######## mul_div_unit ########
mul_div_unit, I/O nets highlighted:
Scale: 1 px per um.
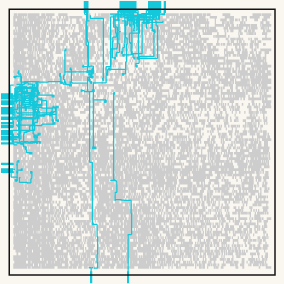

==> src/rtl/mul_div_unit_pkg.sv <==
// Shared types and helpers for the iterative RV64M multiply/divide unit.
package mul_div_unit_pkg;

  localparam int XLEN = 64;

  typedef enum logic [2:0] {
    MD_MUL  = 3'd0,
    MD_DIV  = 3'd1,
    MD_DIVU = 3'd2,
    MD_REM  = 3'd3,
    MD_REMU = 3'd4
  } md_op_t;

  typedef enum logic [1:0] {
    ST_IDLE = 2'd0,
    ST_MUL  = 2'd1,
    ST_DIV  = 2'd2,
    ST_FIN  = 2'd3
  } md_state_t;

  function automatic logic [XLEN-1:0] sext32(input logic [31:0] v);
    return {{32{v[31]}}, v};
  endfunction

  // Word results are always sign-extended from bit 31, including DIVUW/REMUW.
  function automatic logic [XLEN-1:0] fmt_result(input logic word, input logic [XLEN-1:0] v);
    if (word) begin
      return sext32(v[31:0]);
    end else begin
      return v;
    end
  endfunction

  function automatic logic [XLEN-1:0] prep_operand(input md_op_t op, input logic word,
                                                   input logic [XLEN-1:0] src);
    if (!word) begin
      return src;
    end else if (op == MD_DIVU || op == MD_REMU) begin
      return {32'd0, src[31:0]};
    end else begin
      return sext32(src[31:0]);
    end
  endfunction

endpackage

==> src/rtl/mul_div_unit_divider.sv <==
// Unsigned restoring divider core: one quotient bit per cycle for i_iter cycles.
module md_divider
  import mul_div_unit_pkg::*;
(
  input  logic            clk,
  input  logic            resetn,
  input  logic            i_abort,
  input  logic            i_start,
  input  logic [6:0]      i_iter,
  input  logic [XLEN-1:0] i_dividend,
  input  logic [XLEN-1:0] i_divisor,
  output logic [XLEN-1:0] o_quotient,
  output logic [XLEN-1:0] o_remainder,
  output logic            o_done
);

  logic [XLEN-1:0] r_rem;
  logic [XLEN-1:0] r_quo;
  logic [XLEN-1:0] r_divisor;
  logic [6:0]      r_iter;
  logic [5:0]      r_cnt;
  logic            r_active;

  logic [XLEN+1:0] w_shift;
  logic [XLEN+1:0] w_trial;
  logic            w_ge;
  logic [XLEN-1:0] w_rem_nxt;
  logic [XLEN-1:0] w_quo_nxt;

  // One restoring step; extra top bits catch the borrow of the trial subtract.
  always_comb begin
    w_shift   = {1'b0, r_rem, r_quo[XLEN-1]};
    w_trial   = w_shift - {2'b00, r_divisor};
    w_ge      = ~w_trial[XLEN+1];
    w_rem_nxt = w_ge ? w_trial[XLEN-1:0] : w_shift[XLEN-1:0];
    w_quo_nxt = {r_quo[XLEN-2:0], w_ge};
  end

  assign o_quotient  = w_quo_nxt;
  assign o_remainder = w_rem_nxt;
  assign o_done      = r_active && ({1'b0, r_cnt} == (r_iter - 7'd1));

  // Word divides pre-align the dividend so the first step sees bit 31.
  always_ff @(posedge clk or negedge resetn) begin
    if (!resetn) begin
      r_rem     <= '0;
      r_quo     <= '0;
      r_divisor <= '0;
      r_iter    <= 7'd0;
      r_cnt     <= 6'd0;
      r_active  <= 1'b0;
    end else if (i_abort) begin
      r_active <= 1'b0;
      r_cnt    <= 6'd0;
    end else if (i_start) begin
      r_rem     <= '0;
      r_quo     <= i_dividend << (7'd64 - i_iter);
      r_divisor <= i_divisor;
      r_iter    <= i_iter;
      r_cnt     <= 6'd0;
      r_active  <= 1'b1;
    end else if (r_active) begin
      r_rem    <= w_rem_nxt;
      r_quo    <= w_quo_nxt;
      r_cnt    <= r_cnt + 6'd1;
      r_active <= ~o_done;
    end else begin
      r_cnt <= r_cnt;
    end
  end

endmodule

==> src/rtl/mul_div_unit.sv <==
// Iterative RV64M multiply/divide unit: shift-add multiply, restoring divide, sign fix-up.
module mul_div_unit
  import mul_div_unit_pkg::*;
(
  input  logic            clk,
  input  logic            resetn,
  input  logic            start,
  input  md_op_t          op,
  input  logic            word,
  input  logic [XLEN-1:0] src_a,
  input  logic [XLEN-1:0] src_b,
  input  logic            flush,
  output logic            ready,
  output logic            busy,
  output logic            done,
  output logic [XLEN-1:0] result
);

  md_state_t       r_state;
  logic            r_ready;
  logic            r_busy;
  logic            r_done;
  logic [XLEN-1:0] r_result;
  logic [5:0]      r_cnt;
  logic [5:0]      r_last;
  logic [XLEN-1:0] r_acc;
  logic [XLEN-1:0] r_mcand;
  logic [XLEN-1:0] r_mplier;
  logic            r_word;
  logic            r_is_rem;
  logic            r_neg_q;
  logic            r_neg_r;

  logic [XLEN-1:0] w_a;
  logic [XLEN-1:0] w_b;
  logic            w_signed;
  logic            w_a_neg;
  logic            w_b_neg;
  logic [XLEN-1:0] w_a_abs;
  logic [XLEN-1:0] w_b_abs;
  logic            w_is_mul;
  logic            w_is_div;
  logic            w_is_rem;
  logic            w_special;
  logic [XLEN-1:0] w_special_res;
  logic            w_accept;
  logic            w_div_start;
  logic [XLEN-1:0] w_acc_nxt;
  logic [XLEN-1:0] w_quo;
  logic [XLEN-1:0] w_rem;
  logic            w_div_done;
  logic [XLEN-1:0] w_div_res;

  // Operand preparation and divide special-case detection at accept.
  always_comb begin
    w_a           = prep_operand(op, word, src_a);
    w_b           = prep_operand(op, word, src_b);
    w_signed      = (op == MD_DIV) || (op == MD_REM);
    w_a_neg       = w_signed && w_a[XLEN-1];
    w_b_neg       = w_signed && w_b[XLEN-1];
    w_a_abs       = w_a_neg ? (64'd0 - w_a) : w_a;
    w_b_abs       = w_b_neg ? (64'd0 - w_b) : w_b;
    w_is_mul      = (op == MD_MUL);
    w_is_rem      = (op == MD_REM) || (op == MD_REMU);
    w_is_div      = w_signed || (op == MD_DIVU) || (op == MD_REMU);
    w_special     = 1'b0;
    w_special_res = '0;
    if (w_b == 64'd0) begin
      w_special     = 1'b1;
      w_special_res = fmt_result(word, w_is_rem ? w_a : 64'hFFFF_FFFF_FFFF_FFFF);
    end else if (w_signed && (w_b == 64'hFFFF_FFFF_FFFF_FFFF) &&
                 (w_a == (word ? 64'hFFFF_FFFF_8000_0000 : 64'h8000_0000_0000_0000))) begin
      w_special     = 1'b1;
      w_special_res = fmt_result(word, w_is_rem ? 64'd0 : w_a);
    end else begin
      w_special     = 1'b0;
      w_special_res = '0;
    end
    w_accept    = (r_state == ST_IDLE) && start && !flush && (w_is_mul || w_is_div);
    w_div_start = w_accept && w_is_div && !w_special;
  end

  // Datapath step values consumed by the FSM, including the final divide sign fix-up.
  always_comb begin
    w_acc_nxt = r_mplier[0] ? (r_acc + r_mcand) : r_acc;
    if (r_is_rem) begin
      w_div_res = fmt_result(r_word, r_neg_r ? (64'd0 - w_rem) : w_rem);
    end else begin
      w_div_res = fmt_result(r_word, r_neg_q ? (64'd0 - w_quo) : w_quo);
    end
  end

  md_divider u_divider (
    .clk        (clk),
    .resetn     (resetn),
    .i_abort    (flush),
    .i_start    (w_div_start),
    .i_iter     (word ? 7'd32 : 7'd64),
    .i_dividend (w_a_abs),
    .i_divisor  (w_b_abs),
    .o_quotient (w_quo),
    .o_remainder(w_rem),
    .o_done     (w_div_done)
  );

  // Control FSM with registered handshake outputs and result.
  always_ff @(posedge clk or negedge resetn) begin
    if (!resetn) begin
      r_state  <= ST_IDLE;
      r_ready  <= 1'b1;
      r_busy   <= 1'b0;
      r_done   <= 1'b0;
      r_result <= '0;
      r_cnt    <= 6'd0;
      r_last   <= 6'd0;
      r_acc    <= '0;
      r_mcand  <= '0;
      r_mplier <= '0;
      r_word   <= 1'b0;
      r_is_rem <= 1'b0;
      r_neg_q  <= 1'b0;
      r_neg_r  <= 1'b0;
    end else if (flush) begin
      r_state <= ST_IDLE;
      r_ready <= 1'b1;
      r_busy  <= 1'b0;
      r_done  <= 1'b0;
    end else begin
      case (r_state)
        ST_IDLE: begin
          r_done <= 1'b0;
          if (w_accept) begin
            r_ready  <= 1'b0;
            r_busy   <= 1'b1;
            r_word   <= word;
            r_is_rem <= w_is_rem;
            r_neg_q  <= w_a_neg ^ w_b_neg;
            r_neg_r  <= w_a_neg;
            r_cnt    <= 6'd0;
            r_last   <= word ? 6'd31 : 6'd63;
            r_acc    <= '0;
            r_mcand  <= w_a;
            r_mplier <= w_b;
            if (w_is_mul) begin
              r_state <= ST_MUL;
            end else if (w_special) begin
              r_state  <= ST_FIN;
              r_done   <= 1'b1;
              r_result <= w_special_res;
            end else begin
              r_state <= ST_DIV;
            end
          end
        end
        ST_MUL: begin
          r_acc    <= w_acc_nxt;
          r_mcand  <= r_mcand << 1;
          r_mplier <= r_mplier >> 1;
          r_cnt    <= r_cnt + 6'd1;
          if (r_cnt == r_last) begin
            r_state  <= ST_FIN;
            r_done   <= 1'b1;
            r_result <= fmt_result(r_word, w_acc_nxt);
          end
        end
        ST_DIV: begin
          if (w_div_done) begin
            r_state  <= ST_FIN;
            r_done   <= 1'b1;
            r_result <= w_div_res;
          end
        end
        ST_FIN: begin
          r_state <= ST_IDLE;
          r_ready <= 1'b1;
          r_busy  <= 1'b0;
          r_done  <= 1'b0;
        end
        default: begin
          r_state <= ST_IDLE;
          r_ready <= 1'b1;
          r_busy  <= 1'b0;
          r_done  <= 1'b0;
        end
      endcase
    end
  end

  assign ready  = r_ready;
  assign busy   = r_busy;
  assign done   = r_done;
  assign result = r_result;

endmodule

==> config.mk <==
export PLATFORM = sky130hd
export DESIGN_NAME = mul_div_unit
export DESIGN_NICKNAME = d
export VERILOG_FILES = /design/src/rtl/mul_div_unit_pkg.sv /design/src/rtl/mul_div_unit_divider.sv /design/src/rtl/mul_div_unit.sv
export SDC_FILE = /design/constraint.sdc
export NUM_CORES = 2
export LEC_CHECK = 0
export ABC_AREA = 1
export CORE_MARGIN = 3
export CORE_UTILIZATION = 65
export CTS_BUF_LIST = sky130_fd_sc_hd__clkbuf_8
export DETAILED_ROUTE_END_ITERATION = 10
export PLACE_DENSITY = 0.85
export SLEW_MARGIN = 10
export SYNTH_ARGS = -nofsm -noshare
export SYNTH_HDL_FRONTEND = slang
export SYNTH_SLANG_ARGS = --single-unit
==> constraint.sdc <==
create_clock -name clk -period 11.9 [get_ports clk]
set_clock_uncertainty 0.05 [all_clocks]
set_input_delay 2.38 -clock clk [delete_from_list [all_inputs] [get_ports clk]]
set_output_delay 2.38 -clock clk [all_outputs]
set_load 0.05 [all_outputs]
######## store_buffer ########
<file path="src/rtl/store_buffer.sv">
// store_buffer: in-order store FIFO in front of a big-endian 16-bit data memory.
// Drains one store per granted cycle and forwards pending store bytes to loads.
module store_buffer #(
   parameter int unsigned DEPTH = 4,
   parameter int unsigned CW    = $clog2(DEPTH + 1)
) (
   input  logic          clk,
   input  logic          rst_n,
   // core store port
   input  logic          st_valid,
   output logic          st_ready,
   input  logic [15:0]   st_addr,
   input  logic [15:0]   st_data,
   // core load port
   input  logic [15:0]   ld_addr,
   output logic [15:0]   ld_data,
   output logic [1:0]    ld_fwd,
   // memory load port
   output logic [15:0]   mem_ldaddr,
   input  logic [15:0]   mem_lddata,
   // memory write port
   input  logic          mem_grant,
   output logic          mem_wen,
   output logic [15:0]   mem_waddr,
   output logic [15:0]   mem_wdata,
   // status
   output logic          empty,
   output logic [CW-1:0] count
);

   localparam int unsigned AW = 16;
   localparam int unsigned DW = 16;
   localparam int unsigned PW = (DEPTH > 1) ? $clog2(DEPTH) : 1;

   typedef struct packed {
      logic [AW-1:0] addr;
      logic [DW-1:0] data;
   } entry_t;

   entry_t          ent_q [DEPTH];
   entry_t          ent_d [DEPTH];
   logic [PW-1:0]   head_q, head_d;
   logic [PW-1:0]   tail_q, tail_d;
   logic [CW-1:0]   count_q, count_d;

   logic            full;
   logic            push;
   logic            pop;

   // Status and handshake derived from registered occupancy
   always_comb begin
      full     = (count_q == CW'(DEPTH));
      empty    = (count_q == '0);
      count    = count_q;
      st_ready = !full;
      push     = st_valid && !full;
      mem_wen  = !empty && mem_grant;
      pop      = mem_wen;
   end

   // Head entry always presented to the write port; gated by mem_wen
   always_comb begin
      mem_waddr = ent_q[head_q].addr;
      mem_wdata = ent_q[head_q].data;
   end

   // Next-state for pointers, occupancy and entry storage
   always_comb begin
      head_d  = head_q;
      tail_d  = tail_q;
      count_d = count_q;
      ent_d   = ent_q;
      if (push) begin
         ent_d[tail_q].addr = st_addr;
         ent_d[tail_q].data = st_data;
         tail_d             = tail_q + PW'(1);
      end
      if (pop) begin
         head_d = head_q + PW'(1);
      end
      unique case ({push, pop})
         2'b10:   count_d = count_q + CW'(1);
         2'b01:   count_d = count_q - CW'(1);
         default: count_d = count_q;
      endcase
   end

   // State registers with synchronous active-low reset
   always_ff @(posedge clk) begin
      if (!rst_n) begin
         head_q  <= '0;
         tail_q  <= '0;
         count_q <= '0;
         for (int unsigned i = 0; i < DEPTH; i++) begin
            ent_q[i] <= '0;
         end
      end else begin
         head_q  <= head_d;
         tail_q  <= tail_d;
         count_q <= count_d;
         ent_q   <= ent_d;
      end
   end

   // Load byte addresses: high result byte at ld_addr, low byte at ld_addr+1
   logic [AW-1:0] ld_b1_addr;
   logic [AW-1:0] ld_b0_addr;

   always_comb begin
      ld_b1_addr = ld_addr;
      ld_b0_addr = ld_addr + AW'(1);
      mem_ldaddr = ld_addr;
   end

   // Per-byte forwarding: walk oldest to youngest so the youngest match wins
   entry_t        fw_ent;
   logic [AW-1:0] fw_addr_nxt;
   logic [7:0]    fw_hi;
   logic [7:0]    fw_lo;
   logic [1:0]    fw_hit;

   always_comb begin
      fw_ent      = '0;
      fw_addr_nxt = '0;
      fw_hi       = mem_lddata[15:8];
      fw_lo       = mem_lddata[7:0];
      fw_hit      = 2'b00;
      for (int unsigned k = 0; k < DEPTH; k++) begin
         if (CW'(k) < count_q) begin
            fw_ent      = ent_q[head_q + PW'(k)];
            fw_addr_nxt = fw_ent.addr + AW'(1);
            // high result byte
            if (fw_ent.addr == ld_b1_addr) begin
               fw_hi     = fw_ent.data[15:8];
               fw_hit[1] = 1'b1;
            end else if (fw_addr_nxt == ld_b1_addr) begin
               fw_hi     = fw_ent.data[7:0];
               fw_hit[1] = 1'b1;
            end
            // low result byte
            if (fw_ent.addr == ld_b0_addr) begin
               fw_lo     = fw_ent.data[15:8];
               fw_hit[0] = 1'b1;
            end else if (fw_addr_nxt == ld_b0_addr) begin
               fw_lo     = fw_ent.data[7:0];
               fw_hit[0] = 1'b1;
            end
         end
      end
   end

   // Merged load result
   always_comb begin
      ld_data = {fw_hi, fw_lo};
      ld_fwd  = fw_hit;
   end

endmodule

</file>
<file path="config.mk">
export PLATFORM = sky130hd
export DESIGN_NAME = store_buffer
export DESIGN_NICKNAME = d
export VERILOG_FILES = /design/src/rtl/store_buffer.sv
export SDC_FILE = /design/constraint.sdc
export NUM_CORES = 1
export LEC_CHECK = 0
export CAP_MARGIN = 5
export CORE_UTILIZATION = 48
export CTS_BUF_LIST = sky130_fd_sc_hd__clkbuf_8
export DETAILED_ROUTE_END_ITERATION = 12
export PLACE_DENSITY = 0.68
export SETUP_SLACK_MARGIN = 0.15
export SKIP_LAST_GASP = 1
export SLEW_MARGIN = 15
export SYNTH_ARGS = -nofsm -noshare
export SYNTH_HDL_FRONTEND = slang
export SYNTH_SLANG_ARGS = --single-unit
</file>
<file path="constraint.sdc">
create_clock -name clk -period 8 [get_ports clk]
set_input_delay 0.8 -clock clk [delete_from_list [all_inputs] [get_ports clk]]
set_output_delay 0.8 -clock clk [all_outputs]
set_load 0.01 [all_outputs]
</file>
######## ui_press_classifier ########
===== config.mk =====
export PLATFORM = sky130hd
export DESIGN_NAME = ui_press_classifier
export DESIGN_NICKNAME = d
export VERILOG_FILES = /design/src/rtl/ui_press_classifier.sv
export SDC_FILE = /design/constraint.sdc
export NUM_CORES = 1
export LEC_CHECK = 0
export ABC_CLOCK_PERIOD_IN_PS = 4900
export CORE_ASPECT_RATIO = 0.6
export CORE_UTILIZATION = 52
export CTS_BUF_LIST = sky130_fd_sc_hd__clkbuf_4 sky130_fd_sc_hd__clkbuf_8
export DETAILED_ROUTE_END_ITERATION = 10
export PLACE_DENSITY = 0.7
export SETUP_SLACK_MARGIN = 0.15
export SLEW_MARGIN = 20
export SYNTH_ARGS = -nofsm -noshare
export SYNTH_HDL_FRONTEND = slang
export SYNTH_SLANG_ARGS = --single-unit

===== constraint.sdc =====
create_clock -name clock_50Mhz -period 4.9 [get_ports clock_50Mhz]
set_input_delay 0.98 -clock clock_50Mhz [delete_from_list [all_inputs] [get_ports clock_50Mhz]]
set_output_delay 0.98 -clock clock_50Mhz [all_outputs]
set_load 0.1 [all_outputs]

===== src/rtl/ui_press_classifier.sv =====
// Turns the debounced active-low button level into short, long,
// repeat and release pulses plus a held level.
module ui_press_classifier #(
  parameter int LONG_PRESS_CYCLES = 25_000_000,
  parameter int REPEAT_CYCLES     = 5_000_000,
  parameter bit REPEAT_EN         = 1'b1
) (
  input  logic clock_50Mhz,
  input  logic reset_n,
  input  logic button_n,
  output logic short_press,
  output logic long_press,
  output logic repeat_press,
  output logic released,
  output logic held
);

  localparam int MAX_CYC =
    (LONG_PRESS_CYCLES > REPEAT_CYCLES) ?
    LONG_PRESS_CYCLES : REPEAT_CYCLES;
  localparam int CNT_W = $clog2(MAX_CYC + 1);

  localparam logic [CNT_W-1:0] LONG_C =
    CNT_W'(LONG_PRESS_CYCLES);
  localparam logic [CNT_W-1:0] REP_C =
    CNT_W'(REPEAT_CYCLES);
  localparam logic [CNT_W-1:0] ONE_C = CNT_W'(1);

  typedef enum logic [1:0] {
    WAIT_RELEASE,
    IDLE,
    PRESSED,
    LONG_HELD
  } state_t;

  state_t state;
  state_t stateNext;

  logic [CNT_W-1:0] count;
  logic [CNT_W-1:0] countNext;

  logic shortNext;
  logic longNext;
  logic repeatNext;
  logic releasedNext;
  logic heldNext;

  always_ff @(posedge clock_50Mhz) begin
    if (!reset_n) begin
      state        <= WAIT_RELEASE;
      count        <= '0;
      short_press  <= 1'b0;
      long_press   <= 1'b0;
      repeat_press <= 1'b0;
      released     <= 1'b0;
      held         <= 1'b0;
    end else begin
      state        <= stateNext;
      count        <= countNext;
      short_press  <= shortNext;
      long_press   <= longNext;
      repeat_press <= repeatNext;
      released     <= releasedNext;
      held         <= heldNext;
    end
  end

  always_comb begin
    stateNext    = state;
    countNext    = count;
    shortNext    = 1'b0;
    longNext     = 1'b0;
    repeatNext   = 1'b0;
    releasedNext = 1'b0;

    case (state)
      WAIT_RELEASE: begin
        if (button_n) begin
          stateNext = IDLE;
        end
      end
      IDLE: begin
        if (!button_n) begin
          stateNext = PRESSED;
          countNext = ONE_C;
        end
      end
      PRESSED: begin
        // A release on the threshold edge still counts as short.
        if (button_n) begin
          stateNext    = IDLE;
          shortNext    = 1'b1;
          releasedNext = 1'b1;
        end else if (count == LONG_C) begin
          stateNext = LONG_HELD;
          longNext  = 1'b1;
          countNext = ONE_C;
        end else begin
          countNext = count + ONE_C;
        end
      end
      LONG_HELD: begin
        if (button_n) begin
          stateNext    = IDLE;
          releasedNext = 1'b1;
        end else if (REPEAT_EN && count == REP_C) begin
          repeatNext = 1'b1;
          countNext  = ONE_C;
        end else if (count != REP_C) begin
          countNext = count + ONE_C;
        end
      end
      default: begin
        stateNext = WAIT_RELEASE;
        countNext = '0;
      end
    endcase

    heldNext = (stateNext == PRESSED) ||
               (stateNext == LONG_HELD);
  end

endmodule


ui_press_classifier, metal 2:
Scale: 8 px per um.
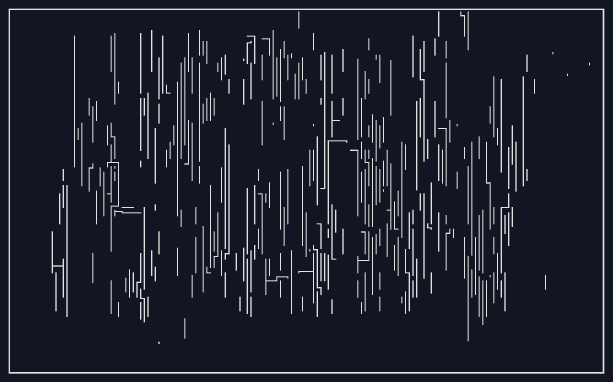
main direction: vertical
longest straight run: 17.0 um
share of all routed wire: 38%
nets with wire on the layer: 164
wire length on this layer: 1260 um

==> notes.md, ui_press_classifier <==
The implementation run finished. The flow ran to the end, and the final reports show no timing, DRC or antenna violations. Net count after synthesis landed at 192. Power dissipated in sequential cells landed at 261 uW.

Minimum period implied by the final worst setup slack landed at 2970 ps. Clock distribution power landed at 258 uW. Final cell count without fillers landed at 235.

Sorting the Yosys area breakdown by cell type puts at the top sky130_fd_sc_hd__dfxtp_1. In this run the maximum-capacitance check reported violations numbering 0. Maximum vdd ir drop landed at 0.233 mV. From synthesis to final layout, the design area changed by 13.2%.

Registers represent a cell area share of 0.338. The main area contributors are sky130_fd_sc_hd__dfxtp_1 (38%), sky130_fd_sc_hd__xor2_1 (9.2%), sky130_fd_sc_hd__ha_1 (5.4%), sky130_fd_sc_hd__nor2_1 (4.4%), sky130_fd_sc_hd__nand4_1 (4.2%). Clock sink total landed at 31. Worst setup timing slack at the placement stage landed at 1630 ps. The endpoint of the worst hold path is reported as count[17]. For this configuration, the core starts out at a cell density of 0.557. The top cell type in the final layout, fill and taps aside, is sky130_fd_sc_hd__dfxtp_1. Post-detailed-route via-to-cell ratio landed at 5.74. There are 31 flip-flops and latches.

count holds more flip-flops than any other register. Dividing the detail-routed wire length by the instance count gives 14.0 um. The most critical setup path has its startpoint at button_n. The group that draws the most power in this run is sequential cells. The most critical min-delay path falls under reg2reg. In the post-synthesis netlist, the cell with the most instances is sky130_fd_sc_hd__dfxtp_1. Total chip power landed at 581 uW. Via count of the first global-routing pass landed at 1114. TritonRoute reported its final design rule violation total as 0.

Summing all multi-input logic gate instances after layout gives 926 um^2. According to the floorplan report, the placeable core area is 2910 um^2. Counting the buffers created by CTS gives 5. The pin closest to its max-slew limit shows a slew of 962 ps.
==> ui_press_classifier: cells by family (layout without fill, tap and decap cells) <==
group	after synthesis	count (layout)	share of synthesized area
XOR/XNOR	17	17	0.0918
adder cells (fa/ha/maj)	7	7	0.0540
flip-flops	31	31	0.383
AND/OR/NAND/NOR	81	81	0.278
buffers and inverters	16	27	0.0463
AND-OR/OR-AND	28	28	0.134
multiplexers	2	2	0.0131
==> ui_press_classifier: layer usage <==
metal	wire, um	global-route usage
met5	0	0
met4	36	0.0692
met3	204	0.0871
met2	1260	0.273
met1	1790	0.353
store_buffer, I/O pins on the die edge:
Scale: 2 px per um. Pins as bars across the die edge, other pins in gray.
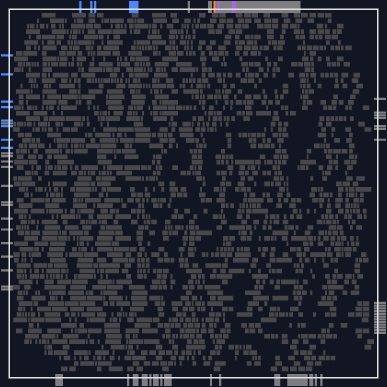
[orange] empty | pins: 1 | direction: output | edge: top
[purple] count | pins: 3 | direction: output | edge: top
[blue] st_data | pins: 16 | direction: input | edge: 8 left, 8 top

==> notes.md, store_buffer <==
The implementation run finished. There are 135 flip-flops and latches. Sequential share of cell area landed at 0.154. The synthesis report names the predominant flop master as sky130_fd_sc_hd__dfxtp_1.

Post-synthesis adder-cell area fraction landed at 0.0109. STA lists the maximum fanout along the critical path as 36. The run finished with clean final reports. Across all layers, the routed design uses 15763 vias. Leakage power summed over all cells landed at 5.54 nW. Looking at the worst setup and hold paths, the clock pins of their registers show a slew of 80 ps. The final antenna diode tally reported by the flow is 0. For this floorplan the total number of well-tap instances is 442. X dimension of the die landed at 184 um. The detailed router finished its first iteration with 1942 violations. In the final timing run, aggregate negative setup slack is 0 ps. Before antenna repair, the detailed router went through 6 iterations. Die height landed at 184 um. Synthesis inferred 135 register bits. On the critical path the data arrives at 6350 ps.

Yosys mapped a number of flops with a built-in enable equal to 0. Post-synthesis cell area landed at 15800 um^2. STA classifies the critical path endpoint as an output port. Looking at the area split, the leading class of cells is combinational gates. After technology mapping, the gate count stands at 1927. In the layout the commonest cells are sky130_fd_sc_hd__nand2_1 (367), sky130_fd_sc_hd__clkdlybuf4s50_1 (138), sky130_fd_sc_hd__dfxtp_1 (133), sky130_fd_sc_hd__xnor2_1 (131), sky130_fd_sc_hd__a21boi_0 (131).
==> store_buffer: flip-flops by register name, indices dropped and copies added (netlist names) <==
name	flops
tail_q	2
ent_q	128
head_q	2
count	3
==> store_buffer: final timing paths <==
path         startpoint          to  slack [ps]  cells after the start
min            ent_q[0]    ent_q[0]         480                      2
min reg2reg    ent_q[0]    ent_q[0]         480                      2
max           head_q[1]  ld_data[0]         850                     13
max reg2reg    count[0]    count[2]        5210                      8
mul_div_unit, placed standard cells:
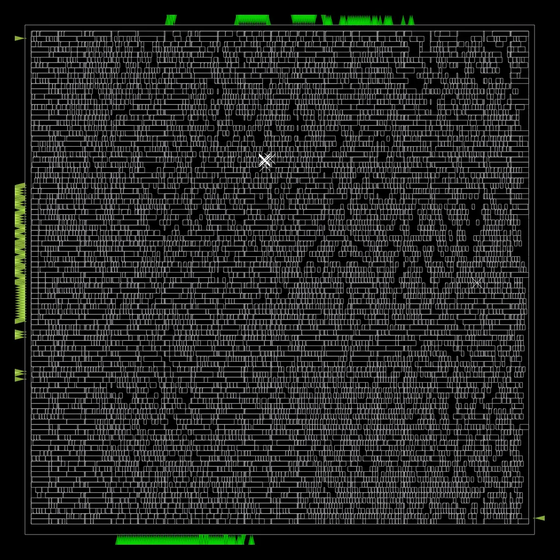
number of sequential cells: 474
Non-Filler Instances: 8132
Tapcells: 864

mul_div_unit, metal layers overlaid:
Scale: 1 px per um. Two of the layers only.
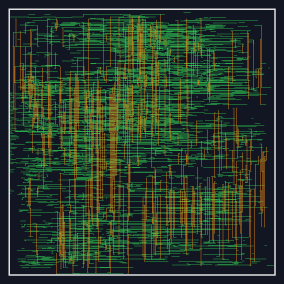
[green] metal 3 | wire length: 30.8 mm
[orange] metal 4 | wire length: 14600 um

Notes on 'I/O nets highlighted' of mul_div_unit above:
[cyan] src_a | bits: 64 | direction: input | edge: 34 top, 28 left, 2 bottom | end cells: 129 | buffers: 65 | wire: 3960 um
I/O pin count: 203
number of buffer cells added on primary ports: 202

==> notes.md, mul_div_unit <==
The implementation run finished. The run finished, with violations left. The final reports fail on DRC. Number of enable flip-flop cells landed at 0. The timing report notes that buffer and inverter cells on the critical path total 8.

Wire length after detailed routing landed at 186 mm. Leakage power summed over all cells landed at 24.3 nW. Setup violations remaining at the end of the flow were counted as 0.

Per the layout report, the design carries 1049 non-clock inverters. Routed via count landed at 51793. In this run the power density over the cells is 335 nW/um^2.

The share of the Yosys chip area taken by registers is 0.274. Of the available clock period, the critical path in the final layout requires 0.787. The tool warning count for the run is 42.

For this run, design rule violations remaining after detail routing come to 16. Chip area line of the yosys report landed at 43400 um^2. Counting every sink on the clock net gives 474.
[mul_div_unit: where the power goes]
part / internal, mW / switching, mW
Sequential: 2.29 / 0.734
Clock: 0.874 / 0.779
Combinational: 3.17 / 8.03
Total: 6.33 / 9.54
[mul_div_unit: layer usage]
layer / part of all wire / vias to the layer above / global-route usage
met4: 0.079 / 12 / 0.309
li1: - / 23080 / -
met5: 0.0016 / - / 0.0111
met2: 0.39 / 4346 / 0.722
met3: 0.17 / 902 / 0.198
met1: 0.36 / 23453 / 0.669

######## alu_share_arbiter ########
alu_share_arbiter, I/O nets highlighted:
Scale: 1.5 px per um.
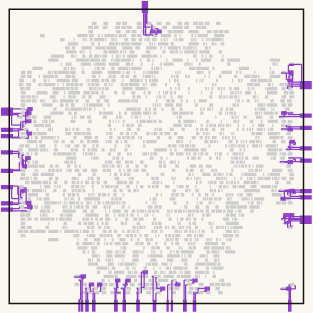

===== src/rtl/alu_share_arbiter_pkg.sv =====
// alu_share_arbiter_pkg: opcodes, FSM states and requester id shared by the ALU arbiter
package alu_share_arbiter_pkg;
    localparam logic [3:0] OP_AND = 4'b0000;
    localparam logic [3:0] OP_OR  = 4'b0001;
    localparam logic [3:0] OP_ADD = 4'b0010;
    localparam logic [3:0] OP_SUB = 4'b0110;
    localparam logic [3:0] OP_SLT = 4'b0111;
    localparam logic [3:0] OP_NOR = 4'b1100;
    typedef enum logic [1:0] {
        ST_IDLE = 2'd0,
        ST_EXEC = 2'd1,
        ST_RESP = 2'd2
    } state_t;
    typedef logic req_id_t;
endpackage


===== src/rtl/alu_share_arbiter_alub.sv =====
// alu_share_arbiter_alub: combinational ALU with zero flag; unknown opcodes yield 0
module alu_share_arbiter_alub
    import alu_share_arbiter_pkg::*;
#(
    parameter int W   = 32,
    parameter int OPW = 4
) (
    input  logic [W-1:0]   a,
    input  logic [W-1:0]   b,
    input  logic [OPW-1:0] op,
    output logic [W-1:0]   res,
    output logic           zflag
);
    // Opcode decode; SLT is an unsigned compare
    always_comb begin
        res = op == OP_ADD ? a + b :
              op == OP_SUB ? a - b :
              op == OP_AND ? a & b :
              op == OP_OR  ? a | b :
              op == OP_NOR ? ~(a | b) :
              op == OP_SLT ? {{(W-1){1'b0}}, a < b} : '0;
    end
    assign zflag = res == '0;
endmodule


===== src/rtl/alu_share_arbiter.sv =====
// alu_share_arbiter: round-robin sharing of one registered ALU between two requesters
module alu_share_arbiter
    import alu_share_arbiter_pkg::*;
#(
    parameter int W   = 32,
    parameter int OPW = 4
) (
    input  logic             clk,
    input  logic             rst,
    input  logic [1:0]       req_valid,
    output logic [1:0]       req_ready,
    input  logic [2*W-1:0]   req_a,
    input  logic [2*W-1:0]   req_b,
    input  logic [2*OPW-1:0] req_op,
    output logic [1:0]       rsp_valid,
    input  logic [1:0]       rsp_ready,
    output logic [W-1:0]     rsp_res,
    output logic             rsp_zero,
    output logic             busy
);
    state_t         state_q, state_d;
    req_id_t        last_q, last_d, owner_q, owner_d, gnt_id;
    logic [W-1:0]   a_q, a_d, b_q, b_d, res_q, res_d, alu_res;
    logic [OPW-1:0] op_q, op_d;
    logic           zero_q, zero_d, alu_zero, accept;
    alu_share_arbiter_alub #(.W(W), .OPW(OPW)) u_alu (
        .a    (a_q),
        .b    (b_q),
        .op   (op_q),
        .res  (alu_res),
        .zflag(alu_zero)
    );
    // Grant: contention goes to the requester that did not win last time
    always_comb begin
        gnt_id    = &req_valid ? ~last_q : req_valid[1];
        req_ready = (state_q == ST_IDLE && !rst && |req_valid) ? (gnt_id ? 2'b10 : 2'b01) : 2'b00;
        accept    = |req_ready;
    end
    // Next state: latch operands on accept, capture ALU result at end of EXEC
    always_comb begin
        state_d = state_q == ST_IDLE ? (accept ? ST_EXEC : ST_IDLE) :
                  state_q == ST_EXEC ? ST_RESP :
                  (state_q == ST_RESP && !rsp_ready[owner_q]) ? ST_RESP : ST_IDLE;
        last_d  = accept ? gnt_id : last_q;
        owner_d = accept ? gnt_id : owner_q;
        a_d     = accept ? (gnt_id ? req_a[2*W-1:W] : req_a[W-1:0]) : a_q;
        b_d     = accept ? (gnt_id ? req_b[2*W-1:W] : req_b[W-1:0]) : b_q;
        op_d    = accept ? (gnt_id ? req_op[2*OPW-1:OPW] : req_op[OPW-1:0]) : op_q;
        res_d   = state_q == ST_EXEC ? alu_res : res_q;
        zero_d  = state_q == ST_EXEC ? alu_zero : zero_q;
    end
    // State registers; reset discards any in-flight operation
    always_ff @(posedge clk) begin
        if (rst) begin
            state_q <= ST_IDLE;
            last_q  <= 1'b1;
            owner_q <= 1'b0;
            a_q     <= '0;
            b_q     <= '0;
            op_q    <= '0;
            res_q   <= '0;
            zero_q  <= 1'b0;
        end else begin
            state_q <= state_d;
            last_q  <= last_d;
            owner_q <= owner_d;
            a_q     <= a_d;
            b_q     <= b_d;
            op_q    <= op_d;
            res_q   <= res_d;
            zero_q  <= zero_d;
        end
    end
    assign rsp_valid = state_q == ST_RESP ? (owner_q ? 2'b10 : 2'b01) : 2'b00;
    assign busy      = state_q != ST_IDLE;
    assign rsp_res   = res_q;
    assign rsp_zero  = zero_q;
endmodule


===== config.mk =====
export PLATFORM = sky130hd
export DESIGN_NAME = alu_share_arbiter
export DESIGN_NICKNAME = d
export VERILOG_FILES = /design/src/rtl/alu_share_arbiter_pkg.sv /design/src/rtl/alu_share_arbiter_alub.sv /design/src/rtl/alu_share_arbiter.sv
export SDC_FILE = /design/constraint.sdc
export NUM_CORES = 1
export LEC_CHECK = 0
export CAP_MARGIN = 0
export CORE_MARGIN = 5
export CORE_UTILIZATION = 30
export DETAILED_ROUTE_END_ITERATION = 10
export HOLD_SLACK_MARGIN = 0.1
export SYNTH_ARGS = -nofsm -noshare
export SYNTH_HDL_FRONTEND = slang
export SYNTH_SLANG_ARGS = --single-unit

===== constraint.sdc =====
create_clock -name clk -period 3.54 [get_ports clk]
set_input_delay 0.354 -clock clk [delete_from_list [all_inputs] [get_ports clk]]
set_output_delay 0.354 -clock clk [all_outputs]
set_load 0.005 [all_outputs]

######## tri_err_fir_rollup_flat ########
## src/rtl/tri_err_fir_rollup_if.sv

```systemverilog
// Report channel between the FIR rollup and pervasive.
//
// Handshake: the master raises rpt_req together with rpt_type and holds both
// stable until it samples rpt_ack=1 on a rising clk edge; that edge completes
// the transfer. rpt_ack is a single-cycle pulse from the slave, and an
// rpt_ack seen while rpt_req=0 has no effect. rpt_type is 00 whenever
// rpt_req=0.
interface tri_err_fir_rollup_if;
  logic       rpt_req;
  logic [1:0] rpt_type;
  logic       rpt_ack;

  modport master (output rpt_req, output rpt_type, input rpt_ack);
  modport slave  (input rpt_req, input rpt_type, output rpt_ack);
endinterface

```

## src/rtl/tri_err_fir_rollup.sv

```systemverilog
// tri_err_fir_rollup: collects masked error pulses from a group of report
// macros into a sticky FIR, captures the first-error index, counts
// recoverable events against a threshold, reports to pervasive over a
// req/ack channel and drives a sticky checkstop.
//
// Vectors are numbered [0:WIDTH-1], so index 0 is the leftmost (MSB) bit.
// Optional feature: define TRI_ERR_FIR_INJECT_EN to add the inj_err injection
// input and the inj_seen status output.
module tri_err_fir_rollup #(
  parameter int               WIDTH        = 8,
  parameter int               IDX_WIDTH    = 3,
  parameter int               CNT_WIDTH    = 4,
  parameter int               THRESHOLD    = 8,
  parameter logic [0:WIDTH-1] CHKSTOP_MASK = '0
) (
  input  logic                 clk,
  input  logic                 rst_n,
  input  logic [0:WIDTH-1]     err_in,
`ifdef TRI_ERR_FIR_INJECT_EN
  input  logic [0:WIDTH-1]     inj_err,
  output logic                 inj_seen,
`endif
  input  logic                 clr_fir,
  output logic [0:WIDTH-1]     fir_out,
  output logic                 first_valid,
  output logic [IDX_WIDTH-1:0] first_idx,
  output logic [CNT_WIDTH-1:0] rec_cnt,
  tri_err_fir_rollup_if.master rpt,
  output logic                 chkstop_out,
  output logic [1:0]           state_dbg
);

  typedef enum logic [1:0] {
    IDLE     = 2'd0,
    REC_REQ  = 2'd1,
    CHK_REQ  = 2'd2,
    CHK_HOLD = 2'd3
  } state_t;

  localparam logic [CNT_WIDTH:0] THR_W = (CNT_WIDTH+1)'(THRESHOLD);

  state_t               state, state_nxt;
  logic                 chk_pend, chk_pend_nxt;
  logic [0:WIDTH-1]     err_eff;
  logic                 rec_ev, chk_ev, thr_ev, chk_any;
  logic                 in_chk, clr_eff;
  logic [IDX_WIDTH-1:0] low_idx;
  logic [CNT_WIDTH-1:0] cnt_base, cnt_nxt;
  logic [CNT_WIDTH:0]   cnt_inc;

`ifdef TRI_ERR_FIR_INJECT_EN
  assign err_eff = err_in | inj_err;
`else
  assign err_eff = err_in;
`endif

  assign rec_ev  = |(err_eff & ~CHKSTOP_MASK);
  assign chk_ev  = |(err_eff & CHKSTOP_MASK);

  // Once a checkstop is being reported the error state is frozen for
  // firmware to inspect, so SCOM clears are dropped.
  assign in_chk  = (state == CHK_REQ) || (state == CHK_HOLD);
  assign clr_eff = clr_fir && !in_chk;

  // Lowest set index of the effective error vector (index 0 wins).
  always_comb begin
    low_idx = '0;
    for (int i = WIDTH - 1; i >= 0; i--) begin
      if (err_eff[i]) low_idx = IDX_WIDTH'(i);
    end
  end

  // Counter next value; a clear in the same cycle makes the count restart,
  // and the threshold test uses that restarted base. The extra bit keeps a
  // saturated counter from wrapping into a false threshold match.
  always_comb begin
    cnt_base = clr_eff ? '0 : rec_cnt;
    cnt_inc  = {1'b0, cnt_base} + {{CNT_WIDTH{1'b0}}, 1'b1};
    cnt_nxt  = cnt_base;
    if (rec_ev && !(&cnt_base)) cnt_nxt = cnt_inc[CNT_WIDTH-1:0];
  end

  assign thr_ev  = rec_ev && (cnt_inc == THR_W);
  assign chk_any = chk_ev || thr_ev;

  // Sticky FIR; an error arriving with the clear survives it.
  always_ff @(posedge clk or negedge rst_n) begin
    if (!rst_n) fir_out <= '0;
    else        fir_out <= (clr_eff ? '0 : fir_out) | err_eff;
  end

  // First-error capture, held until a clear.
  always_ff @(posedge clk or negedge rst_n) begin
    if (!rst_n) begin
      first_valid <= 1'b0;
      first_idx   <= '0;
    end else if ((!first_valid || clr_eff) && (|err_eff)) begin
      first_valid <= 1'b1;
      first_idx   <= low_idx;
    end else if (clr_eff) begin
      first_valid <= 1'b0;
      first_idx   <= '0;
    end
  end

  // Saturating recoverable event counter.
  always_ff @(posedge clk or negedge rst_n) begin
    if (!rst_n) rec_cnt <= '0;
    else        rec_cnt <= cnt_nxt;
  end

`ifdef TRI_ERR_FIR_INJECT_EN
  // Remembers that SCOM injection was used since the last clear.
  always_ff @(posedge clk or negedge rst_n) begin
    if (!rst_n)          inj_seen <= 1'b0;
    else if (|inj_err)   inj_seen <= 1'b1;
    else if (clr_fir)    inj_seen <= 1'b0;
  end
`endif

  // Report FSM state and pending-checkstop registers.
  always_ff @(posedge clk or negedge rst_n) begin
    if (!rst_n) begin
      state    <= IDLE;
      chk_pend <= 1'b0;
    end else begin
      state    <= state_nxt;
      chk_pend <= chk_pend_nxt;
    end
  end

  // Report FSM next state; outputs decode only the state register so they
  // never see a combinational path from err_in or rpt_ack.
  always_comb begin
    state_nxt    = state;
    chk_pend_nxt = chk_pend;
    rpt.rpt_req  = 1'b0;
    rpt.rpt_type = 2'b00;
    chkstop_out  = 1'b0;
    case (state)
      IDLE: begin
        if (chk_any)     state_nxt = CHK_REQ;
        else if (rec_ev) state_nxt = REC_REQ;
      end
      REC_REQ: begin
        rpt.rpt_req  = 1'b1;
        rpt.rpt_type = 2'b01;
        if (rpt.rpt_ack) begin
          state_nxt    = (chk_pend || chk_any) ? CHK_REQ : IDLE;
          chk_pend_nxt = 1'b0;
        end else if (chk_any) begin
          chk_pend_nxt = 1'b1;
        end
      end
      CHK_REQ: begin
        rpt.rpt_req  = 1'b1;
        rpt.rpt_type = 2'b10;
        chkstop_out  = 1'b1;
        if (rpt.rpt_ack) state_nxt = CHK_HOLD;
      end
      CHK_HOLD: begin
        chkstop_out = 1'b1;
      end
      default: state_nxt = IDLE;
    endcase
  end

  assign state_dbg = state;

endmodule

```

## src/flat_wrapper.sv

```systemverilog
// flat-port wrapper written by rule: the top's interface ports become plain ports
module tri_err_fir_rollup_flat 
#(
  parameter int               WIDTH        = 8,
  parameter int               IDX_WIDTH    = 3,
  parameter int               CNT_WIDTH    = 4,
  parameter int               THRESHOLD    = 8,
  parameter logic [0:WIDTH-1] CHKSTOP_MASK = '0
)
  (clk, rst_n, err_in, clr_fir, fir_out, first_valid, first_idx, rec_cnt, chkstop_out, state_dbg, rpt_rpt_req, rpt_rpt_type, rpt_rpt_ack);
  tri_err_fir_rollup_if rpt_i ();
  input  logic clk;
  input  logic rst_n;
  input  logic [0:WIDTH-1] err_in;
  input  logic clr_fir;
  output logic [0:WIDTH-1] fir_out;
  output logic first_valid;
  output logic [IDX_WIDTH-1:0] first_idx;
  output logic [CNT_WIDTH-1:0] rec_cnt;
  output logic chkstop_out;
  output logic [1:0] state_dbg;
  output wire logic [$bits(rpt_i.rpt_req)-1:0] rpt_rpt_req;
  output wire logic [$bits(rpt_i.rpt_type)-1:0] rpt_rpt_type;
  input wire logic [$bits(rpt_i.rpt_ack)-1:0] rpt_rpt_ack;
  assign rpt_rpt_req = rpt_i.rpt_req;
  assign rpt_rpt_type = rpt_i.rpt_type;
  assign rpt_i.rpt_ack = rpt_rpt_ack;
  tri_err_fir_rollup #(.WIDTH(WIDTH), .IDX_WIDTH(IDX_WIDTH), .CNT_WIDTH(CNT_WIDTH), .THRESHOLD(THRESHOLD), .CHKSTOP_MASK(CHKSTOP_MASK)) u_core (.clk(clk), .rst_n(rst_n), .err_in(err_in), .clr_fir(clr_fir), .fir_out(fir_out), .first_valid(first_valid), .first_idx(first_idx), .rec_cnt(rec_cnt), .rpt(rpt_i), .chkstop_out(chkstop_out), .state_dbg(state_dbg));
endmodule
```

## config.mk

```make
export PLATFORM = sky130hd
export DESIGN_NAME = tri_err_fir_rollup_flat
export DESIGN_NICKNAME = d
export VERILOG_FILES = /design/src/rtl/tri_err_fir_rollup_if.sv /design/src/rtl/tri_err_fir_rollup.sv /design/src/flat_wrapper.sv
export SDC_FILE = /design/constraint.sdc
export NUM_CORES = 1
export LEC_CHECK = 0
export CORE_ASPECT_RATIO = 0.75
export CORE_MARGIN = 8
export CORE_UTILIZATION = 34
export CTS_CLUSTER_SIZE = 25
export DETAILED_ROUTE_END_ITERATION = 10
export SYNTH_ARGS = -nofsm -noshare
export SYNTH_HDL_FRONTEND = slang
export SYNTH_SLANG_ARGS = --single-unit
```

## constraint.sdc

```tcl
create_clock -name clk -period 5.1 [get_ports clk]
set_input_delay 1.53 -clock clk [delete_from_list [all_inputs] [get_ports clk]]
set_output_delay 1.53 -clock clk [all_outputs]
set_load 0.02 [all_outputs]
```

######## bus_sequencer ########
<file path="config.mk">
export PLATFORM = sky130hd
export DESIGN_NAME = bus_sequencer
export DESIGN_NICKNAME = d
export VERILOG_FILES = /design/src/rtl/bus_sequencer_pkg.sv /design/src/rtl/bus_sequencer_insn_decode.sv /design/src/rtl/bus_sequencer.sv
export SDC_FILE = /design/constraint.sdc
export NUM_CORES = 1
export LEC_CHECK = 0
export CORE_MARGIN = 8
export CORE_UTILIZATION = 48
export DETAILED_ROUTE_END_ITERATION = 8
export PLACE_DENSITY_LB_ADDON = 0.1
export SYNTH_ARGS = -nofsm -noshare
export SYNTH_HDL_FRONTEND = slang
export SYNTH_HIERARCHICAL = 1
export SYNTH_SLANG_ARGS = --single-unit
</file>
<file path="constraint.sdc">
create_clock -name clk -period 3.3 [get_ports clk]
set_clock_uncertainty 0.05 [all_clocks]
set_input_delay 0.33 -clock clk [delete_from_list [all_inputs] [get_ports clk]]
set_output_delay 0.33 -clock clk [all_outputs]
set_load 0.01 [all_outputs]
</file>
<file path="src/rtl/bus_sequencer_pkg.sv">
// Shared definitions for the fetch/execute bus sequencer: control-word layout,
// sequencer states and instruction field encodings.
package bus_sequencer_pkg;

  localparam int CONTROL_W = 14;

  localparam int LOAD_IR     = 13;
  localparam int LOAD_PC     = 12;
  localparam int LOAD_A      = 11;
  localparam int LOAD_B      = 10;
  localparam int LOAD_X      = 9;
  localparam int DO_OUT      = 8;
  localparam int STORE_MEM   = 7;
  localparam int ASSERT_M    = 6;
  localparam int ASSERT_E    = 5;
  localparam int ASSERT_A    = 4;
  localparam int ASSERT_X    = 3;
  localparam int IMMEDIATE   = 2;
  localparam int DO_SUBTRACT = 1;
  localparam int DO_JUMP     = 0;

  typedef enum logic [1:0] {FETCH, EXEC, HALT, DMA} state_t;

  typedef enum logic [1:0] {SRC_A, SRC_X, SRC_M, SRC_E} src_t;

  typedef enum logic [2:0] {
    DST_A, DST_B, DST_X, DST_OUT, DST_MEM, DST_JMP, DST_JCC, DST_HALT
  } dst_t;

endpackage

</file>
<file path="src/rtl/bus_sequencer_insn_decode.sv">
// Combinational EXEC-phase decode of the instruction register into the control word.
// Exactly one bus driver is selected by the source field; halt and mem->mem emit nothing.
module bus_sequencer_insn_decode
  import bus_sequencer_pkg::*;
(
  input  logic [7:0]           ir,
  input  logic                 flag,
  output logic [CONTROL_W-1:0] ctrl,
  output logic                 pc_inc,
  output logic                 illegal,
  output logic                 halt
);

  src_t src;
  dst_t dst;
  logic unused_bits;

  assign src         = src_t'(ir[7:6]);
  assign dst         = dst_t'(ir[5:3]);
  assign unused_bits = ir[0];

  always_comb begin
    ctrl    = '0;
    pc_inc  = 1'b0;
    illegal = (src == SRC_M) && (dst == DST_MEM);
    halt    = (dst == DST_HALT);
    if (!illegal && !halt) begin
      case (src)
        SRC_A: ctrl[ASSERT_A] = 1'b1;
        SRC_X: ctrl[ASSERT_X] = 1'b1;
        SRC_M: begin
          ctrl[ASSERT_M] = 1'b1;
          // Immediate operand sits at PC, so the fetch pointer must advance.
          if (ir[2]) begin
            ctrl[IMMEDIATE] = 1'b1;
            pc_inc          = 1'b1;
          end
        end
        SRC_E: begin
          ctrl[ASSERT_E]    = 1'b1;
          ctrl[DO_SUBTRACT] = ir[1];
        end
        default: ;
      endcase
      case (dst)
        DST_A:   ctrl[LOAD_A]    = 1'b1;
        DST_B:   ctrl[LOAD_B]    = 1'b1;
        DST_X:   ctrl[LOAD_X]    = 1'b1;
        DST_OUT: ctrl[DO_OUT]    = 1'b1;
        DST_MEM: ctrl[STORE_MEM] = 1'b1;
        DST_JMP: begin
          ctrl[LOAD_PC] = 1'b1;
          ctrl[DO_JUMP] = 1'b1;
        end
        DST_JCC: begin
          ctrl[LOAD_PC] = flag;
          ctrl[DO_JUMP] = flag;
        end
        default: ;
      endcase
    end
  end

endmodule

</file>
<file path="src/rtl/bus_sequencer.sv">
// Two-phase fetch/execute sequencer with HALT and instruction-boundary DMA hand-off
// of the shared data bus; counts retired instructions.
module bus_sequencer
  import bus_sequencer_pkg::*;
#(
  parameter int CNT_W = 16
) (
  input  logic                 clk,
  input  logic                 resetB,
  input  logic [7:0]           dbus,
  input  logic                 flag,
  input  logic                 resume,
  input  logic                 dmaReq,
  output logic                 dmaGnt,
  output logic [CONTROL_W-1:0] controlBits,
  output logic                 pcInc,
  output logic                 halted,
  output logic                 illegal,
  output logic [7:0]           ir,
  output logic [CNT_W-1:0]     retired
);

  state_t state, state_next;
  logic   resume_pending, resume_pending_next;

  logic [CONTROL_W-1:0] dec_ctrl;
  logic                 dec_pc_inc;
  logic                 dec_illegal;
  logic                 dec_halt;

  bus_sequencer_insn_decode u_decode (
    .ir      (ir),
    .flag    (flag),
    .ctrl    (dec_ctrl),
    .pc_inc  (dec_pc_inc),
    .illegal (dec_illegal),
    .halt    (dec_halt)
  );

  always_ff @(posedge clk) begin
    if (!resetB) begin
      state          <= FETCH;
      resume_pending <= 1'b0;
      dmaGnt         <= 1'b0;
      ir             <= '0;
      retired        <= '0;
    end else begin
      state          <= state_next;
      resume_pending <= resume_pending_next;
      dmaGnt         <= (state_next == DMA);
      if (state == FETCH) ir <= dbus;
      if (state == EXEC)  retired <= retired + {{(CNT_W-1){1'b0}}, 1'b1};
    end
  end

  // resume_pending selects the DMA exit: FETCH when set, otherwise back to HALT.
  // A grant taken at an EXEC boundary is treated as already resumed.
  always_comb begin
    state_next          = state;
    resume_pending_next = resume_pending;
    case (state)
      FETCH: state_next = EXEC;
      EXEC: begin
        if (dec_halt) begin
          state_next = HALT;
        end else if (dmaReq) begin
          state_next          = DMA;
          resume_pending_next = 1'b1;
        end else begin
          state_next = FETCH;
        end
      end
      HALT: begin
        if (dmaReq) begin
          state_next          = DMA;
          resume_pending_next = resume;
        end else if (resume) begin
          state_next = FETCH;
        end
      end
      DMA: begin
        resume_pending_next = resume_pending | resume;
        if (!dmaReq) state_next = (resume_pending | resume) ? FETCH : HALT;
      end
      default: state_next = FETCH;
    endcase
  end

  always_comb begin
    controlBits = '0;
    pcInc       = 1'b0;
    illegal     = 1'b0;
    if (resetB) begin
      case (state)
        FETCH: begin
          controlBits[LOAD_IR]   = 1'b1;
          controlBits[ASSERT_M]  = 1'b1;
          controlBits[IMMEDIATE] = 1'b1;
          pcInc                  = 1'b1;
        end
        EXEC: begin
          controlBits = dec_ctrl;
          pcInc       = dec_pc_inc;
          illegal     = dec_illegal;
        end
        default: ;
      endcase
    end
  end

  assign halted = resetB && (state == HALT);

endmodule
</file>
######## arrow_queue ########
**src/rtl/arrow_pkg.sv**
```systemverilog
// -----------------------------------------------------------------------------
// arrow_pkg
// Shared definitions for the arrow queue: game-state codes, arrow codes
// (10..20), 7-segment patterns (active low) and the code->button-mask /
// code->segment functions used by arrow_decode.
// Build option: ARROW_QUEUE_COMBO_EN (consumed in arrow_decode) selects whether
// combo codes are kept or reduced to their first component at load time.
// -----------------------------------------------------------------------------
package arrow_pkg;

  // Global game state as driven by the game controller; 3 behaves as PAUSE.
  typedef enum logic [1:0] {
    GS_GAME      = 2'd0,
    GS_PAUSE     = 2'd1,
    GS_RESET     = 2'd2,
    GS_PAUSE_ALT = 2'd3
  } game_state_e;

  // Local queue FSM.
  typedef enum logic [1:0] {
    Q_IDLE = 2'd0,
    Q_RUN  = 2'd1,
    Q_HOLD = 2'd2
  } q_state_e;

  localparam logic [4:0] ARROW_UP         = 5'd10;
  localparam logic [4:0] ARROW_DOWN       = 5'd11;
  localparam logic [4:0] ARROW_LEFT       = 5'd12;
  localparam logic [4:0] ARROW_RIGHT      = 5'd13;
  localparam logic [4:0] ARROW_UP_DOWN    = 5'd14;
  localparam logic [4:0] ARROW_UP_LEFT    = 5'd15;
  localparam logic [4:0] ARROW_UP_RIGHT   = 5'd16;
  localparam logic [4:0] ARROW_DOWN_LEFT  = 5'd17;
  localparam logic [4:0] ARROW_DOWN_RIGHT = 5'd18;
  localparam logic [4:0] ARROW_LEFT_RIGHT = 5'd19;
  localparam logic [4:0] ARROW_NONE       = 5'd20;

  // Active-low segment patterns of the four base arrows.
  localparam logic [6:0] SEG_ARROW_UP    = 7'b1111110;
  localparam logic [6:0] SEG_ARROW_DOWN  = 7'b1110111;
  localparam logic [6:0] SEG_ARROW_LEFT  = 7'b1001111;
  localparam logic [6:0] SEG_ARROW_RIGHT = 7'b1111001;
  localparam logic [6:0] SEG_ARROW_NONE  = 7'b1111111;

  // Button masks in {up, down, left, right} order.
  localparam logic [3:0] MASK_UP    = 4'b1000;
  localparam logic [3:0] MASK_DOWN  = 4'b0100;
  localparam logic [3:0] MASK_LEFT  = 4'b0010;
  localparam logic [3:0] MASK_RIGHT = 4'b0001;

  // Buttons that must be pressed to clear an arrow; combos need both parts.
  function automatic logic [3:0] arrow_mask(input logic [4:0] code);
    logic [3:0] m;
    case (code)
      ARROW_UP:         m = MASK_UP;
      ARROW_DOWN:       m = MASK_DOWN;
      ARROW_LEFT:       m = MASK_LEFT;
      ARROW_RIGHT:      m = MASK_RIGHT;
      ARROW_UP_DOWN:    m = MASK_UP   | MASK_DOWN;
      ARROW_UP_LEFT:    m = MASK_UP   | MASK_LEFT;
      ARROW_UP_RIGHT:   m = MASK_UP   | MASK_RIGHT;
      ARROW_DOWN_LEFT:  m = MASK_DOWN | MASK_LEFT;
      ARROW_DOWN_RIGHT: m = MASK_DOWN | MASK_RIGHT;
      ARROW_LEFT_RIGHT: m = MASK_LEFT | MASK_RIGHT;
      default:          m = 4'b0000;
    endcase
    return m;
  endfunction

  // Segments are active low, so a combo lights the union of its parts (AND).
  function automatic logic [6:0] arrow_seg(input logic [4:0] code);
    logic [6:0] s;
    case (code)
      ARROW_UP:         s = SEG_ARROW_UP;
      ARROW_DOWN:       s = SEG_ARROW_DOWN;
      ARROW_LEFT:       s = SEG_ARROW_LEFT;
      ARROW_RIGHT:      s = SEG_ARROW_RIGHT;
      ARROW_UP_DOWN:    s = SEG_ARROW_UP   & SEG_ARROW_DOWN;
      ARROW_UP_LEFT:    s = SEG_ARROW_UP   & SEG_ARROW_LEFT;
      ARROW_UP_RIGHT:   s = SEG_ARROW_UP   & SEG_ARROW_RIGHT;
      ARROW_DOWN_LEFT:  s = SEG_ARROW_DOWN & SEG_ARROW_LEFT;
      ARROW_DOWN_RIGHT: s = SEG_ARROW_DOWN & SEG_ARROW_RIGHT;
      ARROW_LEFT_RIGHT: s = SEG_ARROW_LEFT & SEG_ARROW_RIGHT;
      default:          s = SEG_ARROW_NONE;
    endcase
    return s;
  endfunction

endpackage

```
**src/rtl/arrow_decode.sv**
```systemverilog
// -----------------------------------------------------------------------------
// arrow_decode
// Combinational arrow decoder plus the tail load filter.
//   code_i  [4:0]  code to decode (the head slot)
//   raw_i   [4:0]  raw code from the random generator
//   dec_o   [10:0] {seg[6:0] active-low pattern, mask[3:0] {u,d,l,r}}
//   load_o  [4:0]  raw_i after filtering: out-of-range -> NONE, combos reduced
//                  to their first component unless ARROW_QUEUE_COMBO_EN is
//                  defined.
// -----------------------------------------------------------------------------
module arrow_decode
  import arrow_pkg::*;
(
  input  logic [4:0]  code_i,
  input  logic [4:0]  raw_i,
  output logic [10:0] dec_o,
  output logic [4:0]  load_o
);

  assign dec_o = {arrow_seg(code_i), arrow_mask(code_i)};

  always_comb begin
    load_o = ARROW_NONE;
    if (raw_i >= ARROW_UP && raw_i <= ARROW_NONE) begin
`ifdef ARROW_QUEUE_COMBO_EN
      load_o = raw_i;
`else
      case (raw_i)
        ARROW_UP_DOWN, ARROW_UP_LEFT, ARROW_UP_RIGHT: load_o = ARROW_UP;
        ARROW_DOWN_LEFT, ARROW_DOWN_RIGHT:            load_o = ARROW_DOWN;
        ARROW_LEFT_RIGHT:                             load_o = ARROW_LEFT;
        default:                                      load_o = raw_i;
      endcase
`endif
    end
  end

endmodule

```
**src/rtl/arrow_queue.sv**
```systemverilog
// -----------------------------------------------------------------------------
// arrow_queue
// Shifting queue of arrow codes fed once per scroll tick, with button judging
// against the head slot, hit/miss pulses and a saturating score.
//   clk           system clock
//   rst_n         asynchronous active-low reset
//   state  [1:0]  game state: 0 GAME, 1 PAUSE, 2 RESET, 3 PAUSE
//   random_arrow  [4:0] arrow code from the generator
//   btn    [3:0]  debounced buttons {up, down, left, right}
//   queue  [5*DEPTH-1:0] slot codes, slot i at [5i+4:5i], slot 0 is the head
//   seg_head [6:0] active-low segments of slot 0 (combinational)
//   score  [SCORE_BITS-1:0] saturating hit count
//   hit, miss     one-cycle pulses
// Build option: ARROW_QUEUE_COMBO_EN keeps combo codes 14..19 at load.
// -----------------------------------------------------------------------------
module arrow_queue
  import arrow_pkg::*;
#(
  parameter int DEPTH      = 4,
  parameter int TICK_DIV   = 25_000_000,
  parameter int SCORE_BITS = 8
) (
  input  logic                  clk,
  input  logic                  rst_n,
  input  logic [1:0]            state,
  input  logic [4:0]            random_arrow,
  input  logic [3:0]            btn,
  output logic [5*DEPTH-1:0]    queue,
  output logic [6:0]            seg_head,
  output logic [SCORE_BITS-1:0] score,
  output logic                  hit,
  output logic                  miss
);

  localparam int               CNT_W    = (TICK_DIV > 2) ? $clog2(TICK_DIV) : 1;
  localparam logic [CNT_W-1:0] CNT_LAST = CNT_W'(TICK_DIV - 1);

  q_state_e              fsm_q, fsm_d;
  logic [4:0]            slot_q [DEPTH];
  logic [4:0]            slot_d [DEPTH];
  logic [CNT_W-1:0]      cnt_q, cnt_d;
  logic [3:0]            press_q, press_d;
  logic [3:0]            btn_s_q, btn_q;
  logic [SCORE_BITS-1:0] score_q, score_d;
  logic                  hit_q, hit_d, miss_q, miss_d;

  logic [10:0] head_dec;
  logic [6:0]  head_seg;
  logic [3:0]  head_mask;
  logic [4:0]  load_code;
  logic [3:0]  edges, press_acc;
  logic        tick, head_live;

  arrow_decode u_decode (
    .code_i (slot_q[0]),
    .raw_i  (random_arrow),
    .dec_o  (head_dec),
    .load_o (load_code)
  );

  assign head_seg  = head_dec[10:4];
  assign head_mask = head_dec[3:0];

  // btn_s_q is the input sample; edges are judged one cycle after a button is
  // first sampled high, so hit/miss appear two edges after btn rises.
  assign edges     = btn_s_q & ~btn_q;
  assign press_acc = press_q | edges;
  assign tick      = (cnt_q == CNT_LAST);
  assign head_live = (slot_q[0] != ARROW_NONE);

  // Queue FSM next state.
  always_comb begin
    fsm_d = fsm_q;
    case (game_state_e'(state))
      GS_GAME:  fsm_d = Q_RUN;
      GS_RESET: fsm_d = Q_IDLE;
      default:  if (fsm_q == Q_RUN) fsm_d = Q_HOLD;
    endcase
  end

  // Datapath follows the state being entered, so GAME/PAUSE/RESET take effect
  // on the very next edge (RESET clears without any pulse).
  always_comb begin
    for (int i = 0; i < DEPTH; i++) slot_d[i] = slot_q[i];
    cnt_d   = cnt_q;
    press_d = press_q;
    score_d = score_q;
    hit_d   = 1'b0;
    miss_d  = 1'b0;
    case (fsm_d)
      Q_IDLE: begin
        for (int i = 0; i < DEPTH; i++) slot_d[i] = ARROW_NONE;
        cnt_d   = '0;
        press_d = '0;
        score_d = '0;
      end
      Q_RUN: begin
        cnt_d = tick ? '0 : cnt_q + 1'b1;
        if (tick) begin
          // Tick wins over any same-cycle button edge.
          for (int i = 0; i < DEPTH - 1; i++) slot_d[i] = slot_q[i + 1];
          slot_d[DEPTH-1] = load_code;
          press_d         = '0;
          miss_d          = head_live;
        end else if (head_live && (edges != 4'b0000)) begin
          if ((press_acc & ~head_mask) != 4'b0000) begin
            miss_d    = 1'b1;
            slot_d[0] = ARROW_NONE;
            press_d   = '0;
          end else if (press_acc == head_mask) begin
            hit_d     = 1'b1;
            slot_d[0] = ARROW_NONE;
            press_d   = '0;
            score_d   = (score_q == {SCORE_BITS{1'b1}}) ? score_q : score_q + 1'b1;
          end else begin
            press_d = press_acc;
          end
        end
      end
      default: ; // HOLD: everything frozen
    endcase
  end

  always_ff @(posedge clk or negedge rst_n) begin
    if (!rst_n) begin
      fsm_q   <= Q_IDLE;
      cnt_q   <= '0;
      press_q <= '0;
      btn_s_q <= '0;
      btn_q   <= '0;
      score_q <= '0;
      hit_q   <= 1'b0;
      miss_q  <= 1'b0;
      for (int i = 0; i < DEPTH; i++) slot_q[i] <= ARROW_NONE;
    end else begin
      fsm_q   <= fsm_d;
      cnt_q   <= cnt_d;
      press_q <= press_d;
      btn_s_q <= btn;
      btn_q   <= btn_s_q;
      score_q <= score_d;
      hit_q   <= hit_d;
      miss_q  <= miss_d;
      for (int i = 0; i < DEPTH; i++) slot_q[i] <= slot_d[i];
    end
  end

  genvar gi;
  generate
    for (gi = 0; gi < DEPTH; gi++) begin : g_pack
      assign queue[5*gi +: 5] = slot_q[gi];
    end
  endgenerate

  assign seg_head = head_seg;
  assign score    = score_q;
  assign hit      = hit_q;
  assign miss     = miss_q;

endmodule

```
**config.mk**
```make
export PLATFORM = sky130hd
export DESIGN_NAME = arrow_queue
export DESIGN_NICKNAME = d
export VERILOG_FILES = /design/src/rtl/arrow_pkg.sv /design/src/rtl/arrow_decode.sv /design/src/rtl/arrow_queue.sv
export SDC_FILE = /design/constraint.sdc
export NUM_CORES = 1
export LEC_CHECK = 0
export ABC_AREA = 0
export ABC_CLOCK_PERIOD_IN_PS = 3400
export CAP_MARGIN = 30
export CORE_MARGIN = 1
export CORE_UTILIZATION = 45
export CTS_BUF_LIST = sky130_fd_sc_hd__clkbuf_8
export DETAILED_ROUTE_END_ITERATION = 10
export PLACE_DENSITY_LB_ADDON = 0.08
export SLEW_MARGIN = 0
export SYNTH_ARGS = -nofsm -noshare
export SYNTH_HDL_FRONTEND = slang
export SYNTH_HIERARCHICAL = 1
export SYNTH_SLANG_ARGS = --single-unit
export TNS_END_PERCENT = 10
```
**constraint.sdc**
```tcl
create_clock -name clk -period 3.4 [get_ports clk]
set_clock_uncertainty 0.05 [all_clocks]
set_input_delay 0.68 -clock clk [delete_from_list [all_inputs] [get_ports clk]]
set_output_delay 0.68 -clock clk [all_outputs]
set_load 0.05 [all_outputs]
```
arrow_queue, placed standard cells:
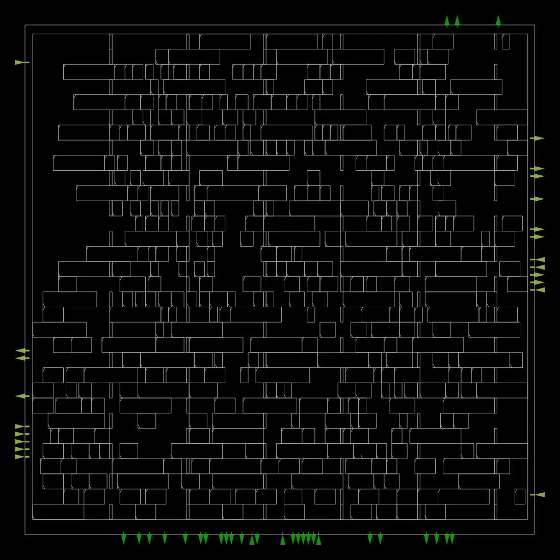
number of core rows: 32
end-of-flow core utilization: 0.573
standard cell core area: 7730 um^2

arrow_queue, metal 2:
Scale: 4 px per um.
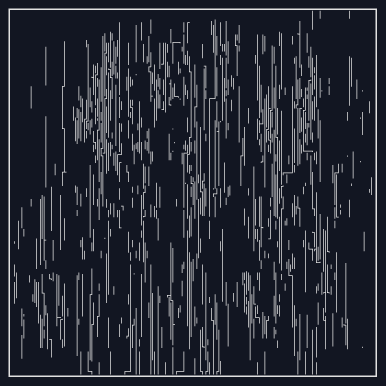
main direction: vertical
nets with wire on the layer: 347
longest straight run: 29.4 um
Global Route met2 Usage: 0.323
via total after detailed routing: 2942

==> notes.md, arrow_queue <==
The implementation run finished. Register share of total power landed at 0.487. Ranked by power, first place goes to sequential cells. According to the floorplan report, the die width is 91.4 um.

TritonCTS built the clock tree. According to the report, the first pass of detailed routing completed in 4 iterations. Number of stages on the worst setup path landed at 5. Met3 wire length landed at 282 um. Multi-input gate area in the final layout landed at 1720 um^2. The kind of cell with the highest combined delay along the critical path is buffers and inverters.

The switching component of the power was reported as 393 uW. Wire length on met1 landed at 3.96 mm. For reference, the critical path cell chain is inv_1 -> ha_1 -> a22oi_1 -> o21a_1 -> clkdlybuf4s50_1. The power report lists cell-internal power as 1.33 mW. Global routing put the most usage on met2. The power report lists the combinational group at 129 uW. In this run the deepest clock path goes through 2 buffers. The flow ran to the end, and the final reports show no timing, DRC or antenna violations.

Of the total power, the share spent switching nets is 0.229. CTS buffer count landed at 9. Die height landed at 91.4 um. The sequential cells in the finished layout cover a total of 1740 um^2. The placed instances occupy a cell area of 4200 um^2.
==> arrow_queue: cell families (layout without fill, tap and decap cells) <==
family,Yosys count,count (layout),share of synthesized area
other,1,1,0.00104
xor gates and xnor gates,5,5,0.0122
and+or+nand+nor,141,141,0.213
buffers and inverters,29,87,0.0379
DFF,69,69,0.483
adders and majority gates,10,10,0.0348
muxes,1,1,0.00278
AOI/OAI and AO/OA,116,116,0.215
==> arrow_queue: sequential cells by signal, summed over array words and instances, names as in the netlist <==
name and count:
btn_q 4, fsm_q 2, cnt_q 25, btn_s_q 4, miss 1, score 8
hit 1, queue 20, press_q 4
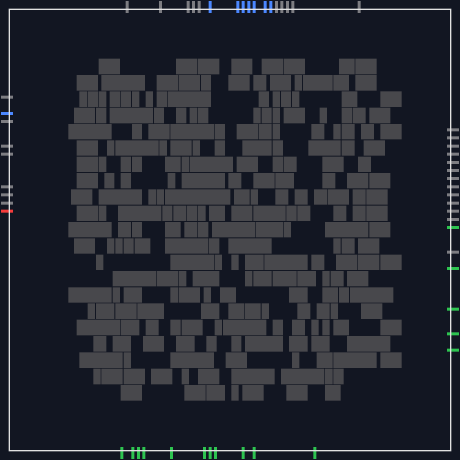
bus_sequencer: I/O pins on the die edge
Scale: 6 px per um. Pins as bars across the die edge, other pins in gray.
[red] resume | pins: 1 | direction: input | edge: left
[blue] ir | pins: 8 | direction: output | edge: 7 top, 1 left
[green] retired | pins: 16 | direction: output | edge: 11 bottom, 5 right
all pins by edge: 18 right, 17 top, 11 bottom, 9 left
horizontal extent of the die: 73.3 um
Die Height: 73.3 um

bus_sequencer, metal 2:
Scale: 6 px per um.
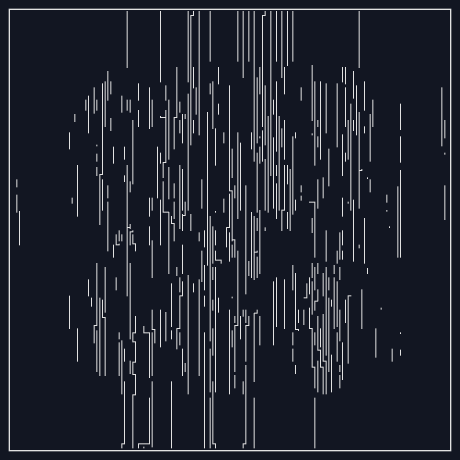
wire length on this layer: 1950 um
longest straight run: 27.4 um
nets with wire on the layer: 210
share of all routed wire: 47%

==> notes.md, bus_sequencer <==
The implementation run finished. The flow ran to the end, and the final reports show no timing, DRC or antenna violations. After detailed routing, the number of remaining DRC violations is 0. Placer's final routability congestion estimate landed at 0.747. For reference, the critical path is launched at state[1].

The share of synthesized area in the top cell type comes to 0.355. Compared with the post-synthesis result, the final layout area differs by 36.2%. Count of cells along the worst register-to-register path landed at 4. Number of OpenROAD warnings landed at 26. Along the worst hold path, the cell count comes to 2.

TritonCTS reports the number of clock sinks as 28. In the final report, the number of hold violations comes to 0. Count of maximum capacitance violations landed at 0.

In the Yosys report the total cell count is 197. Yosys printed 6 warnings. In the finished design the tool counted flip-flops and latches totalling 28. Maximum number of pins on one net before global-route repair landed at 25. Of the total standard cell area in the layout, the sequential portion is 0.261. The final layout report lists a clock buffer count of 3. After clock tree synthesis, the flow added hold-fix buffers numbering 0. The core region is 3260 um^2.

Multiplexer fraction of the synthesized cell area landed at 0.0127. After synthesis the netlist holds a flip-flop and latch count of 28. In the synthesized netlist, the cells that appear most often are sky130_fd_sc_hd__dfxtp_1 (28), sky130_fd_sc_hd__a21oi_1 (19), sky130_fd_sc_hd__nand2_1 (19). The number of gates resized after CTS was 0. Met2 wirelength from detailed routing landed at 1.95 mm. Per the layout area report, the register area comes to 561 um^2. CTS built an H-tree with a depth of 1. Remaining global-route overflow landed at 0.

Buffer depth of the longest clock path landed at 2. By area the synthesized netlist is led by sky130_fd_sc_hd__dfxtp_1 (36%), sky130_fd_sc_hd__a21oi_1 (6.0%), sky130_fd_sc_hd__and3_1 (5.6%), sky130_fd_sc_hd__nand2_1 (4.5%), sky130_fd_sc_hd__nor2_1 (4.3%). In the final routed layout, each cell accounts on average for 14.4 um. Number of enable flip-flop cells landed at 0. Slack of the critical path landed at 484 ps. The timing report gives the clock slew at the launch and capture registers of the worst setup and hold paths as 160 ps. The most common logic cells in the final layout are sky130_fd_sc_hd__clkdlybuf4s50_1 (54), sky130_fd_sc_hd__dfxtp_1 (28), sky130_fd_sc_hd__a21oi_1 (19), sky130_fd_sc_hd__nand2_1 (19), sky130_fd_sc_hd__nor2_1 (18). Looking at the gate-level netlist, the highest instance count belongs to sky130_fd_sc_hd__dfxtp_1.

The chip occupies 5380 um^2. By instance count after routing, the leading logic cell type is sky130_fd_sc_hd__clkdlybuf4s50_1. Wire length after detailed routing landed at 4.12 mm. On met2, the global router reports a usage of 0.260.
bus_sequencer: sequential cells by signal (all words and copies together) (netlist names):
register	flops
dmaGnt	1
ir	8
resume_pending	1
retired	16
state	2
bus_sequencer: worst max-delay path, delay by kind of cell (launching register included):
| kind | cells | cell delay (ps) |
|---|---|---|
| DFF | 1 | 530 |
| and+or+nand+nor | 2 | 1000 |
| buffers and inverters | 1 | 560 |
bus_sequencer: where the power goes:
group          total [mW]  switching (mW)  internal [mW]
registers           0.374          0.0224          0.352
logic               0.129          0.0600         0.0694
clock network       0.227           0.104          0.123
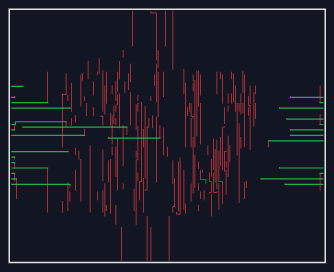
tri_err_fir_rollup_flat: metal layers overlaid
Scale: 4 px per um. Two of the layers only.
[green] metal 3 | wire length: 235 um
[red] metal 2 | wire length: 1060 um

==> notes.md, tri_err_fir_rollup_flat <==
The implementation run finished. The flow ran to the end, and the final reports show no timing, DRC or antenna violations. In the global route stage, met1 resource usage came out at 0.128. Wire length on met1 landed at 1.13 mm. Maximum vdd ir drop landed at 0.159 mV. According to the timing report, the data required time at the worst endpoint equals 5260 ps.

Entering global routing, the biggest net connects 20 pins. The power report lists the clock group at 105 uW. Iteration tally of the first detailed-router pass landed at 3. By area the synthesized netlist is led by sky130_fd_sc_hd__dfrtp_1 (48%), sky130_fd_sc_hd__ha_1 (7.5%), sky130_fd_sc_hd__a21o_1 (5.3%), sky130_fd_sc_hd__nand2_1 (4.1%), sky130_fd_sc_hd__a21oi_1 (3.0%). The worst setup path is launched from an input pin.

Total chip power landed at 442 uW. The flow inserted 38 tap cells. Sequential share of cell area landed at 0.336. Gate count after technology mapping landed at 96. Combinational share of cell area landed at 0.354. Met2 wirelength from detailed routing landed at 1.06 mm.

Post-detailed-route via-to-cell ratio landed at 4.93. According to the hold report, the worst path is of the reg2reg type. Number of clock buffers in the layout landed at 3.
[tri_err_fir_rollup_flat: cells in the final DEF, fill, tap and decap left out, drive strengths merged, types with 2 or more instances in the layout]
cell type	count
a21oi	6
a21o	7
nor2b	2
clkdlybuf4s50	33
nand3	3
inv	4
xnor2	2
clkbuf	3
o21ai	5
nand2	11
and2	2
mux2	2
dfrtp	19
ha	6
nor3b	3
nor2	6
or4	2
[tri_err_fir_rollup_flat: stage by stage]
stage | util | area (um^2)
floorplan | - | 1000
global placement | 0.477 | 1370
detailed placement | 0.477 | 1370
CTS | 0.493 | 1420
global route | 0.493 | 1420
finish | 0.493 | 1420
alu_share_arbiter, metal 2:
Scale: 2 px per um.
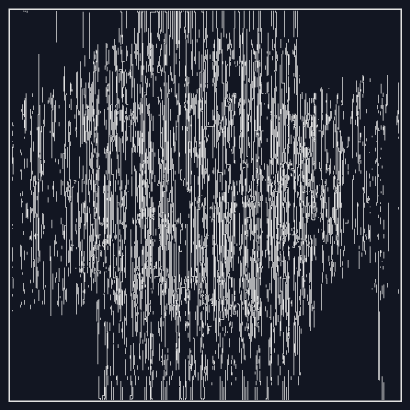
share of all routed wire: 49%
wire length on this layer: 20.4 mm
longest straight run: 81.3 um
nets with wire on the layer: 1635
main direction: vertical
via total after detailed routing: 11754
Global Route met2 Usage: 0.376
Detailed Route WL: 41.4 mm

alu_share_arbiter, I/O pins on the die edge:
Scale: 2 px per um. Pins as bars across the die edge, other pins in gray.
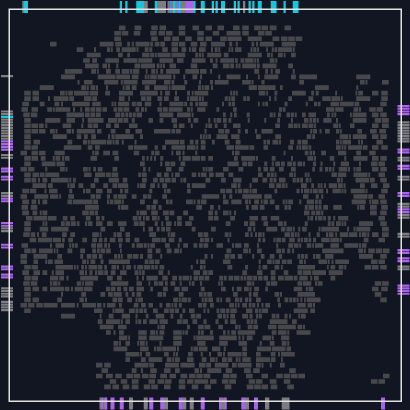
[cyan] rsp_res | pins: 32 | direction: output | edge: 31 top, 1 left
[blue] rsp_valid | pins: 2 | direction: output | edge: top
[purple] req_a | pins: 64 | direction: input | edge: 22 bottom, 20 right, 18 left, 4 top
Die Height: 195 um
number of buffer cells added on primary ports: 179
horizontal extent of the die: 195 um

## Picture notes: 'I/O nets highlighted' of alu_share_arbiter
[purple] req_a | bits: 64 | direction: input | edge: 22 bottom, 20 right, 18 left, 4 top | end cells: 32 | buffers: 64 | wire: 1090 um

==> notes.md, alu_share_arbiter <==
The implementation run finished. The flow ran to the end, but the final reports show violations. The final reports fail on setup timing. Summing every instance area after synthesis gives 10300 um^2. met3 track demand over resource after global routing is 0.0345.

After detailed routing, the number of vias per cell comes to 5.31. Count of final setup violators landed at 1. Number of enable flip-flop cells landed at 0. Worst setup timing slack at the placement stage landed at -252 ps. Setup repair after global routing could not meet its margin everywhere. Clock tree synthesis selected as its root buffer the cell sky130_fd_sc_hd__clkbuf_16. For this run, the register share of the synthesized area comes to 0.204. Data arrival time at the worst-slack endpoint landed at 3850 ps. Placer's final routability congestion estimate landed at 0.975.

Detailed-route iteration 0 reported a violation count of 757. Maximum number of pins on one net before global-route repair landed at 138. Data required time of the worst path landed at 3840 ps.

Number of OpenROAD warnings landed at 93. In the post-route analysis, the smallest setup slack over all paths is -7.76 ps. The clock net in this run drives a total of 105 sinks.
[alu_share_arbiter: state kept, by name, summed over array words and instances, names as in the netlist]
signal / count
op_q: 4
state_q: 2
owner_q: 1
rsp_zero: 1
a_q: 32
b_q: 32
last_q: 1
rsp_res: 32
[alu_share_arbiter: final cells by class]
class,instances,area share
repair buffers,434,0.252
clock inverters,5,0.00534
flip-flops and latches,105,0.141
inverters,101,0.0253
multi-input cells,1109,0.523
well taps,448,0.0374
clock buffers,11,0.0155
[alu_share_arbiter: layer usage]
metal	part of all wire	vias up
li1	-	5828
met1	0.43	5571
met2	0.49	308
met3	0.049	47
met4	0.024	0
met5	0	-

######## mem_bus_arbiter ########
mem_bus_arbiter, metal 2:
Scale: 2 px per um.
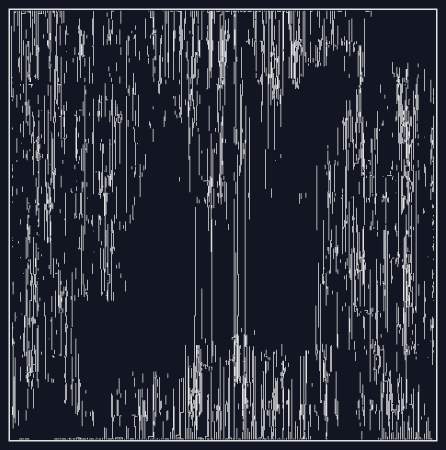

**config.mk**
```make
export PLATFORM = sky130hd
export DESIGN_NAME = mem_bus_arbiter
export DESIGN_NICKNAME = d
export VERILOG_FILES = /design/src/rtl/mem_bus_pkg.sv /design/src/rtl/rr_starve_guard.sv /design/src/rtl/mem_bus_arbiter.sv
export SDC_FILE = /design/constraint.sdc
export NUM_CORES = 1
export LEC_CHECK = 0
export CORE_AREA = 2 2 211 213
export CTS_CLUSTER_DIAMETER = 200
export DETAILED_ROUTE_END_ITERATION = 8
export DIE_AREA = 0 0 213 215
export PLACE_DENSITY_LB_ADDON = 0.08
export SLEW_MARGIN = 5
export SYNTH_ARGS = -nofsm -noshare
export SYNTH_HDL_FRONTEND = slang
export SYNTH_SLANG_ARGS = --single-unit
```
**constraint.sdc**
```tcl
create_clock -name clk -period 1.9 [get_ports clk]
set_clock_uncertainty 0.05 [all_clocks]
set_input_delay 0.38 -clock clk [delete_from_list [all_inputs] [get_ports clk]]
set_output_delay 0.38 -clock clk [all_outputs]
set_load 0.01 [all_outputs]
```
**src/rtl/mem_bus_pkg.sv**
```systemverilog
// rtl/mem_bus_pkg.sv - shared encodings and constants for the IF/MEM memory bus arbiter
package mem_bus_pkg;

  localparam logic [1:0] ST_IDLE = 2'd0;
  localparam logic [1:0] ST_ADDR = 2'd1;
  localparam logic [1:0] ST_RESP = 2'd2;

  typedef enum logic {
    OWNER_INST = 1'b0,
    OWNER_DATA = 1'b1
  } owner_e;

  localparam int STARVE_MAX_DEFAULT = 4;
  localparam int BUS_DATA_W         = 64;
  localparam int BUS_STRB_W         = BUS_DATA_W / 8;

  function automatic logic [3:0] sat_inc4(input logic [3:0] v, input logic [3:0] limit);
    return (v >= limit) ? limit : v + 4'd1;
  endfunction

endpackage

```
**src/rtl/rr_starve_guard.sv**
```systemverilog
// rtl/rr_starve_guard.sv - data-first grant decision with a starvation guard for the fetch port
module rr_starve_guard
  import mem_bus_pkg::*;
#(
  parameter int STARVE_MAX = STARVE_MAX_DEFAULT
) (
  input  logic clk,
  input  logic rst_n,
  input  logic inst_req,
  input  logic data_req,
  input  logic grant_en,
  output logic grant_inst,
  output logic grant_data
);

  localparam logic [3:0] LIMIT = 4'(STARVE_MAX);

  logic [3:0] starve_cnt_q;
  logic [3:0] starve_cnt_d;

  always_comb begin
    grant_inst   = grant_en & inst_req & (~data_req | (starve_cnt_q == LIMIT));
    grant_data   = grant_en & data_req & ~grant_inst;
    starve_cnt_d = starve_cnt_q;
    // Only data grants that overtake a waiting fetch count toward the limit.
    if (!inst_req || grant_inst) begin
      starve_cnt_d = '0;
    end else if (grant_data) begin
      starve_cnt_d = sat_inc4(starve_cnt_q, LIMIT);
    end
  end

  always_ff @(posedge clk) begin
    if (!rst_n) begin
      starve_cnt_q <= '0;
    end else begin
      starve_cnt_q <= starve_cnt_d;
    end
  end

endmodule

```
**src/rtl/mem_bus_arbiter.sv**
```systemverilog
// rtl/mem_bus_arbiter.sv - single-outstanding 64-bit memory bus shared by IF fetch and MEM load/store
module mem_bus_arbiter
  import mem_bus_pkg::*;
#(
  parameter int ADDR_W     = 64,
  parameter int DATA_W     = BUS_DATA_W,
  parameter int STARVE_MAX = STARVE_MAX_DEFAULT
) (
  input  logic                clk,
  input  logic                rst_n,
  input  logic                br_e,
  input  logic                inst_req,
  input  logic [ADDR_W-1:0]   inst_addr,
  output logic [DATA_W-1:0]   inst_rdata,
  output logic                inst_rvalid,
  output logic                stallreq_if,
  input  logic                data_req,
  input  logic                data_we,
  input  logic [DATA_W/8-1:0] data_wstrb,
  input  logic [ADDR_W-1:0]   data_addr,
  input  logic [DATA_W-1:0]   data_wdata,
  output logic [DATA_W-1:0]   data_rdata,
  output logic                data_rvalid,
  output logic                stallreq_mem,
  output logic                bus_req,
  output logic                bus_we,
  output logic [DATA_W/8-1:0] bus_wstrb,
  output logic [ADDR_W-1:0]   bus_addr,
  output logic [DATA_W-1:0]   bus_wdata,
  input  logic                bus_ready,
  input  logic                bus_rvalid,
  input  logic [DATA_W-1:0]   bus_rdata
);

  logic [1:0]          state_q, state_d;
  owner_e              owner_q, owner_d;
  logic                drop_q, drop_d;
  logic                bus_req_q, bus_req_d;
  logic                bus_we_q, bus_we_d;
  logic [DATA_W/8-1:0] bus_wstrb_q, bus_wstrb_d;
  logic [ADDR_W-1:0]   bus_addr_q, bus_addr_d;
  logic [DATA_W-1:0]   bus_wdata_q, bus_wdata_d;

  logic grant_en;
  logic grant_inst;
  logic grant_data;
  logic accept;
  logic complete;

  rr_starve_guard #(
    .STARVE_MAX(STARVE_MAX)
  ) u_guard (
    .clk       (clk),
    .rst_n     (rst_n),
    .inst_req  (inst_req),
    .data_req  (data_req),
    .grant_en  (grant_en),
    .grant_inst(grant_inst),
    .grant_data(grant_data)
  );

  assign grant_en = (state_q == ST_IDLE);
  assign accept   = (state_q == ST_ADDR) & bus_ready;
  // A response arriving while reset is asserted belongs to an abandoned transaction.
  assign complete = rst_n & bus_rvalid & (accept | (state_q == ST_RESP));

  assign inst_rdata   = bus_rdata;
  assign data_rdata   = bus_rdata;
  assign inst_rvalid  = complete & (owner_q == OWNER_INST) & ~drop_q & ~br_e;
  assign data_rvalid  = complete & (owner_q == OWNER_DATA);
  assign stallreq_if  = inst_req & ~inst_rvalid;
  assign stallreq_mem = data_req & ~data_rvalid;

  assign bus_req   = bus_req_q;
  assign bus_we    = bus_we_q;
  assign bus_wstrb = bus_wstrb_q;
  assign bus_addr  = bus_addr_q;
  assign bus_wdata = bus_wdata_q;

  always_comb begin
    state_d     = state_q;
    owner_d     = owner_q;
    drop_d      = drop_q;
    bus_req_d   = bus_req_q;
    bus_we_d    = bus_we_q;
    bus_wstrb_d = bus_wstrb_q;
    bus_addr_d  = bus_addr_q;
    bus_wdata_d = bus_wdata_q;

    case (state_q)
      ST_IDLE: begin
        if (grant_inst || grant_data) begin
          state_d     = ST_ADDR;
          owner_d     = grant_data ? OWNER_DATA : OWNER_INST;
          drop_d      = 1'b0;
          bus_req_d   = 1'b1;
          bus_we_d    = grant_data & data_we;
          bus_wstrb_d = grant_data ? data_wstrb : '0;
          bus_addr_d  = grant_data ? data_addr : inst_addr;
          bus_wdata_d = grant_data ? data_wdata : '0;
        end
      end
      ST_ADDR: begin
        if (accept) begin
          bus_req_d = 1'b0;
          state_d   = bus_rvalid ? ST_IDLE : ST_RESP;
        end
      end
      ST_RESP: begin
        if (bus_rvalid) begin
          state_d = ST_IDLE;
        end
      end
      default: state_d = ST_IDLE;
    endcase

    // The bus cannot abort, so a flushed fetch runs to completion and is discarded.
    if (complete) begin
      drop_d = 1'b0;
    end else if (br_e && (owner_q == OWNER_INST) && (state_q != ST_IDLE)) begin
      drop_d = 1'b1;
    end
  end

  always_ff @(posedge clk) begin
    if (!rst_n) begin
      state_q     <= ST_IDLE;
      owner_q     <= OWNER_INST;
      drop_q      <= 1'b0;
      bus_req_q   <= 1'b0;
      bus_we_q    <= 1'b0;
      bus_wstrb_q <= '0;
      bus_addr_q  <= '0;
      bus_wdata_q <= '0;
    end else begin
      state_q     <= state_d;
      owner_q     <= owner_d;
      drop_q      <= drop_d;
      bus_req_q   <= bus_req_d;
      bus_we_q    <= bus_we_d;
      bus_wstrb_q <= bus_wstrb_d;
      bus_addr_q  <= bus_addr_d;
      bus_wdata_q <= bus_wdata_d;
    end
  end

endmodule
```
######## exc_sequencer ########
<file path="config.mk">
export PLATFORM = sky130hd
export DESIGN_NAME = exc_sequencer
export DESIGN_NICKNAME = d
export VERILOG_FILES = /design/src/rtl/exc_pkg.sv /design/src/rtl/exc_prio_enc.sv /design/src/rtl/exc_sequencer.sv
export SDC_FILE = /design/constraint.sdc
export NUM_CORES = 1
export LEC_CHECK = 0
export CORE_MARGIN = 1
export CORE_UTILIZATION = 45
export DETAILED_ROUTE_END_ITERATION = 10
export PLACE_DENSITY = 0.89
export SLEW_MARGIN = 10
export SYNTH_ARGS = -nofsm -noshare
export SYNTH_HDL_FRONTEND = slang
export SYNTH_HIERARCHICAL = 1
export SYNTH_SLANG_ARGS = --single-unit
</file>
<file path="constraint.sdc">
create_clock -name clk -period 2.82 [get_ports clk]
set_input_delay 0.282 -clock clk [delete_from_list [all_inputs] [get_ports clk]]
set_output_delay 0.282 -clock clk [all_outputs]
set_load 0.005 [all_outputs]
</file>
<file path="src/rtl/exc_pkg.sv">
// Shared types and constants for the exception sequencer: FSM states,
// cause one-hot codes and vector-table offsets.
package exc_pkg;

    typedef enum logic [2:0] {
        S_IDLE   = 3'd0,
        S_FLUSH  = 3'd1,
        S_RD_HI  = 3'd2,
        S_RD_LO  = 3'd3,
        S_CAP_LO = 3'd4,
        S_JUMP   = 3'd5
    } state_t;

    localparam logic [3:0] CAUSE_NONE  = 4'b0000;
    localparam logic [3:0] CAUSE_STACK = 4'b0001;
    localparam logic [3:0] CAUSE_ADDR  = 4'b0010;
    localparam logic [3:0] CAUSE_INT   = 4'b0100;

    localparam logic [31:0] K_STACK = 32'd1;
    localparam logic [31:0] K_ADDR  = 32'd2;
    localparam logic [31:0] K_INT   = 32'd3;

    // Request/grant bit order: [2] addr, [1] stack, [0] int.
    localparam int REQ_ADDR  = 2;
    localparam int REQ_STACK = 1;
    localparam int REQ_INT   = 0;

    function automatic logic [3:0] grant_to_cause(input logic [2:0] grant);
        logic [3:0] cause;
        cause = CAUSE_NONE;
        case (grant)
            3'b100:  cause = CAUSE_ADDR;
            3'b010:  cause = CAUSE_STACK;
            3'b001:  cause = CAUSE_INT;
            default: cause = CAUSE_NONE;
        endcase
        return cause;
    endfunction

    // Each vector entry is two 16-bit words, so the word offset is 2*k.
    function automatic logic [31:0] grant_to_offset(input logic [2:0] grant);
        logic [31:0] k;
        k = 32'd0;
        case (grant)
            3'b100:  k = K_ADDR;
            3'b010:  k = K_STACK;
            3'b001:  k = K_INT;
            default: k = 32'd0;
        endcase
        return k << 1;
    endfunction

endpackage

</file>
<file path="src/rtl/exc_prio_enc.sv">
// Fixed-priority encoder for exception sources: addr > stack > int.
// Produces a one-hot grant (all zero when nothing is requested).
module exc_prio_enc
    import exc_pkg::*;
(
    input  logic [2:0] req,
    output logic [2:0] grant
);

    always_comb begin
        grant = 3'b000;
        if (req[REQ_ADDR])
            grant[REQ_ADDR] = 1'b1;
        else if (req[REQ_STACK])
            grant[REQ_STACK] = 1'b1;
        else if (req[REQ_INT])
            grant[REQ_INT] = 1'b1;
    end

endmodule

</file>
<file path="src/rtl/exc_sequencer.sv">
// Exception/interrupt sequencer: flushes the pipeline, fetches the handler
// address from a two-word vector entry and loads it into the PC.
// Optional feature: define EXC_PENDING_EN to remember events that were not
// accepted (simultaneous lower-priority or arriving while busy).
//
// state  | meaning
// IDLE   | waiting for an event; accepts highest-priority source
// FLUSH  | squash pipeline, cause and epc already latched
// RD_HI  | read vector word vec
// RD_LO  | read vector word vec+1, capture high half
// CAP_LO | capture low half, prepare PC load
// JUMP   | one-cycle pc_load with handler address
module exc_sequencer
    import exc_pkg::*;
#(
    parameter logic [31:0] VEC_BASE = 32'h0000_0000
) (
    input  logic        clk,
    input  logic        reset,
    input  logic        addr_exc,
    input  logic        stack_exc,
    input  logic        int_req,
    input  logic [31:0] pc_in,
    input  logic [15:0] mem_rdata,
    output logic [3:0]  exceptions,
    output logic        flush,
    output logic        stall,
    output logic        mem_rd,
    output logic [31:0] mem_addr,
    output logic        pc_load,
    output logic [31:0] pc_value,
    output logic [31:0] epc,
    output logic        busy
);

    state_t      state;
    logic [31:0] vec;
    logic [15:0] hi;
    logic [2:0]  req_live;
    logic [2:0]  req;
    logic [2:0]  grant;

    assign req_live = {addr_exc, stack_exc, int_req};

`ifdef EXC_PENDING_EN
    logic [2:0] pending;

    assign req = req_live | pending;

    // Granted source is retired on the accepting edge; everything else sticks.
    always_ff @(posedge clk or negedge reset) begin
        if (!reset)
            pending <= 3'b000;
        else if (state == S_IDLE)
            pending <= (pending | req_live) & ~grant;
        else
            pending <= pending | req_live;
    end
`else
    assign req = req_live;
`endif

    exc_prio_enc u_prio (
        .req   (req),
        .grant (grant)
    );

    always_ff @(posedge clk or negedge reset) begin
        if (!reset) begin
            state      <= S_IDLE;
            vec        <= 32'd0;
            hi         <= 16'd0;
            exceptions <= CAUSE_NONE;
            flush      <= 1'b0;
            stall      <= 1'b0;
            busy       <= 1'b0;
            mem_rd     <= 1'b0;
            mem_addr   <= 32'd0;
            pc_load    <= 1'b0;
            pc_value   <= 32'd0;
            epc        <= 32'd0;
        end else begin
            flush    <= 1'b0;
            mem_rd   <= 1'b0;
            mem_addr <= 32'd0;
            pc_load  <= 1'b0;
            pc_value <= 32'd0;
            case (state)
                S_IDLE: begin
                    if (|req) begin
                        state      <= S_FLUSH;
                        exceptions <= grant_to_cause(grant);
                        epc        <= pc_in;
                        vec        <= VEC_BASE + grant_to_offset(grant);
                        flush      <= 1'b1;
                        stall      <= 1'b1;
                        busy       <= 1'b1;
                    end
                end
                S_FLUSH: begin
                    state    <= S_RD_HI;
                    mem_rd   <= 1'b1;
                    mem_addr <= vec;
                end
                S_RD_HI: begin
                    state    <= S_RD_LO;
                    mem_rd   <= 1'b1;
                    mem_addr <= vec + 32'd1;
                end
                S_RD_LO: begin
                    state <= S_CAP_LO;
                    hi    <= mem_rdata;
                end
                S_CAP_LO: begin
                    // Low half lands directly in pc_value, which is only
                    // visible during JUMP.
                    state    <= S_JUMP;
                    pc_load  <= 1'b1;
                    pc_value <= {hi, mem_rdata};
                end
                S_JUMP: begin
                    state      <= S_IDLE;
                    exceptions <= CAUSE_NONE;
                    stall      <= 1'b0;
                    busy       <= 1'b0;
                end
                default: begin
                    state      <= S_IDLE;
                    exceptions <= CAUSE_NONE;
                    stall      <= 1'b0;
                    busy       <= 1'b0;
                end
            endcase
        end
    end

endmodule

</file>
######## timer ########
### src/rtl/timer.sv
// timer: programmable down-counter with one-shot/auto-reload modes and a maskable interrupt.
//   clk   - clock, all state changes on the rising edge
//   rst   - asynchronous active-low reset
//   addr  - register select (bus address bits [3:2]): 0=CTRL, 1=PRESET, 2=COUNT, 3=ACK
//   we    - write strobe
//   din   - write data
//   dout  - combinational read data for addr
//   irq   - interrupt request, PEND & IM
// Build option: define TIMER_IRQ_ACK_EN to make PEND sticky until a write to addr 3.
module timer (
    input  logic        clk,
    input  logic        rst,
    input  logic [3:2]  addr,
    input  logic        we,
    input  logic [31:0] din,
    output logic [31:0] dout,
    output logic        irq
);
    typedef enum logic [1:0] {IDLE, LOAD, CNT, INT} state_t;
    state_t      state;
    logic [3:0]  ctrl;
    logic [31:0] preset;
    logic [31:0] count;
    logic        pend;
    logic        en;
    logic        auto_reload;
    logic        wr_ctrl;
    logic        wr_preset;
    logic        pend_set;
    logic        pend_clr;
    assign en          = ctrl[0];
    assign auto_reload = ctrl[2:1] == 2'b01;
    assign wr_ctrl     = we && addr == 2'd0;
    assign wr_preset   = we && addr == 2'd1;
    // A zero preset skips CNT entirely so the reload period stays at two cycles.
    assign pend_set    = (state == CNT && en && count <= 32'd1) || (state == LOAD && preset == 32'd0);
`ifdef TIMER_IRQ_ACK_EN
    assign pend_clr    = we && addr == 2'd3;
`else
    assign pend_clr    = (wr_ctrl && !auto_reload) || (state == INT && auto_reload);
`endif
    assign irq         = pend & ctrl[3];
    always_comb
        dout = addr == 2'd0 ? {28'b0, ctrl} :
               addr == 2'd1 ? preset :
               addr == 2'd2 ? count : {31'b0, pend};
    always_ff @(posedge clk or negedge rst) begin
        if (!rst) begin
            state  <= IDLE;
            ctrl   <= 4'b0;
            preset <= 32'b0;
            count  <= 32'b0;
            pend   <= 1'b0;
        end else begin
            if (wr_preset) preset <= din;
            // Set has priority over clear so a terminal count is never lost.
            pend <= pend_set | (pend & ~pend_clr);
            // A CTRL write beats the one-shot EN clear on the INT exit edge.
            if (wr_ctrl) ctrl <= din[3:0];
            else if (state == INT && !auto_reload) ctrl[0] <= 1'b0;
            case (state)
                IDLE: if (en) state <= LOAD;
                LOAD: begin
                    count <= preset;
                    state <= preset == 32'd0 ? INT : CNT;
                end
                CNT: begin
                    if (!en) state <= IDLE;
                    else if (count > 32'd1) count <= count - 32'd1;
                    else begin
                        count <= 32'd0;
                        state <= INT;
                    end
                end
                INT: state <= auto_reload ? LOAD : IDLE;
            endcase
        end
    end
endmodule

### config.mk
export PLATFORM = sky130hd
export DESIGN_NAME = timer
export DESIGN_NICKNAME = d
export VERILOG_FILES = /design/src/rtl/timer.sv
export SDC_FILE = /design/constraint.sdc
export NUM_CORES = 1
export LEC_CHECK = 0
export CORE_ASPECT_RATIO = 0.8
export CORE_MARGIN = 10
export CORE_UTILIZATION = 54
export CTS_BUF_LIST = sky130_fd_sc_hd__clkbuf_4 sky130_fd_sc_hd__clkbuf_8 sky130_fd_sc_hd__clkbuf_16
export DETAILED_ROUTE_END_ITERATION = 8
export PLACE_DENSITY_LB_ADDON = 0.08
export SETUP_SLACK_MARGIN = 0.3
export SYNTH_ARGS = -nofsm -noshare
export SYNTH_HDL_FRONTEND = slang
export SYNTH_SLANG_ARGS = --single-unit
### constraint.sdc
create_clock -name clk -period 3 [get_ports clk]
set_clock_uncertainty 0.15 [all_clocks]
set_input_delay 0.6 -clock clk [delete_from_list [all_inputs] [get_ports clk]]
set_output_delay 0.6 -clock clk [all_outputs]
set_load 0.1 [all_outputs]
######## instr_fetch_unit ########
==> src/rtl/instr_fetch_unit.sv <==
// Instruction fetch stage for the microprogrammed RV32I core.
// Holds the PC and runs a single-outstanding-request fetch handshake.
// Latches the fetched word into the instruction register.
// Reports misaligned fetch addresses and memory timeouts as faults.
module instr_fetch_unit #(
  parameter logic [31:0] RESET_PC       = 32'h0000_0000,
  parameter int unsigned TIMEOUT_CYCLES = 255
) (
  input  logic        clk,
  input  logic        reset,
  input  logic        fetch_start,
  input  logic        pc_write,
  input  logic        pc_src,
  input  logic [31:0] pc_next,
  output logic        mem_req,
  output logic [31:0] mem_addr,
  input  logic [31:0] mem_rdata,
  input  logic        mem_ready,
  output logic [31:0] instruction,
  output logic [31:0] ir_pc,
  output logic [31:0] pc,
  output logic        ir_valid,
  output logic        busy,
  output logic        fault,
  output logic [1:0]  fault_code
);

  localparam logic [31:0] NOP_INSTR     = 32'h0000_0013;
  localparam logic [15:0] TIMEOUT_LIMIT = 16'(TIMEOUT_CYCLES);
  localparam logic [1:0]  CODE_NONE     = 2'b00;
  localparam logic [1:0]  CODE_MISALIGN = 2'b01;
  localparam logic [1:0]  CODE_TIMEOUT  = 2'b10;

  typedef enum logic [1:0] {
    IDLE  = 2'd0,
    WAIT  = 2'd1,
    FAULT = 2'd2
  } state_t;

  state_t      state_reg, state_next;
  logic [31:0] pc_value_reg, pc_value_next;
  logic [31:0] mem_addr_reg, mem_addr_next;
  logic [31:0] instr_reg, instr_next;
  logic [31:0] ir_pc_reg, ir_pc_next;
  logic        ir_valid_reg, ir_valid_next;
  logic [1:0]  fault_code_reg, fault_code_next;
  logic [15:0] cnt_reg, cnt_next;

  // PC update source and wait-cycle counter increment.
  logic [31:0] pc_target;
  logic [15:0] cnt_inc;
  logic        cnt_sat;

  assign pc_target = pc_src ? pc_next : (pc_value_reg + 32'd4);
  assign cnt_inc   = cnt_reg + 16'd1;
  assign cnt_sat   = (cnt_reg == 16'hFFFF);

  // State and datapath registers; reset abandons any outstanding request.
  always_ff @(posedge clk) begin
    if (reset) begin
      state_reg      <= IDLE;
      pc_value_reg   <= RESET_PC;
      mem_addr_reg   <= RESET_PC;
      instr_reg      <= NOP_INSTR;
      ir_pc_reg      <= RESET_PC;
      ir_valid_reg   <= 1'b0;
      fault_code_reg <= CODE_NONE;
      cnt_reg        <= 16'd0;
    end else begin
      state_reg      <= state_next;
      pc_value_reg   <= pc_value_next;
      mem_addr_reg   <= mem_addr_next;
      instr_reg      <= instr_next;
      ir_pc_reg      <= ir_pc_next;
      ir_valid_reg   <= ir_valid_next;
      fault_code_reg <= fault_code_next;
      cnt_reg        <= cnt_next;
    end
  end

  // Next-state and datapath decisions for the fetch handshake.
  always_comb begin
    state_next      = state_reg;
    pc_value_next   = pc_value_reg;
    mem_addr_next   = mem_addr_reg;
    instr_next      = instr_reg;
    ir_pc_next      = ir_pc_reg;
    ir_valid_next   = ir_valid_reg;
    fault_code_next = fault_code_reg;
    cnt_next        = cnt_reg;

    case (state_reg)
      IDLE: begin
        if (pc_write) begin
          // A PC write wins over a simultaneous fetch request.
          pc_value_next = pc_target;
          ir_valid_next = 1'b0;
        end else if (fetch_start) begin
          ir_valid_next = 1'b0;
          if (pc_value_reg[1:0] != 2'b00) begin
            state_next      = FAULT;
            fault_code_next = CODE_MISALIGN;
          end else begin
            state_next    = WAIT;
            mem_addr_next = pc_value_reg;
            cnt_next      = 16'd0;
          end
        end
      end

      WAIT: begin
        if (mem_ready) begin
          // Data arriving in the final allowed cycle is still accepted.
          state_next    = IDLE;
          instr_next    = mem_rdata;
          ir_pc_next    = mem_addr_reg;
          ir_valid_next = 1'b1;
        end else begin
          cnt_next = cnt_sat ? cnt_reg : cnt_inc;
          if ((TIMEOUT_CYCLES != 0) && !cnt_sat && (cnt_inc == TIMEOUT_LIMIT)) begin
            state_next      = FAULT;
            fault_code_next = CODE_TIMEOUT;
          end
        end
      end

      FAULT: begin
        // Only a PC write (trap vector load) leaves the fault state.
        if (pc_write) begin
          pc_value_next   = pc_target;
          fault_code_next = CODE_NONE;
          state_next      = IDLE;
        end
      end

      default: begin
        state_next = IDLE;
      end
    endcase
  end

  assign mem_req     = (state_reg == WAIT);
  assign busy        = (state_reg == WAIT);
  assign fault       = (state_reg == FAULT);
  assign mem_addr    = mem_addr_reg;
  assign instruction = instr_reg;
  assign ir_pc       = ir_pc_reg;
  assign pc          = pc_value_reg;
  assign ir_valid    = ir_valid_reg;
  assign fault_code  = fault_code_reg;

endmodule
==> config.mk <==
export PLATFORM = sky130hd
export DESIGN_NAME = instr_fetch_unit
export DESIGN_NICKNAME = d
export VERILOG_FILES = /design/src/rtl/instr_fetch_unit.sv
export SDC_FILE = /design/constraint.sdc
export NUM_CORES = 1
export LEC_CHECK = 0
export CELL_PAD_IN_SITES_DETAIL_PLACEMENT = 1
export CELL_PAD_IN_SITES_GLOBAL_PLACEMENT = 2
export CORE_ASPECT_RATIO = 0.6
export CORE_MARGIN = 10
export CORE_UTILIZATION = 23
export CTS_BUF_LIST = sky130_fd_sc_hd__clkbuf_8 sky130_fd_sc_hd__clkbuf_16
export DETAILED_ROUTE_END_ITERATION = 7
export PLACE_DENSITY = 0.75
export SYNTH_ARGS = -nofsm -noshare
export SYNTH_HDL_FRONTEND = slang
export SYNTH_SLANG_ARGS = --single-unit
export TNS_END_PERCENT = 1
==> constraint.sdc <==
create_clock -name clk -period 2.63 [get_ports clk]
set_input_delay 0.6575 -clock clk [delete_from_list [all_inputs] [get_ports clk]]
set_output_delay 0.6575 -clock clk [all_outputs]
set_load 0.05 [all_outputs]
instr_fetch_unit, metal 2:
Scale: 2 px per um.
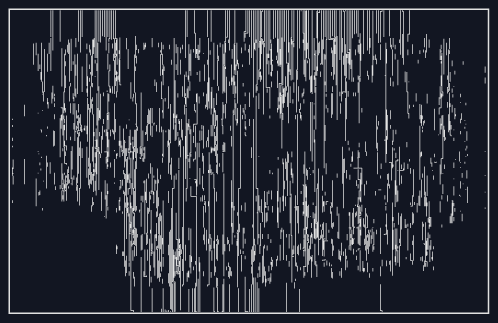
main direction: vertical
longest straight run: 71.4 um
share of all routed wire: 43%
nets with wire on the layer: 946
via total after detailed routing: 6916
Global Route met2 Usage: 0.227
Detailed Route WL: 28.6 mm

instr_fetch_unit, placed standard cells:
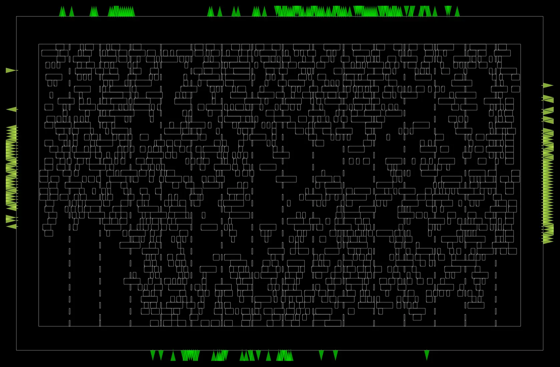
FILL cells: 3314
number of sequential cells: 149
standard cell core area: 27900 um^2

==> notes.md, instr_fetch_unit <==
The implementation run finished. Yosys reports a chip area of 6610 um^2. Global-route wire length before repair landed at 43.2 mm. Number of enable flip-flop cells landed at 0. The setup path with the least slack is of type reg2out.

During synthesis, Yosys emitted a total of 0 warnings. DRC violations left landed at 0. The slowest stage of the critical path belongs to the cell sky130_fd_sc_hd__clkdlybuf4s50_1. For reference, the placement row count at floorplan is 47. Count of buffers from port buffering landed at 203.

For the worst min-delay path, the startpoint reported by OpenROAD is ir_pc[25]. In this run the worst setup path begins at pc[8]. The via count of the first global-routing pass came to 6881. Number of non-clock inverters in the layout landed at 10.

Of the total synthesized cell area, the portion taken by full adders, half adders and majority gates is 0.0133. Buffer depth of the longest clock path landed at 2. The flow ran to the end, and the final reports show no timing, DRC or antenna violations. Across the run, the number of max-cap violations was 0. Layout-stage area growth over the synthesis result landed at 51.2%. The number of antenna violations at the first check in global routing was 2. Number of stages on the worst setup path landed at 1. Delay of the slowest cell on the worst path landed at 890 ps. The setup check on the worst reg-to-reg path leaves a slack of 240 ps. After layout, the clock buffer instance count stands at 18. In the Yosys report the total cell count is 870. In this run the critical register-to-register path is captured at state_reg[0]. In this run the top signal layer used is met4. Maximum number of pins on one net before global-route repair landed at 65. 2 antenna diodes ended up in the layout. Mean cell area of the mapped netlist landed at 7.59 um^2. The number of clock buffers added by TritonCTS is 17. Looking at the area split, the leading class of cells is combinational gates. Wire segments on met2 add up to 12.2 mm in the final route.

Area of placed instances landed at 9340 um^2. The fraction of cell area in sequential cells is reported as 0.299. Number of failing hold endpoints at the final stage landed at 0.

Hold analysis lists the worst path endpoint as ir_pc[25]. Remaining global-route overflow landed at 0. Per the cell usage report, the commonest logic cell in the layout is sky130_fd_sc_hd__nand2_1. The max-slew check reports its worst relative slack as 0.511. Maximum vdd ir drop landed at 0.389 mV.
instr_fetch_unit: what timing repair did:
item,CTS,global route
gates resized,0,1
hold endpoints to repair,0,0
setup endpoints to repair,0,1
instr_fetch_unit: layer usage:
| layer | global-route usage | vias to the layer above |
|---|---|---|
| met3 | 0.0457 | 19 |
| met2 | 0.227 | 148 |
| met4 | 0.0443 | 0 |
| met5 | 0 | - |
| li1 | - | 3443 |
| met1 | 0.219 | 3306 |
instr_fetch_unit: power by group:
part           internal (mW)  switching, mW  total, mW
logic                  0.946           1.83       2.78
clock network           1.62           1.10       2.72
registers               2.45          0.190       2.64
total                   5.02           3.12       8.14
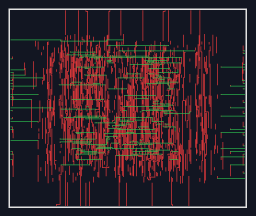
timer: metal layers overlaid
Scale: 2 px per um. Two of the layers only.
[green] metal 3 | wire length: 1280 um
[red] metal 2 | wire length: 5760 um

==> notes.md, timer <==
The implementation run finished. Count of final setup violators landed at 0. The fraction of cell area in sequential cells is reported as 0.304. Area fraction in xor and xnor cells landed at 0. The final antenna diode tally reported by the flow is 0. Per the TritonCTS log, the buffer count is 9. The synthesized netlist was found by Yosys to have 415 cells. The total area inside the core boundary comes to 7430 um^2.

Of the post-synthesis cell area, the dominant cell type holds 0.430. Post-synth the commonest register cell is sky130_fd_sc_hd__dfrtp_1. For this run, the detailed router's first-pass iteration total came to 5. Wires add up to 12.9 mm. The setup check on the worst reg-to-reg path leaves a slack of 390 ps. For this run, the register share of the synthesized area comes to 0.430. Derived from the worst setup path, the maximum achievable clock frequency is 383 MHz. Internal power of the cells landed at 2.84 mW. The flow ran to the end, and the final reports show no timing, DRC or antenna violations. Global-route wire length before repair landed at 21.0 mm.

Switching part of the total power landed at 0.471. Non-clock buffering overhead in the final layout landed at 0.220. In the final layout, excluding clock buffers the buffer count is 98. Number of enable flip-flop cells landed at 0. Post-synthesis share of cell area spent on and-or and or-and gates landed at 0.218. Cell area after layout landed at 5840 um^2. Remaining global-route overflow landed at 0. Mean cell area of the mapped netlist landed at 9.96 um^2.

The layout summary lists the proportion of cells stronger than drive strength 1 as 0.319. Initial detailed-routing violation count landed at 412. The design received a total of 105 well taps at floorplan.

Number of stages on the worst setup path landed at 6. Met2 wirelength from detailed routing landed at 5.76 mm. Combinational share of cell area landed at 0.412. Fill cell total of the finished layout landed at 496.

Post-detailed-route count of antenna-violating nets landed at 0. The largest cell class by area is combinational gates. The most frequently used library cell after synthesis is sky130_fd_sc_hd__dfrtp_1. Sorting the Yosys area breakdown by cell type puts at the top sky130_fd_sc_hd__dfrtp_1.

Area fraction in and, or, nand and nor cells after synthesis landed at 0.195. Setup repair after global routing left no endpoint under its margin.
## timer: worst reg2reg max path, delay by kind of cell (launching register included)
family	cells	cell delay [ps]
DFF	1	480
buffers and inverters	1	200
and+or+nand+nor	5	1720
## timer: repair_timing
action,CTS,global route
gates cloned,1,0
buffers inserted,1,0
pin swaps,0,0
setup endpoints to repair,25,6
gates resized,5,2
## timer: registers in the layout, summed over array words and instances, names as in the netlist
register  count
preset       32
ctrl          4
state         2
count        32
pend          1
exc_sequencer, I/O nets highlighted:
Scale: 3 px per um.
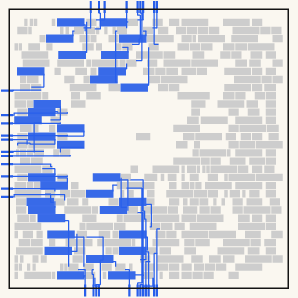
[blue] pc_value | bits: 32 | direction: output | edge: 12 bottom, 11 left, 9 top | end cells: 32 | buffers: 32 | wire: 692 um

exc_sequencer, I/O pins on the die edge:
Scale: 4 px per um. Pins as bars across the die edge, other pins in gray.
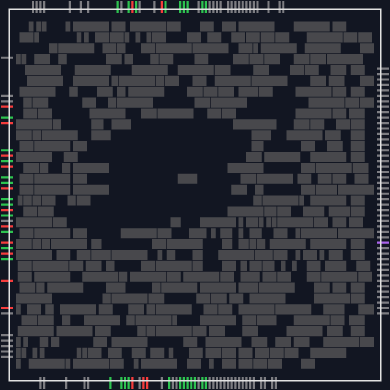
[purple] flush | pins: 1 | direction: output | edge: right
[red] mem_rdata | pins: 16 | direction: input | edge: 11 left, 3 bottom, 2 top
[green] pc_value | pins: 32 | direction: output | edge: 12 bottom, 11 left, 9 top
all pins by edge: 46 right, 42 bottom, 38 top, 32 left
horizontal extent of the die: 92.5 um
number of buffer cells added on primary ports: 127
Die Height: 92.5 um

==> notes.md, exc_sequencer <==
The implementation run finished. In this run the tools logged warnings totalling 26. The number of antenna violations at the first check in global routing was 0. Maximum number of pins on one net before global-route repair landed at 96. The worst setup path is launched from an input pin. Buffering stage count on the worst path with inverters included landed at 1.

The flow ran to the end, but the final reports show violations. Per the TritonCTS log, the buffer count is 9. Per the CTS log, the maximum H-tree level is 3. Number of clock buffers in the layout landed at 10.

Per the layout area report, the register area comes to 2380 um^2. Number of failing hold endpoints at the final stage landed at 10. Once placement completed, the tool counted placed cells totaling 470. Worst hold slack across all endpoints landed at -19.4 ps. According to the timing report, the arrival time at the worst endpoint equals 2120 ps. Wire length on met1 landed at 2.55 mm. Synthesis handed over a netlist of 254 instances.

The checks that failed: hold timing. Delay of the slowest cell on the worst path landed at 700 ps. Cell area after layout landed at 5110 um^2. The worst setup path is captured at a register.

On the final layout, the worst clock skew is 7.57 ps. Number of setup buffers added after CTS landed at 0.
==> exc_sequencer: power by group <==
group / leakage [nW] / internal, mW / switching (mW)
clock network: 0.103 / 0.439 / 0.461
registers: 1.20 / 1.87 / 0.250
logic: 1.01 / 1.20 / 0.572
==> exc_sequencer: logic make-up (layout without fill, tap and decap cells) <==
logic type | Yosys count | after routing | synth area share
flops | 95 | 95 | 0.645
simple gates | 56 | 56 | 0.0930
mux | 53 | 53 | 0.166
buf+inv | 44 | 145 | 0.0848
xor+xnor | 3 | 3 | 0.00713
compound gates | 2 | 2 | 0.00339
other cells | 1 | 30 | 0.00102
mem_bus_arbiter, placed standard cells:
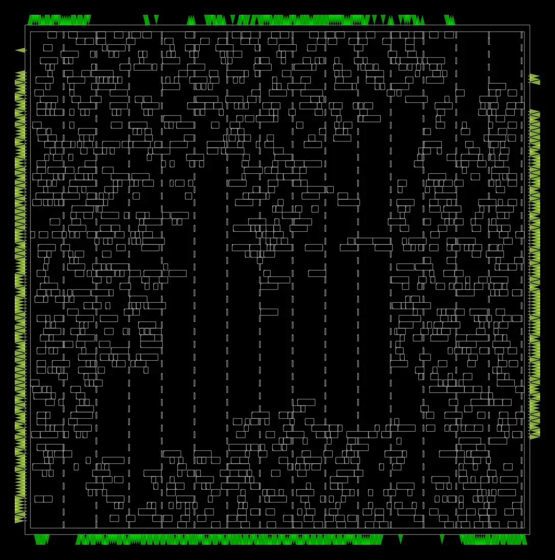
sequential share of cell area: 0.251
end-of-flow core utilization: 0.267
standard cell core area: 43600 um^2

## Picture notes: 'metal 2' of mem_bus_arbiter
wire length on this layer: 14900 um
nets with wire on the layer: 1147

==> notes.md, mem_bus_arbiter <==
The implementation run finished. The flow ran to the end, but the final reports show violations. The checks that failed: setup timing. The library cells used most frequently in the layout, excluding fill and tap cells, are sky130_fd_sc_hd__clkdlybuf4s50_1 (313), sky130_fd_sc_hd__dfxtp_1 (144), sky130_fd_sc_hd__a21oi_1 (141), sky130_fd_sc_hd__nand3_1 (138), sky130_fd_sc_hd__o21ai_0 (125).

The final layout reports a setup TNS of -475 ps. In the per-layer breakdown of the detailed-route log, met1 shows 14.4 mm. Post-synthesis adder-cell area fraction landed at 0.00347. Count of final setup violators landed at 4.

Signal routing reaches up to met5. Of the cells placed in the final design, the portion with a size suffix greater than 1 is 0.105. Non-clock buffering overhead in the final layout landed at 0.378.

Post-route period utilization is reported as 1.07. For this run, the number of Yosys warnings is 0. After layout, the worst setup slack is -129 ps.

Of all flip-flops after synthesis, the portion carrying an async set or reset was 0. Synthesis inferred 146 register bits. Per the timing report, the most critical flop-to-flop path finishes at bus_addr[35].
mem_bus_arbiter: power breakdown:
part	leakage, nW	switching, mW	internal, mW	total (mW)
Combinational	2.83	1.08	1.25	2.33
Clock	0.297	1.77	1.89	3.66
Sequential	1.20	0.139	3.33	3.47
Total	4.33	2.99	6.48	9.47
mem_bus_arbiter: metrics by stage:
step / instances / setup slack, ps / hold slack (ps)
3_3_place_gp: 1677 / -685 / 408
6_report: 1711 / -129 / 399
5_1_grt: 1710 / -257 / 361
2_1_floorplan: 895 / 236 / 408
3_5_place_dp: 1677 / -650 / 413
4_1_cts: 1710 / -219 / 337


## Gallery

Metal layers overlaid.
picture 1
Scale: 3 px per um. Two of the layers only.
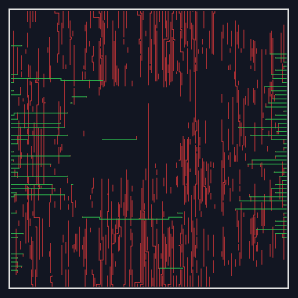
picture 2
Scale: 1 px per um. Two of the layers only.
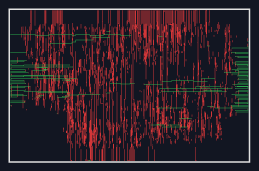
picture 3
Scale: 1.5 px per um. Two of the layers only.
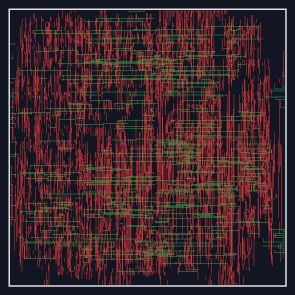
picture 4
Scale: 4 px per um. Two of the layers only.
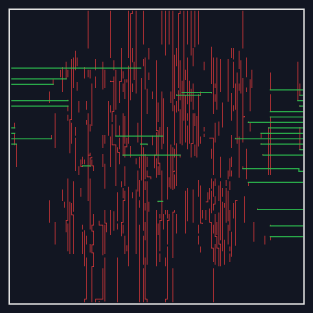
picture 5
Scale: 1.5 px per um. Two of the layers only.
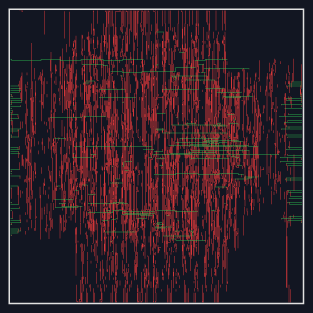
picture 6
Scale: 3 px per um. Two of the layers only.
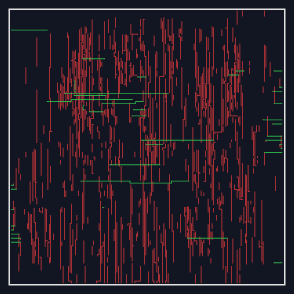
Of these, least wire: picture 4
Of these, smallest die: picture 4
Picture 3 is store_buffer.
Picture 5 is alu_share_arbiter.
Picture 2 is instr_fetch_unit.
Picture 1 is exc_sequencer.
Picture 4 is bus_sequencer.
Picture 6 is arrow_queue.

Key to picture 3:
[green] metal 3 | wire length: 6550 um
[red] metal 2 | wire length: 26.7 mm


## Gallery

Metal 2.
panel A
Scale: 4 px per um.
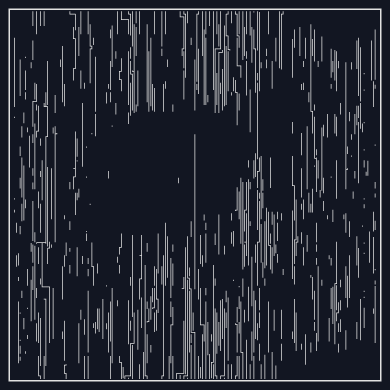
panel B
Scale: 2 px per um.
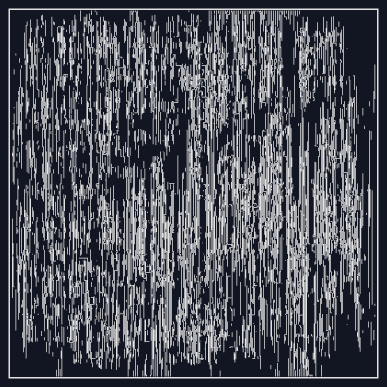
panel C
Scale: 4 px per um.
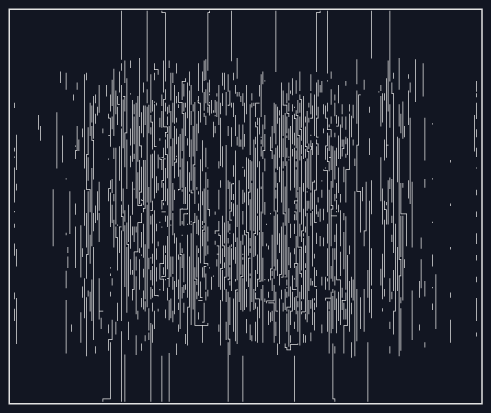
panel D
Scale: 6 px per um.
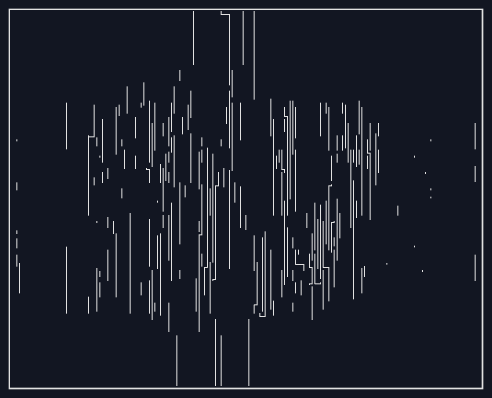
panel E
Scale: 2 px per um.
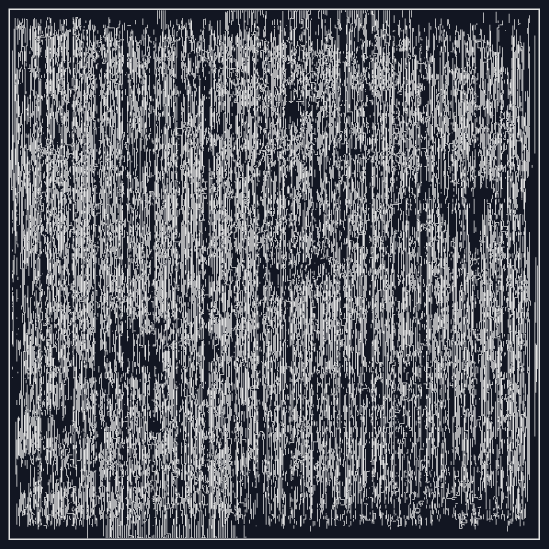
- tri_err_fir_rollup_flat = panel D
- exc_sequencer = panel A
- mul_div_unit = panel E
- timer = panel C
- store_buffer = panel B
- largest die: panel E
- smallest die: panel D

Power is estimated from default activity; no workload was simulated.
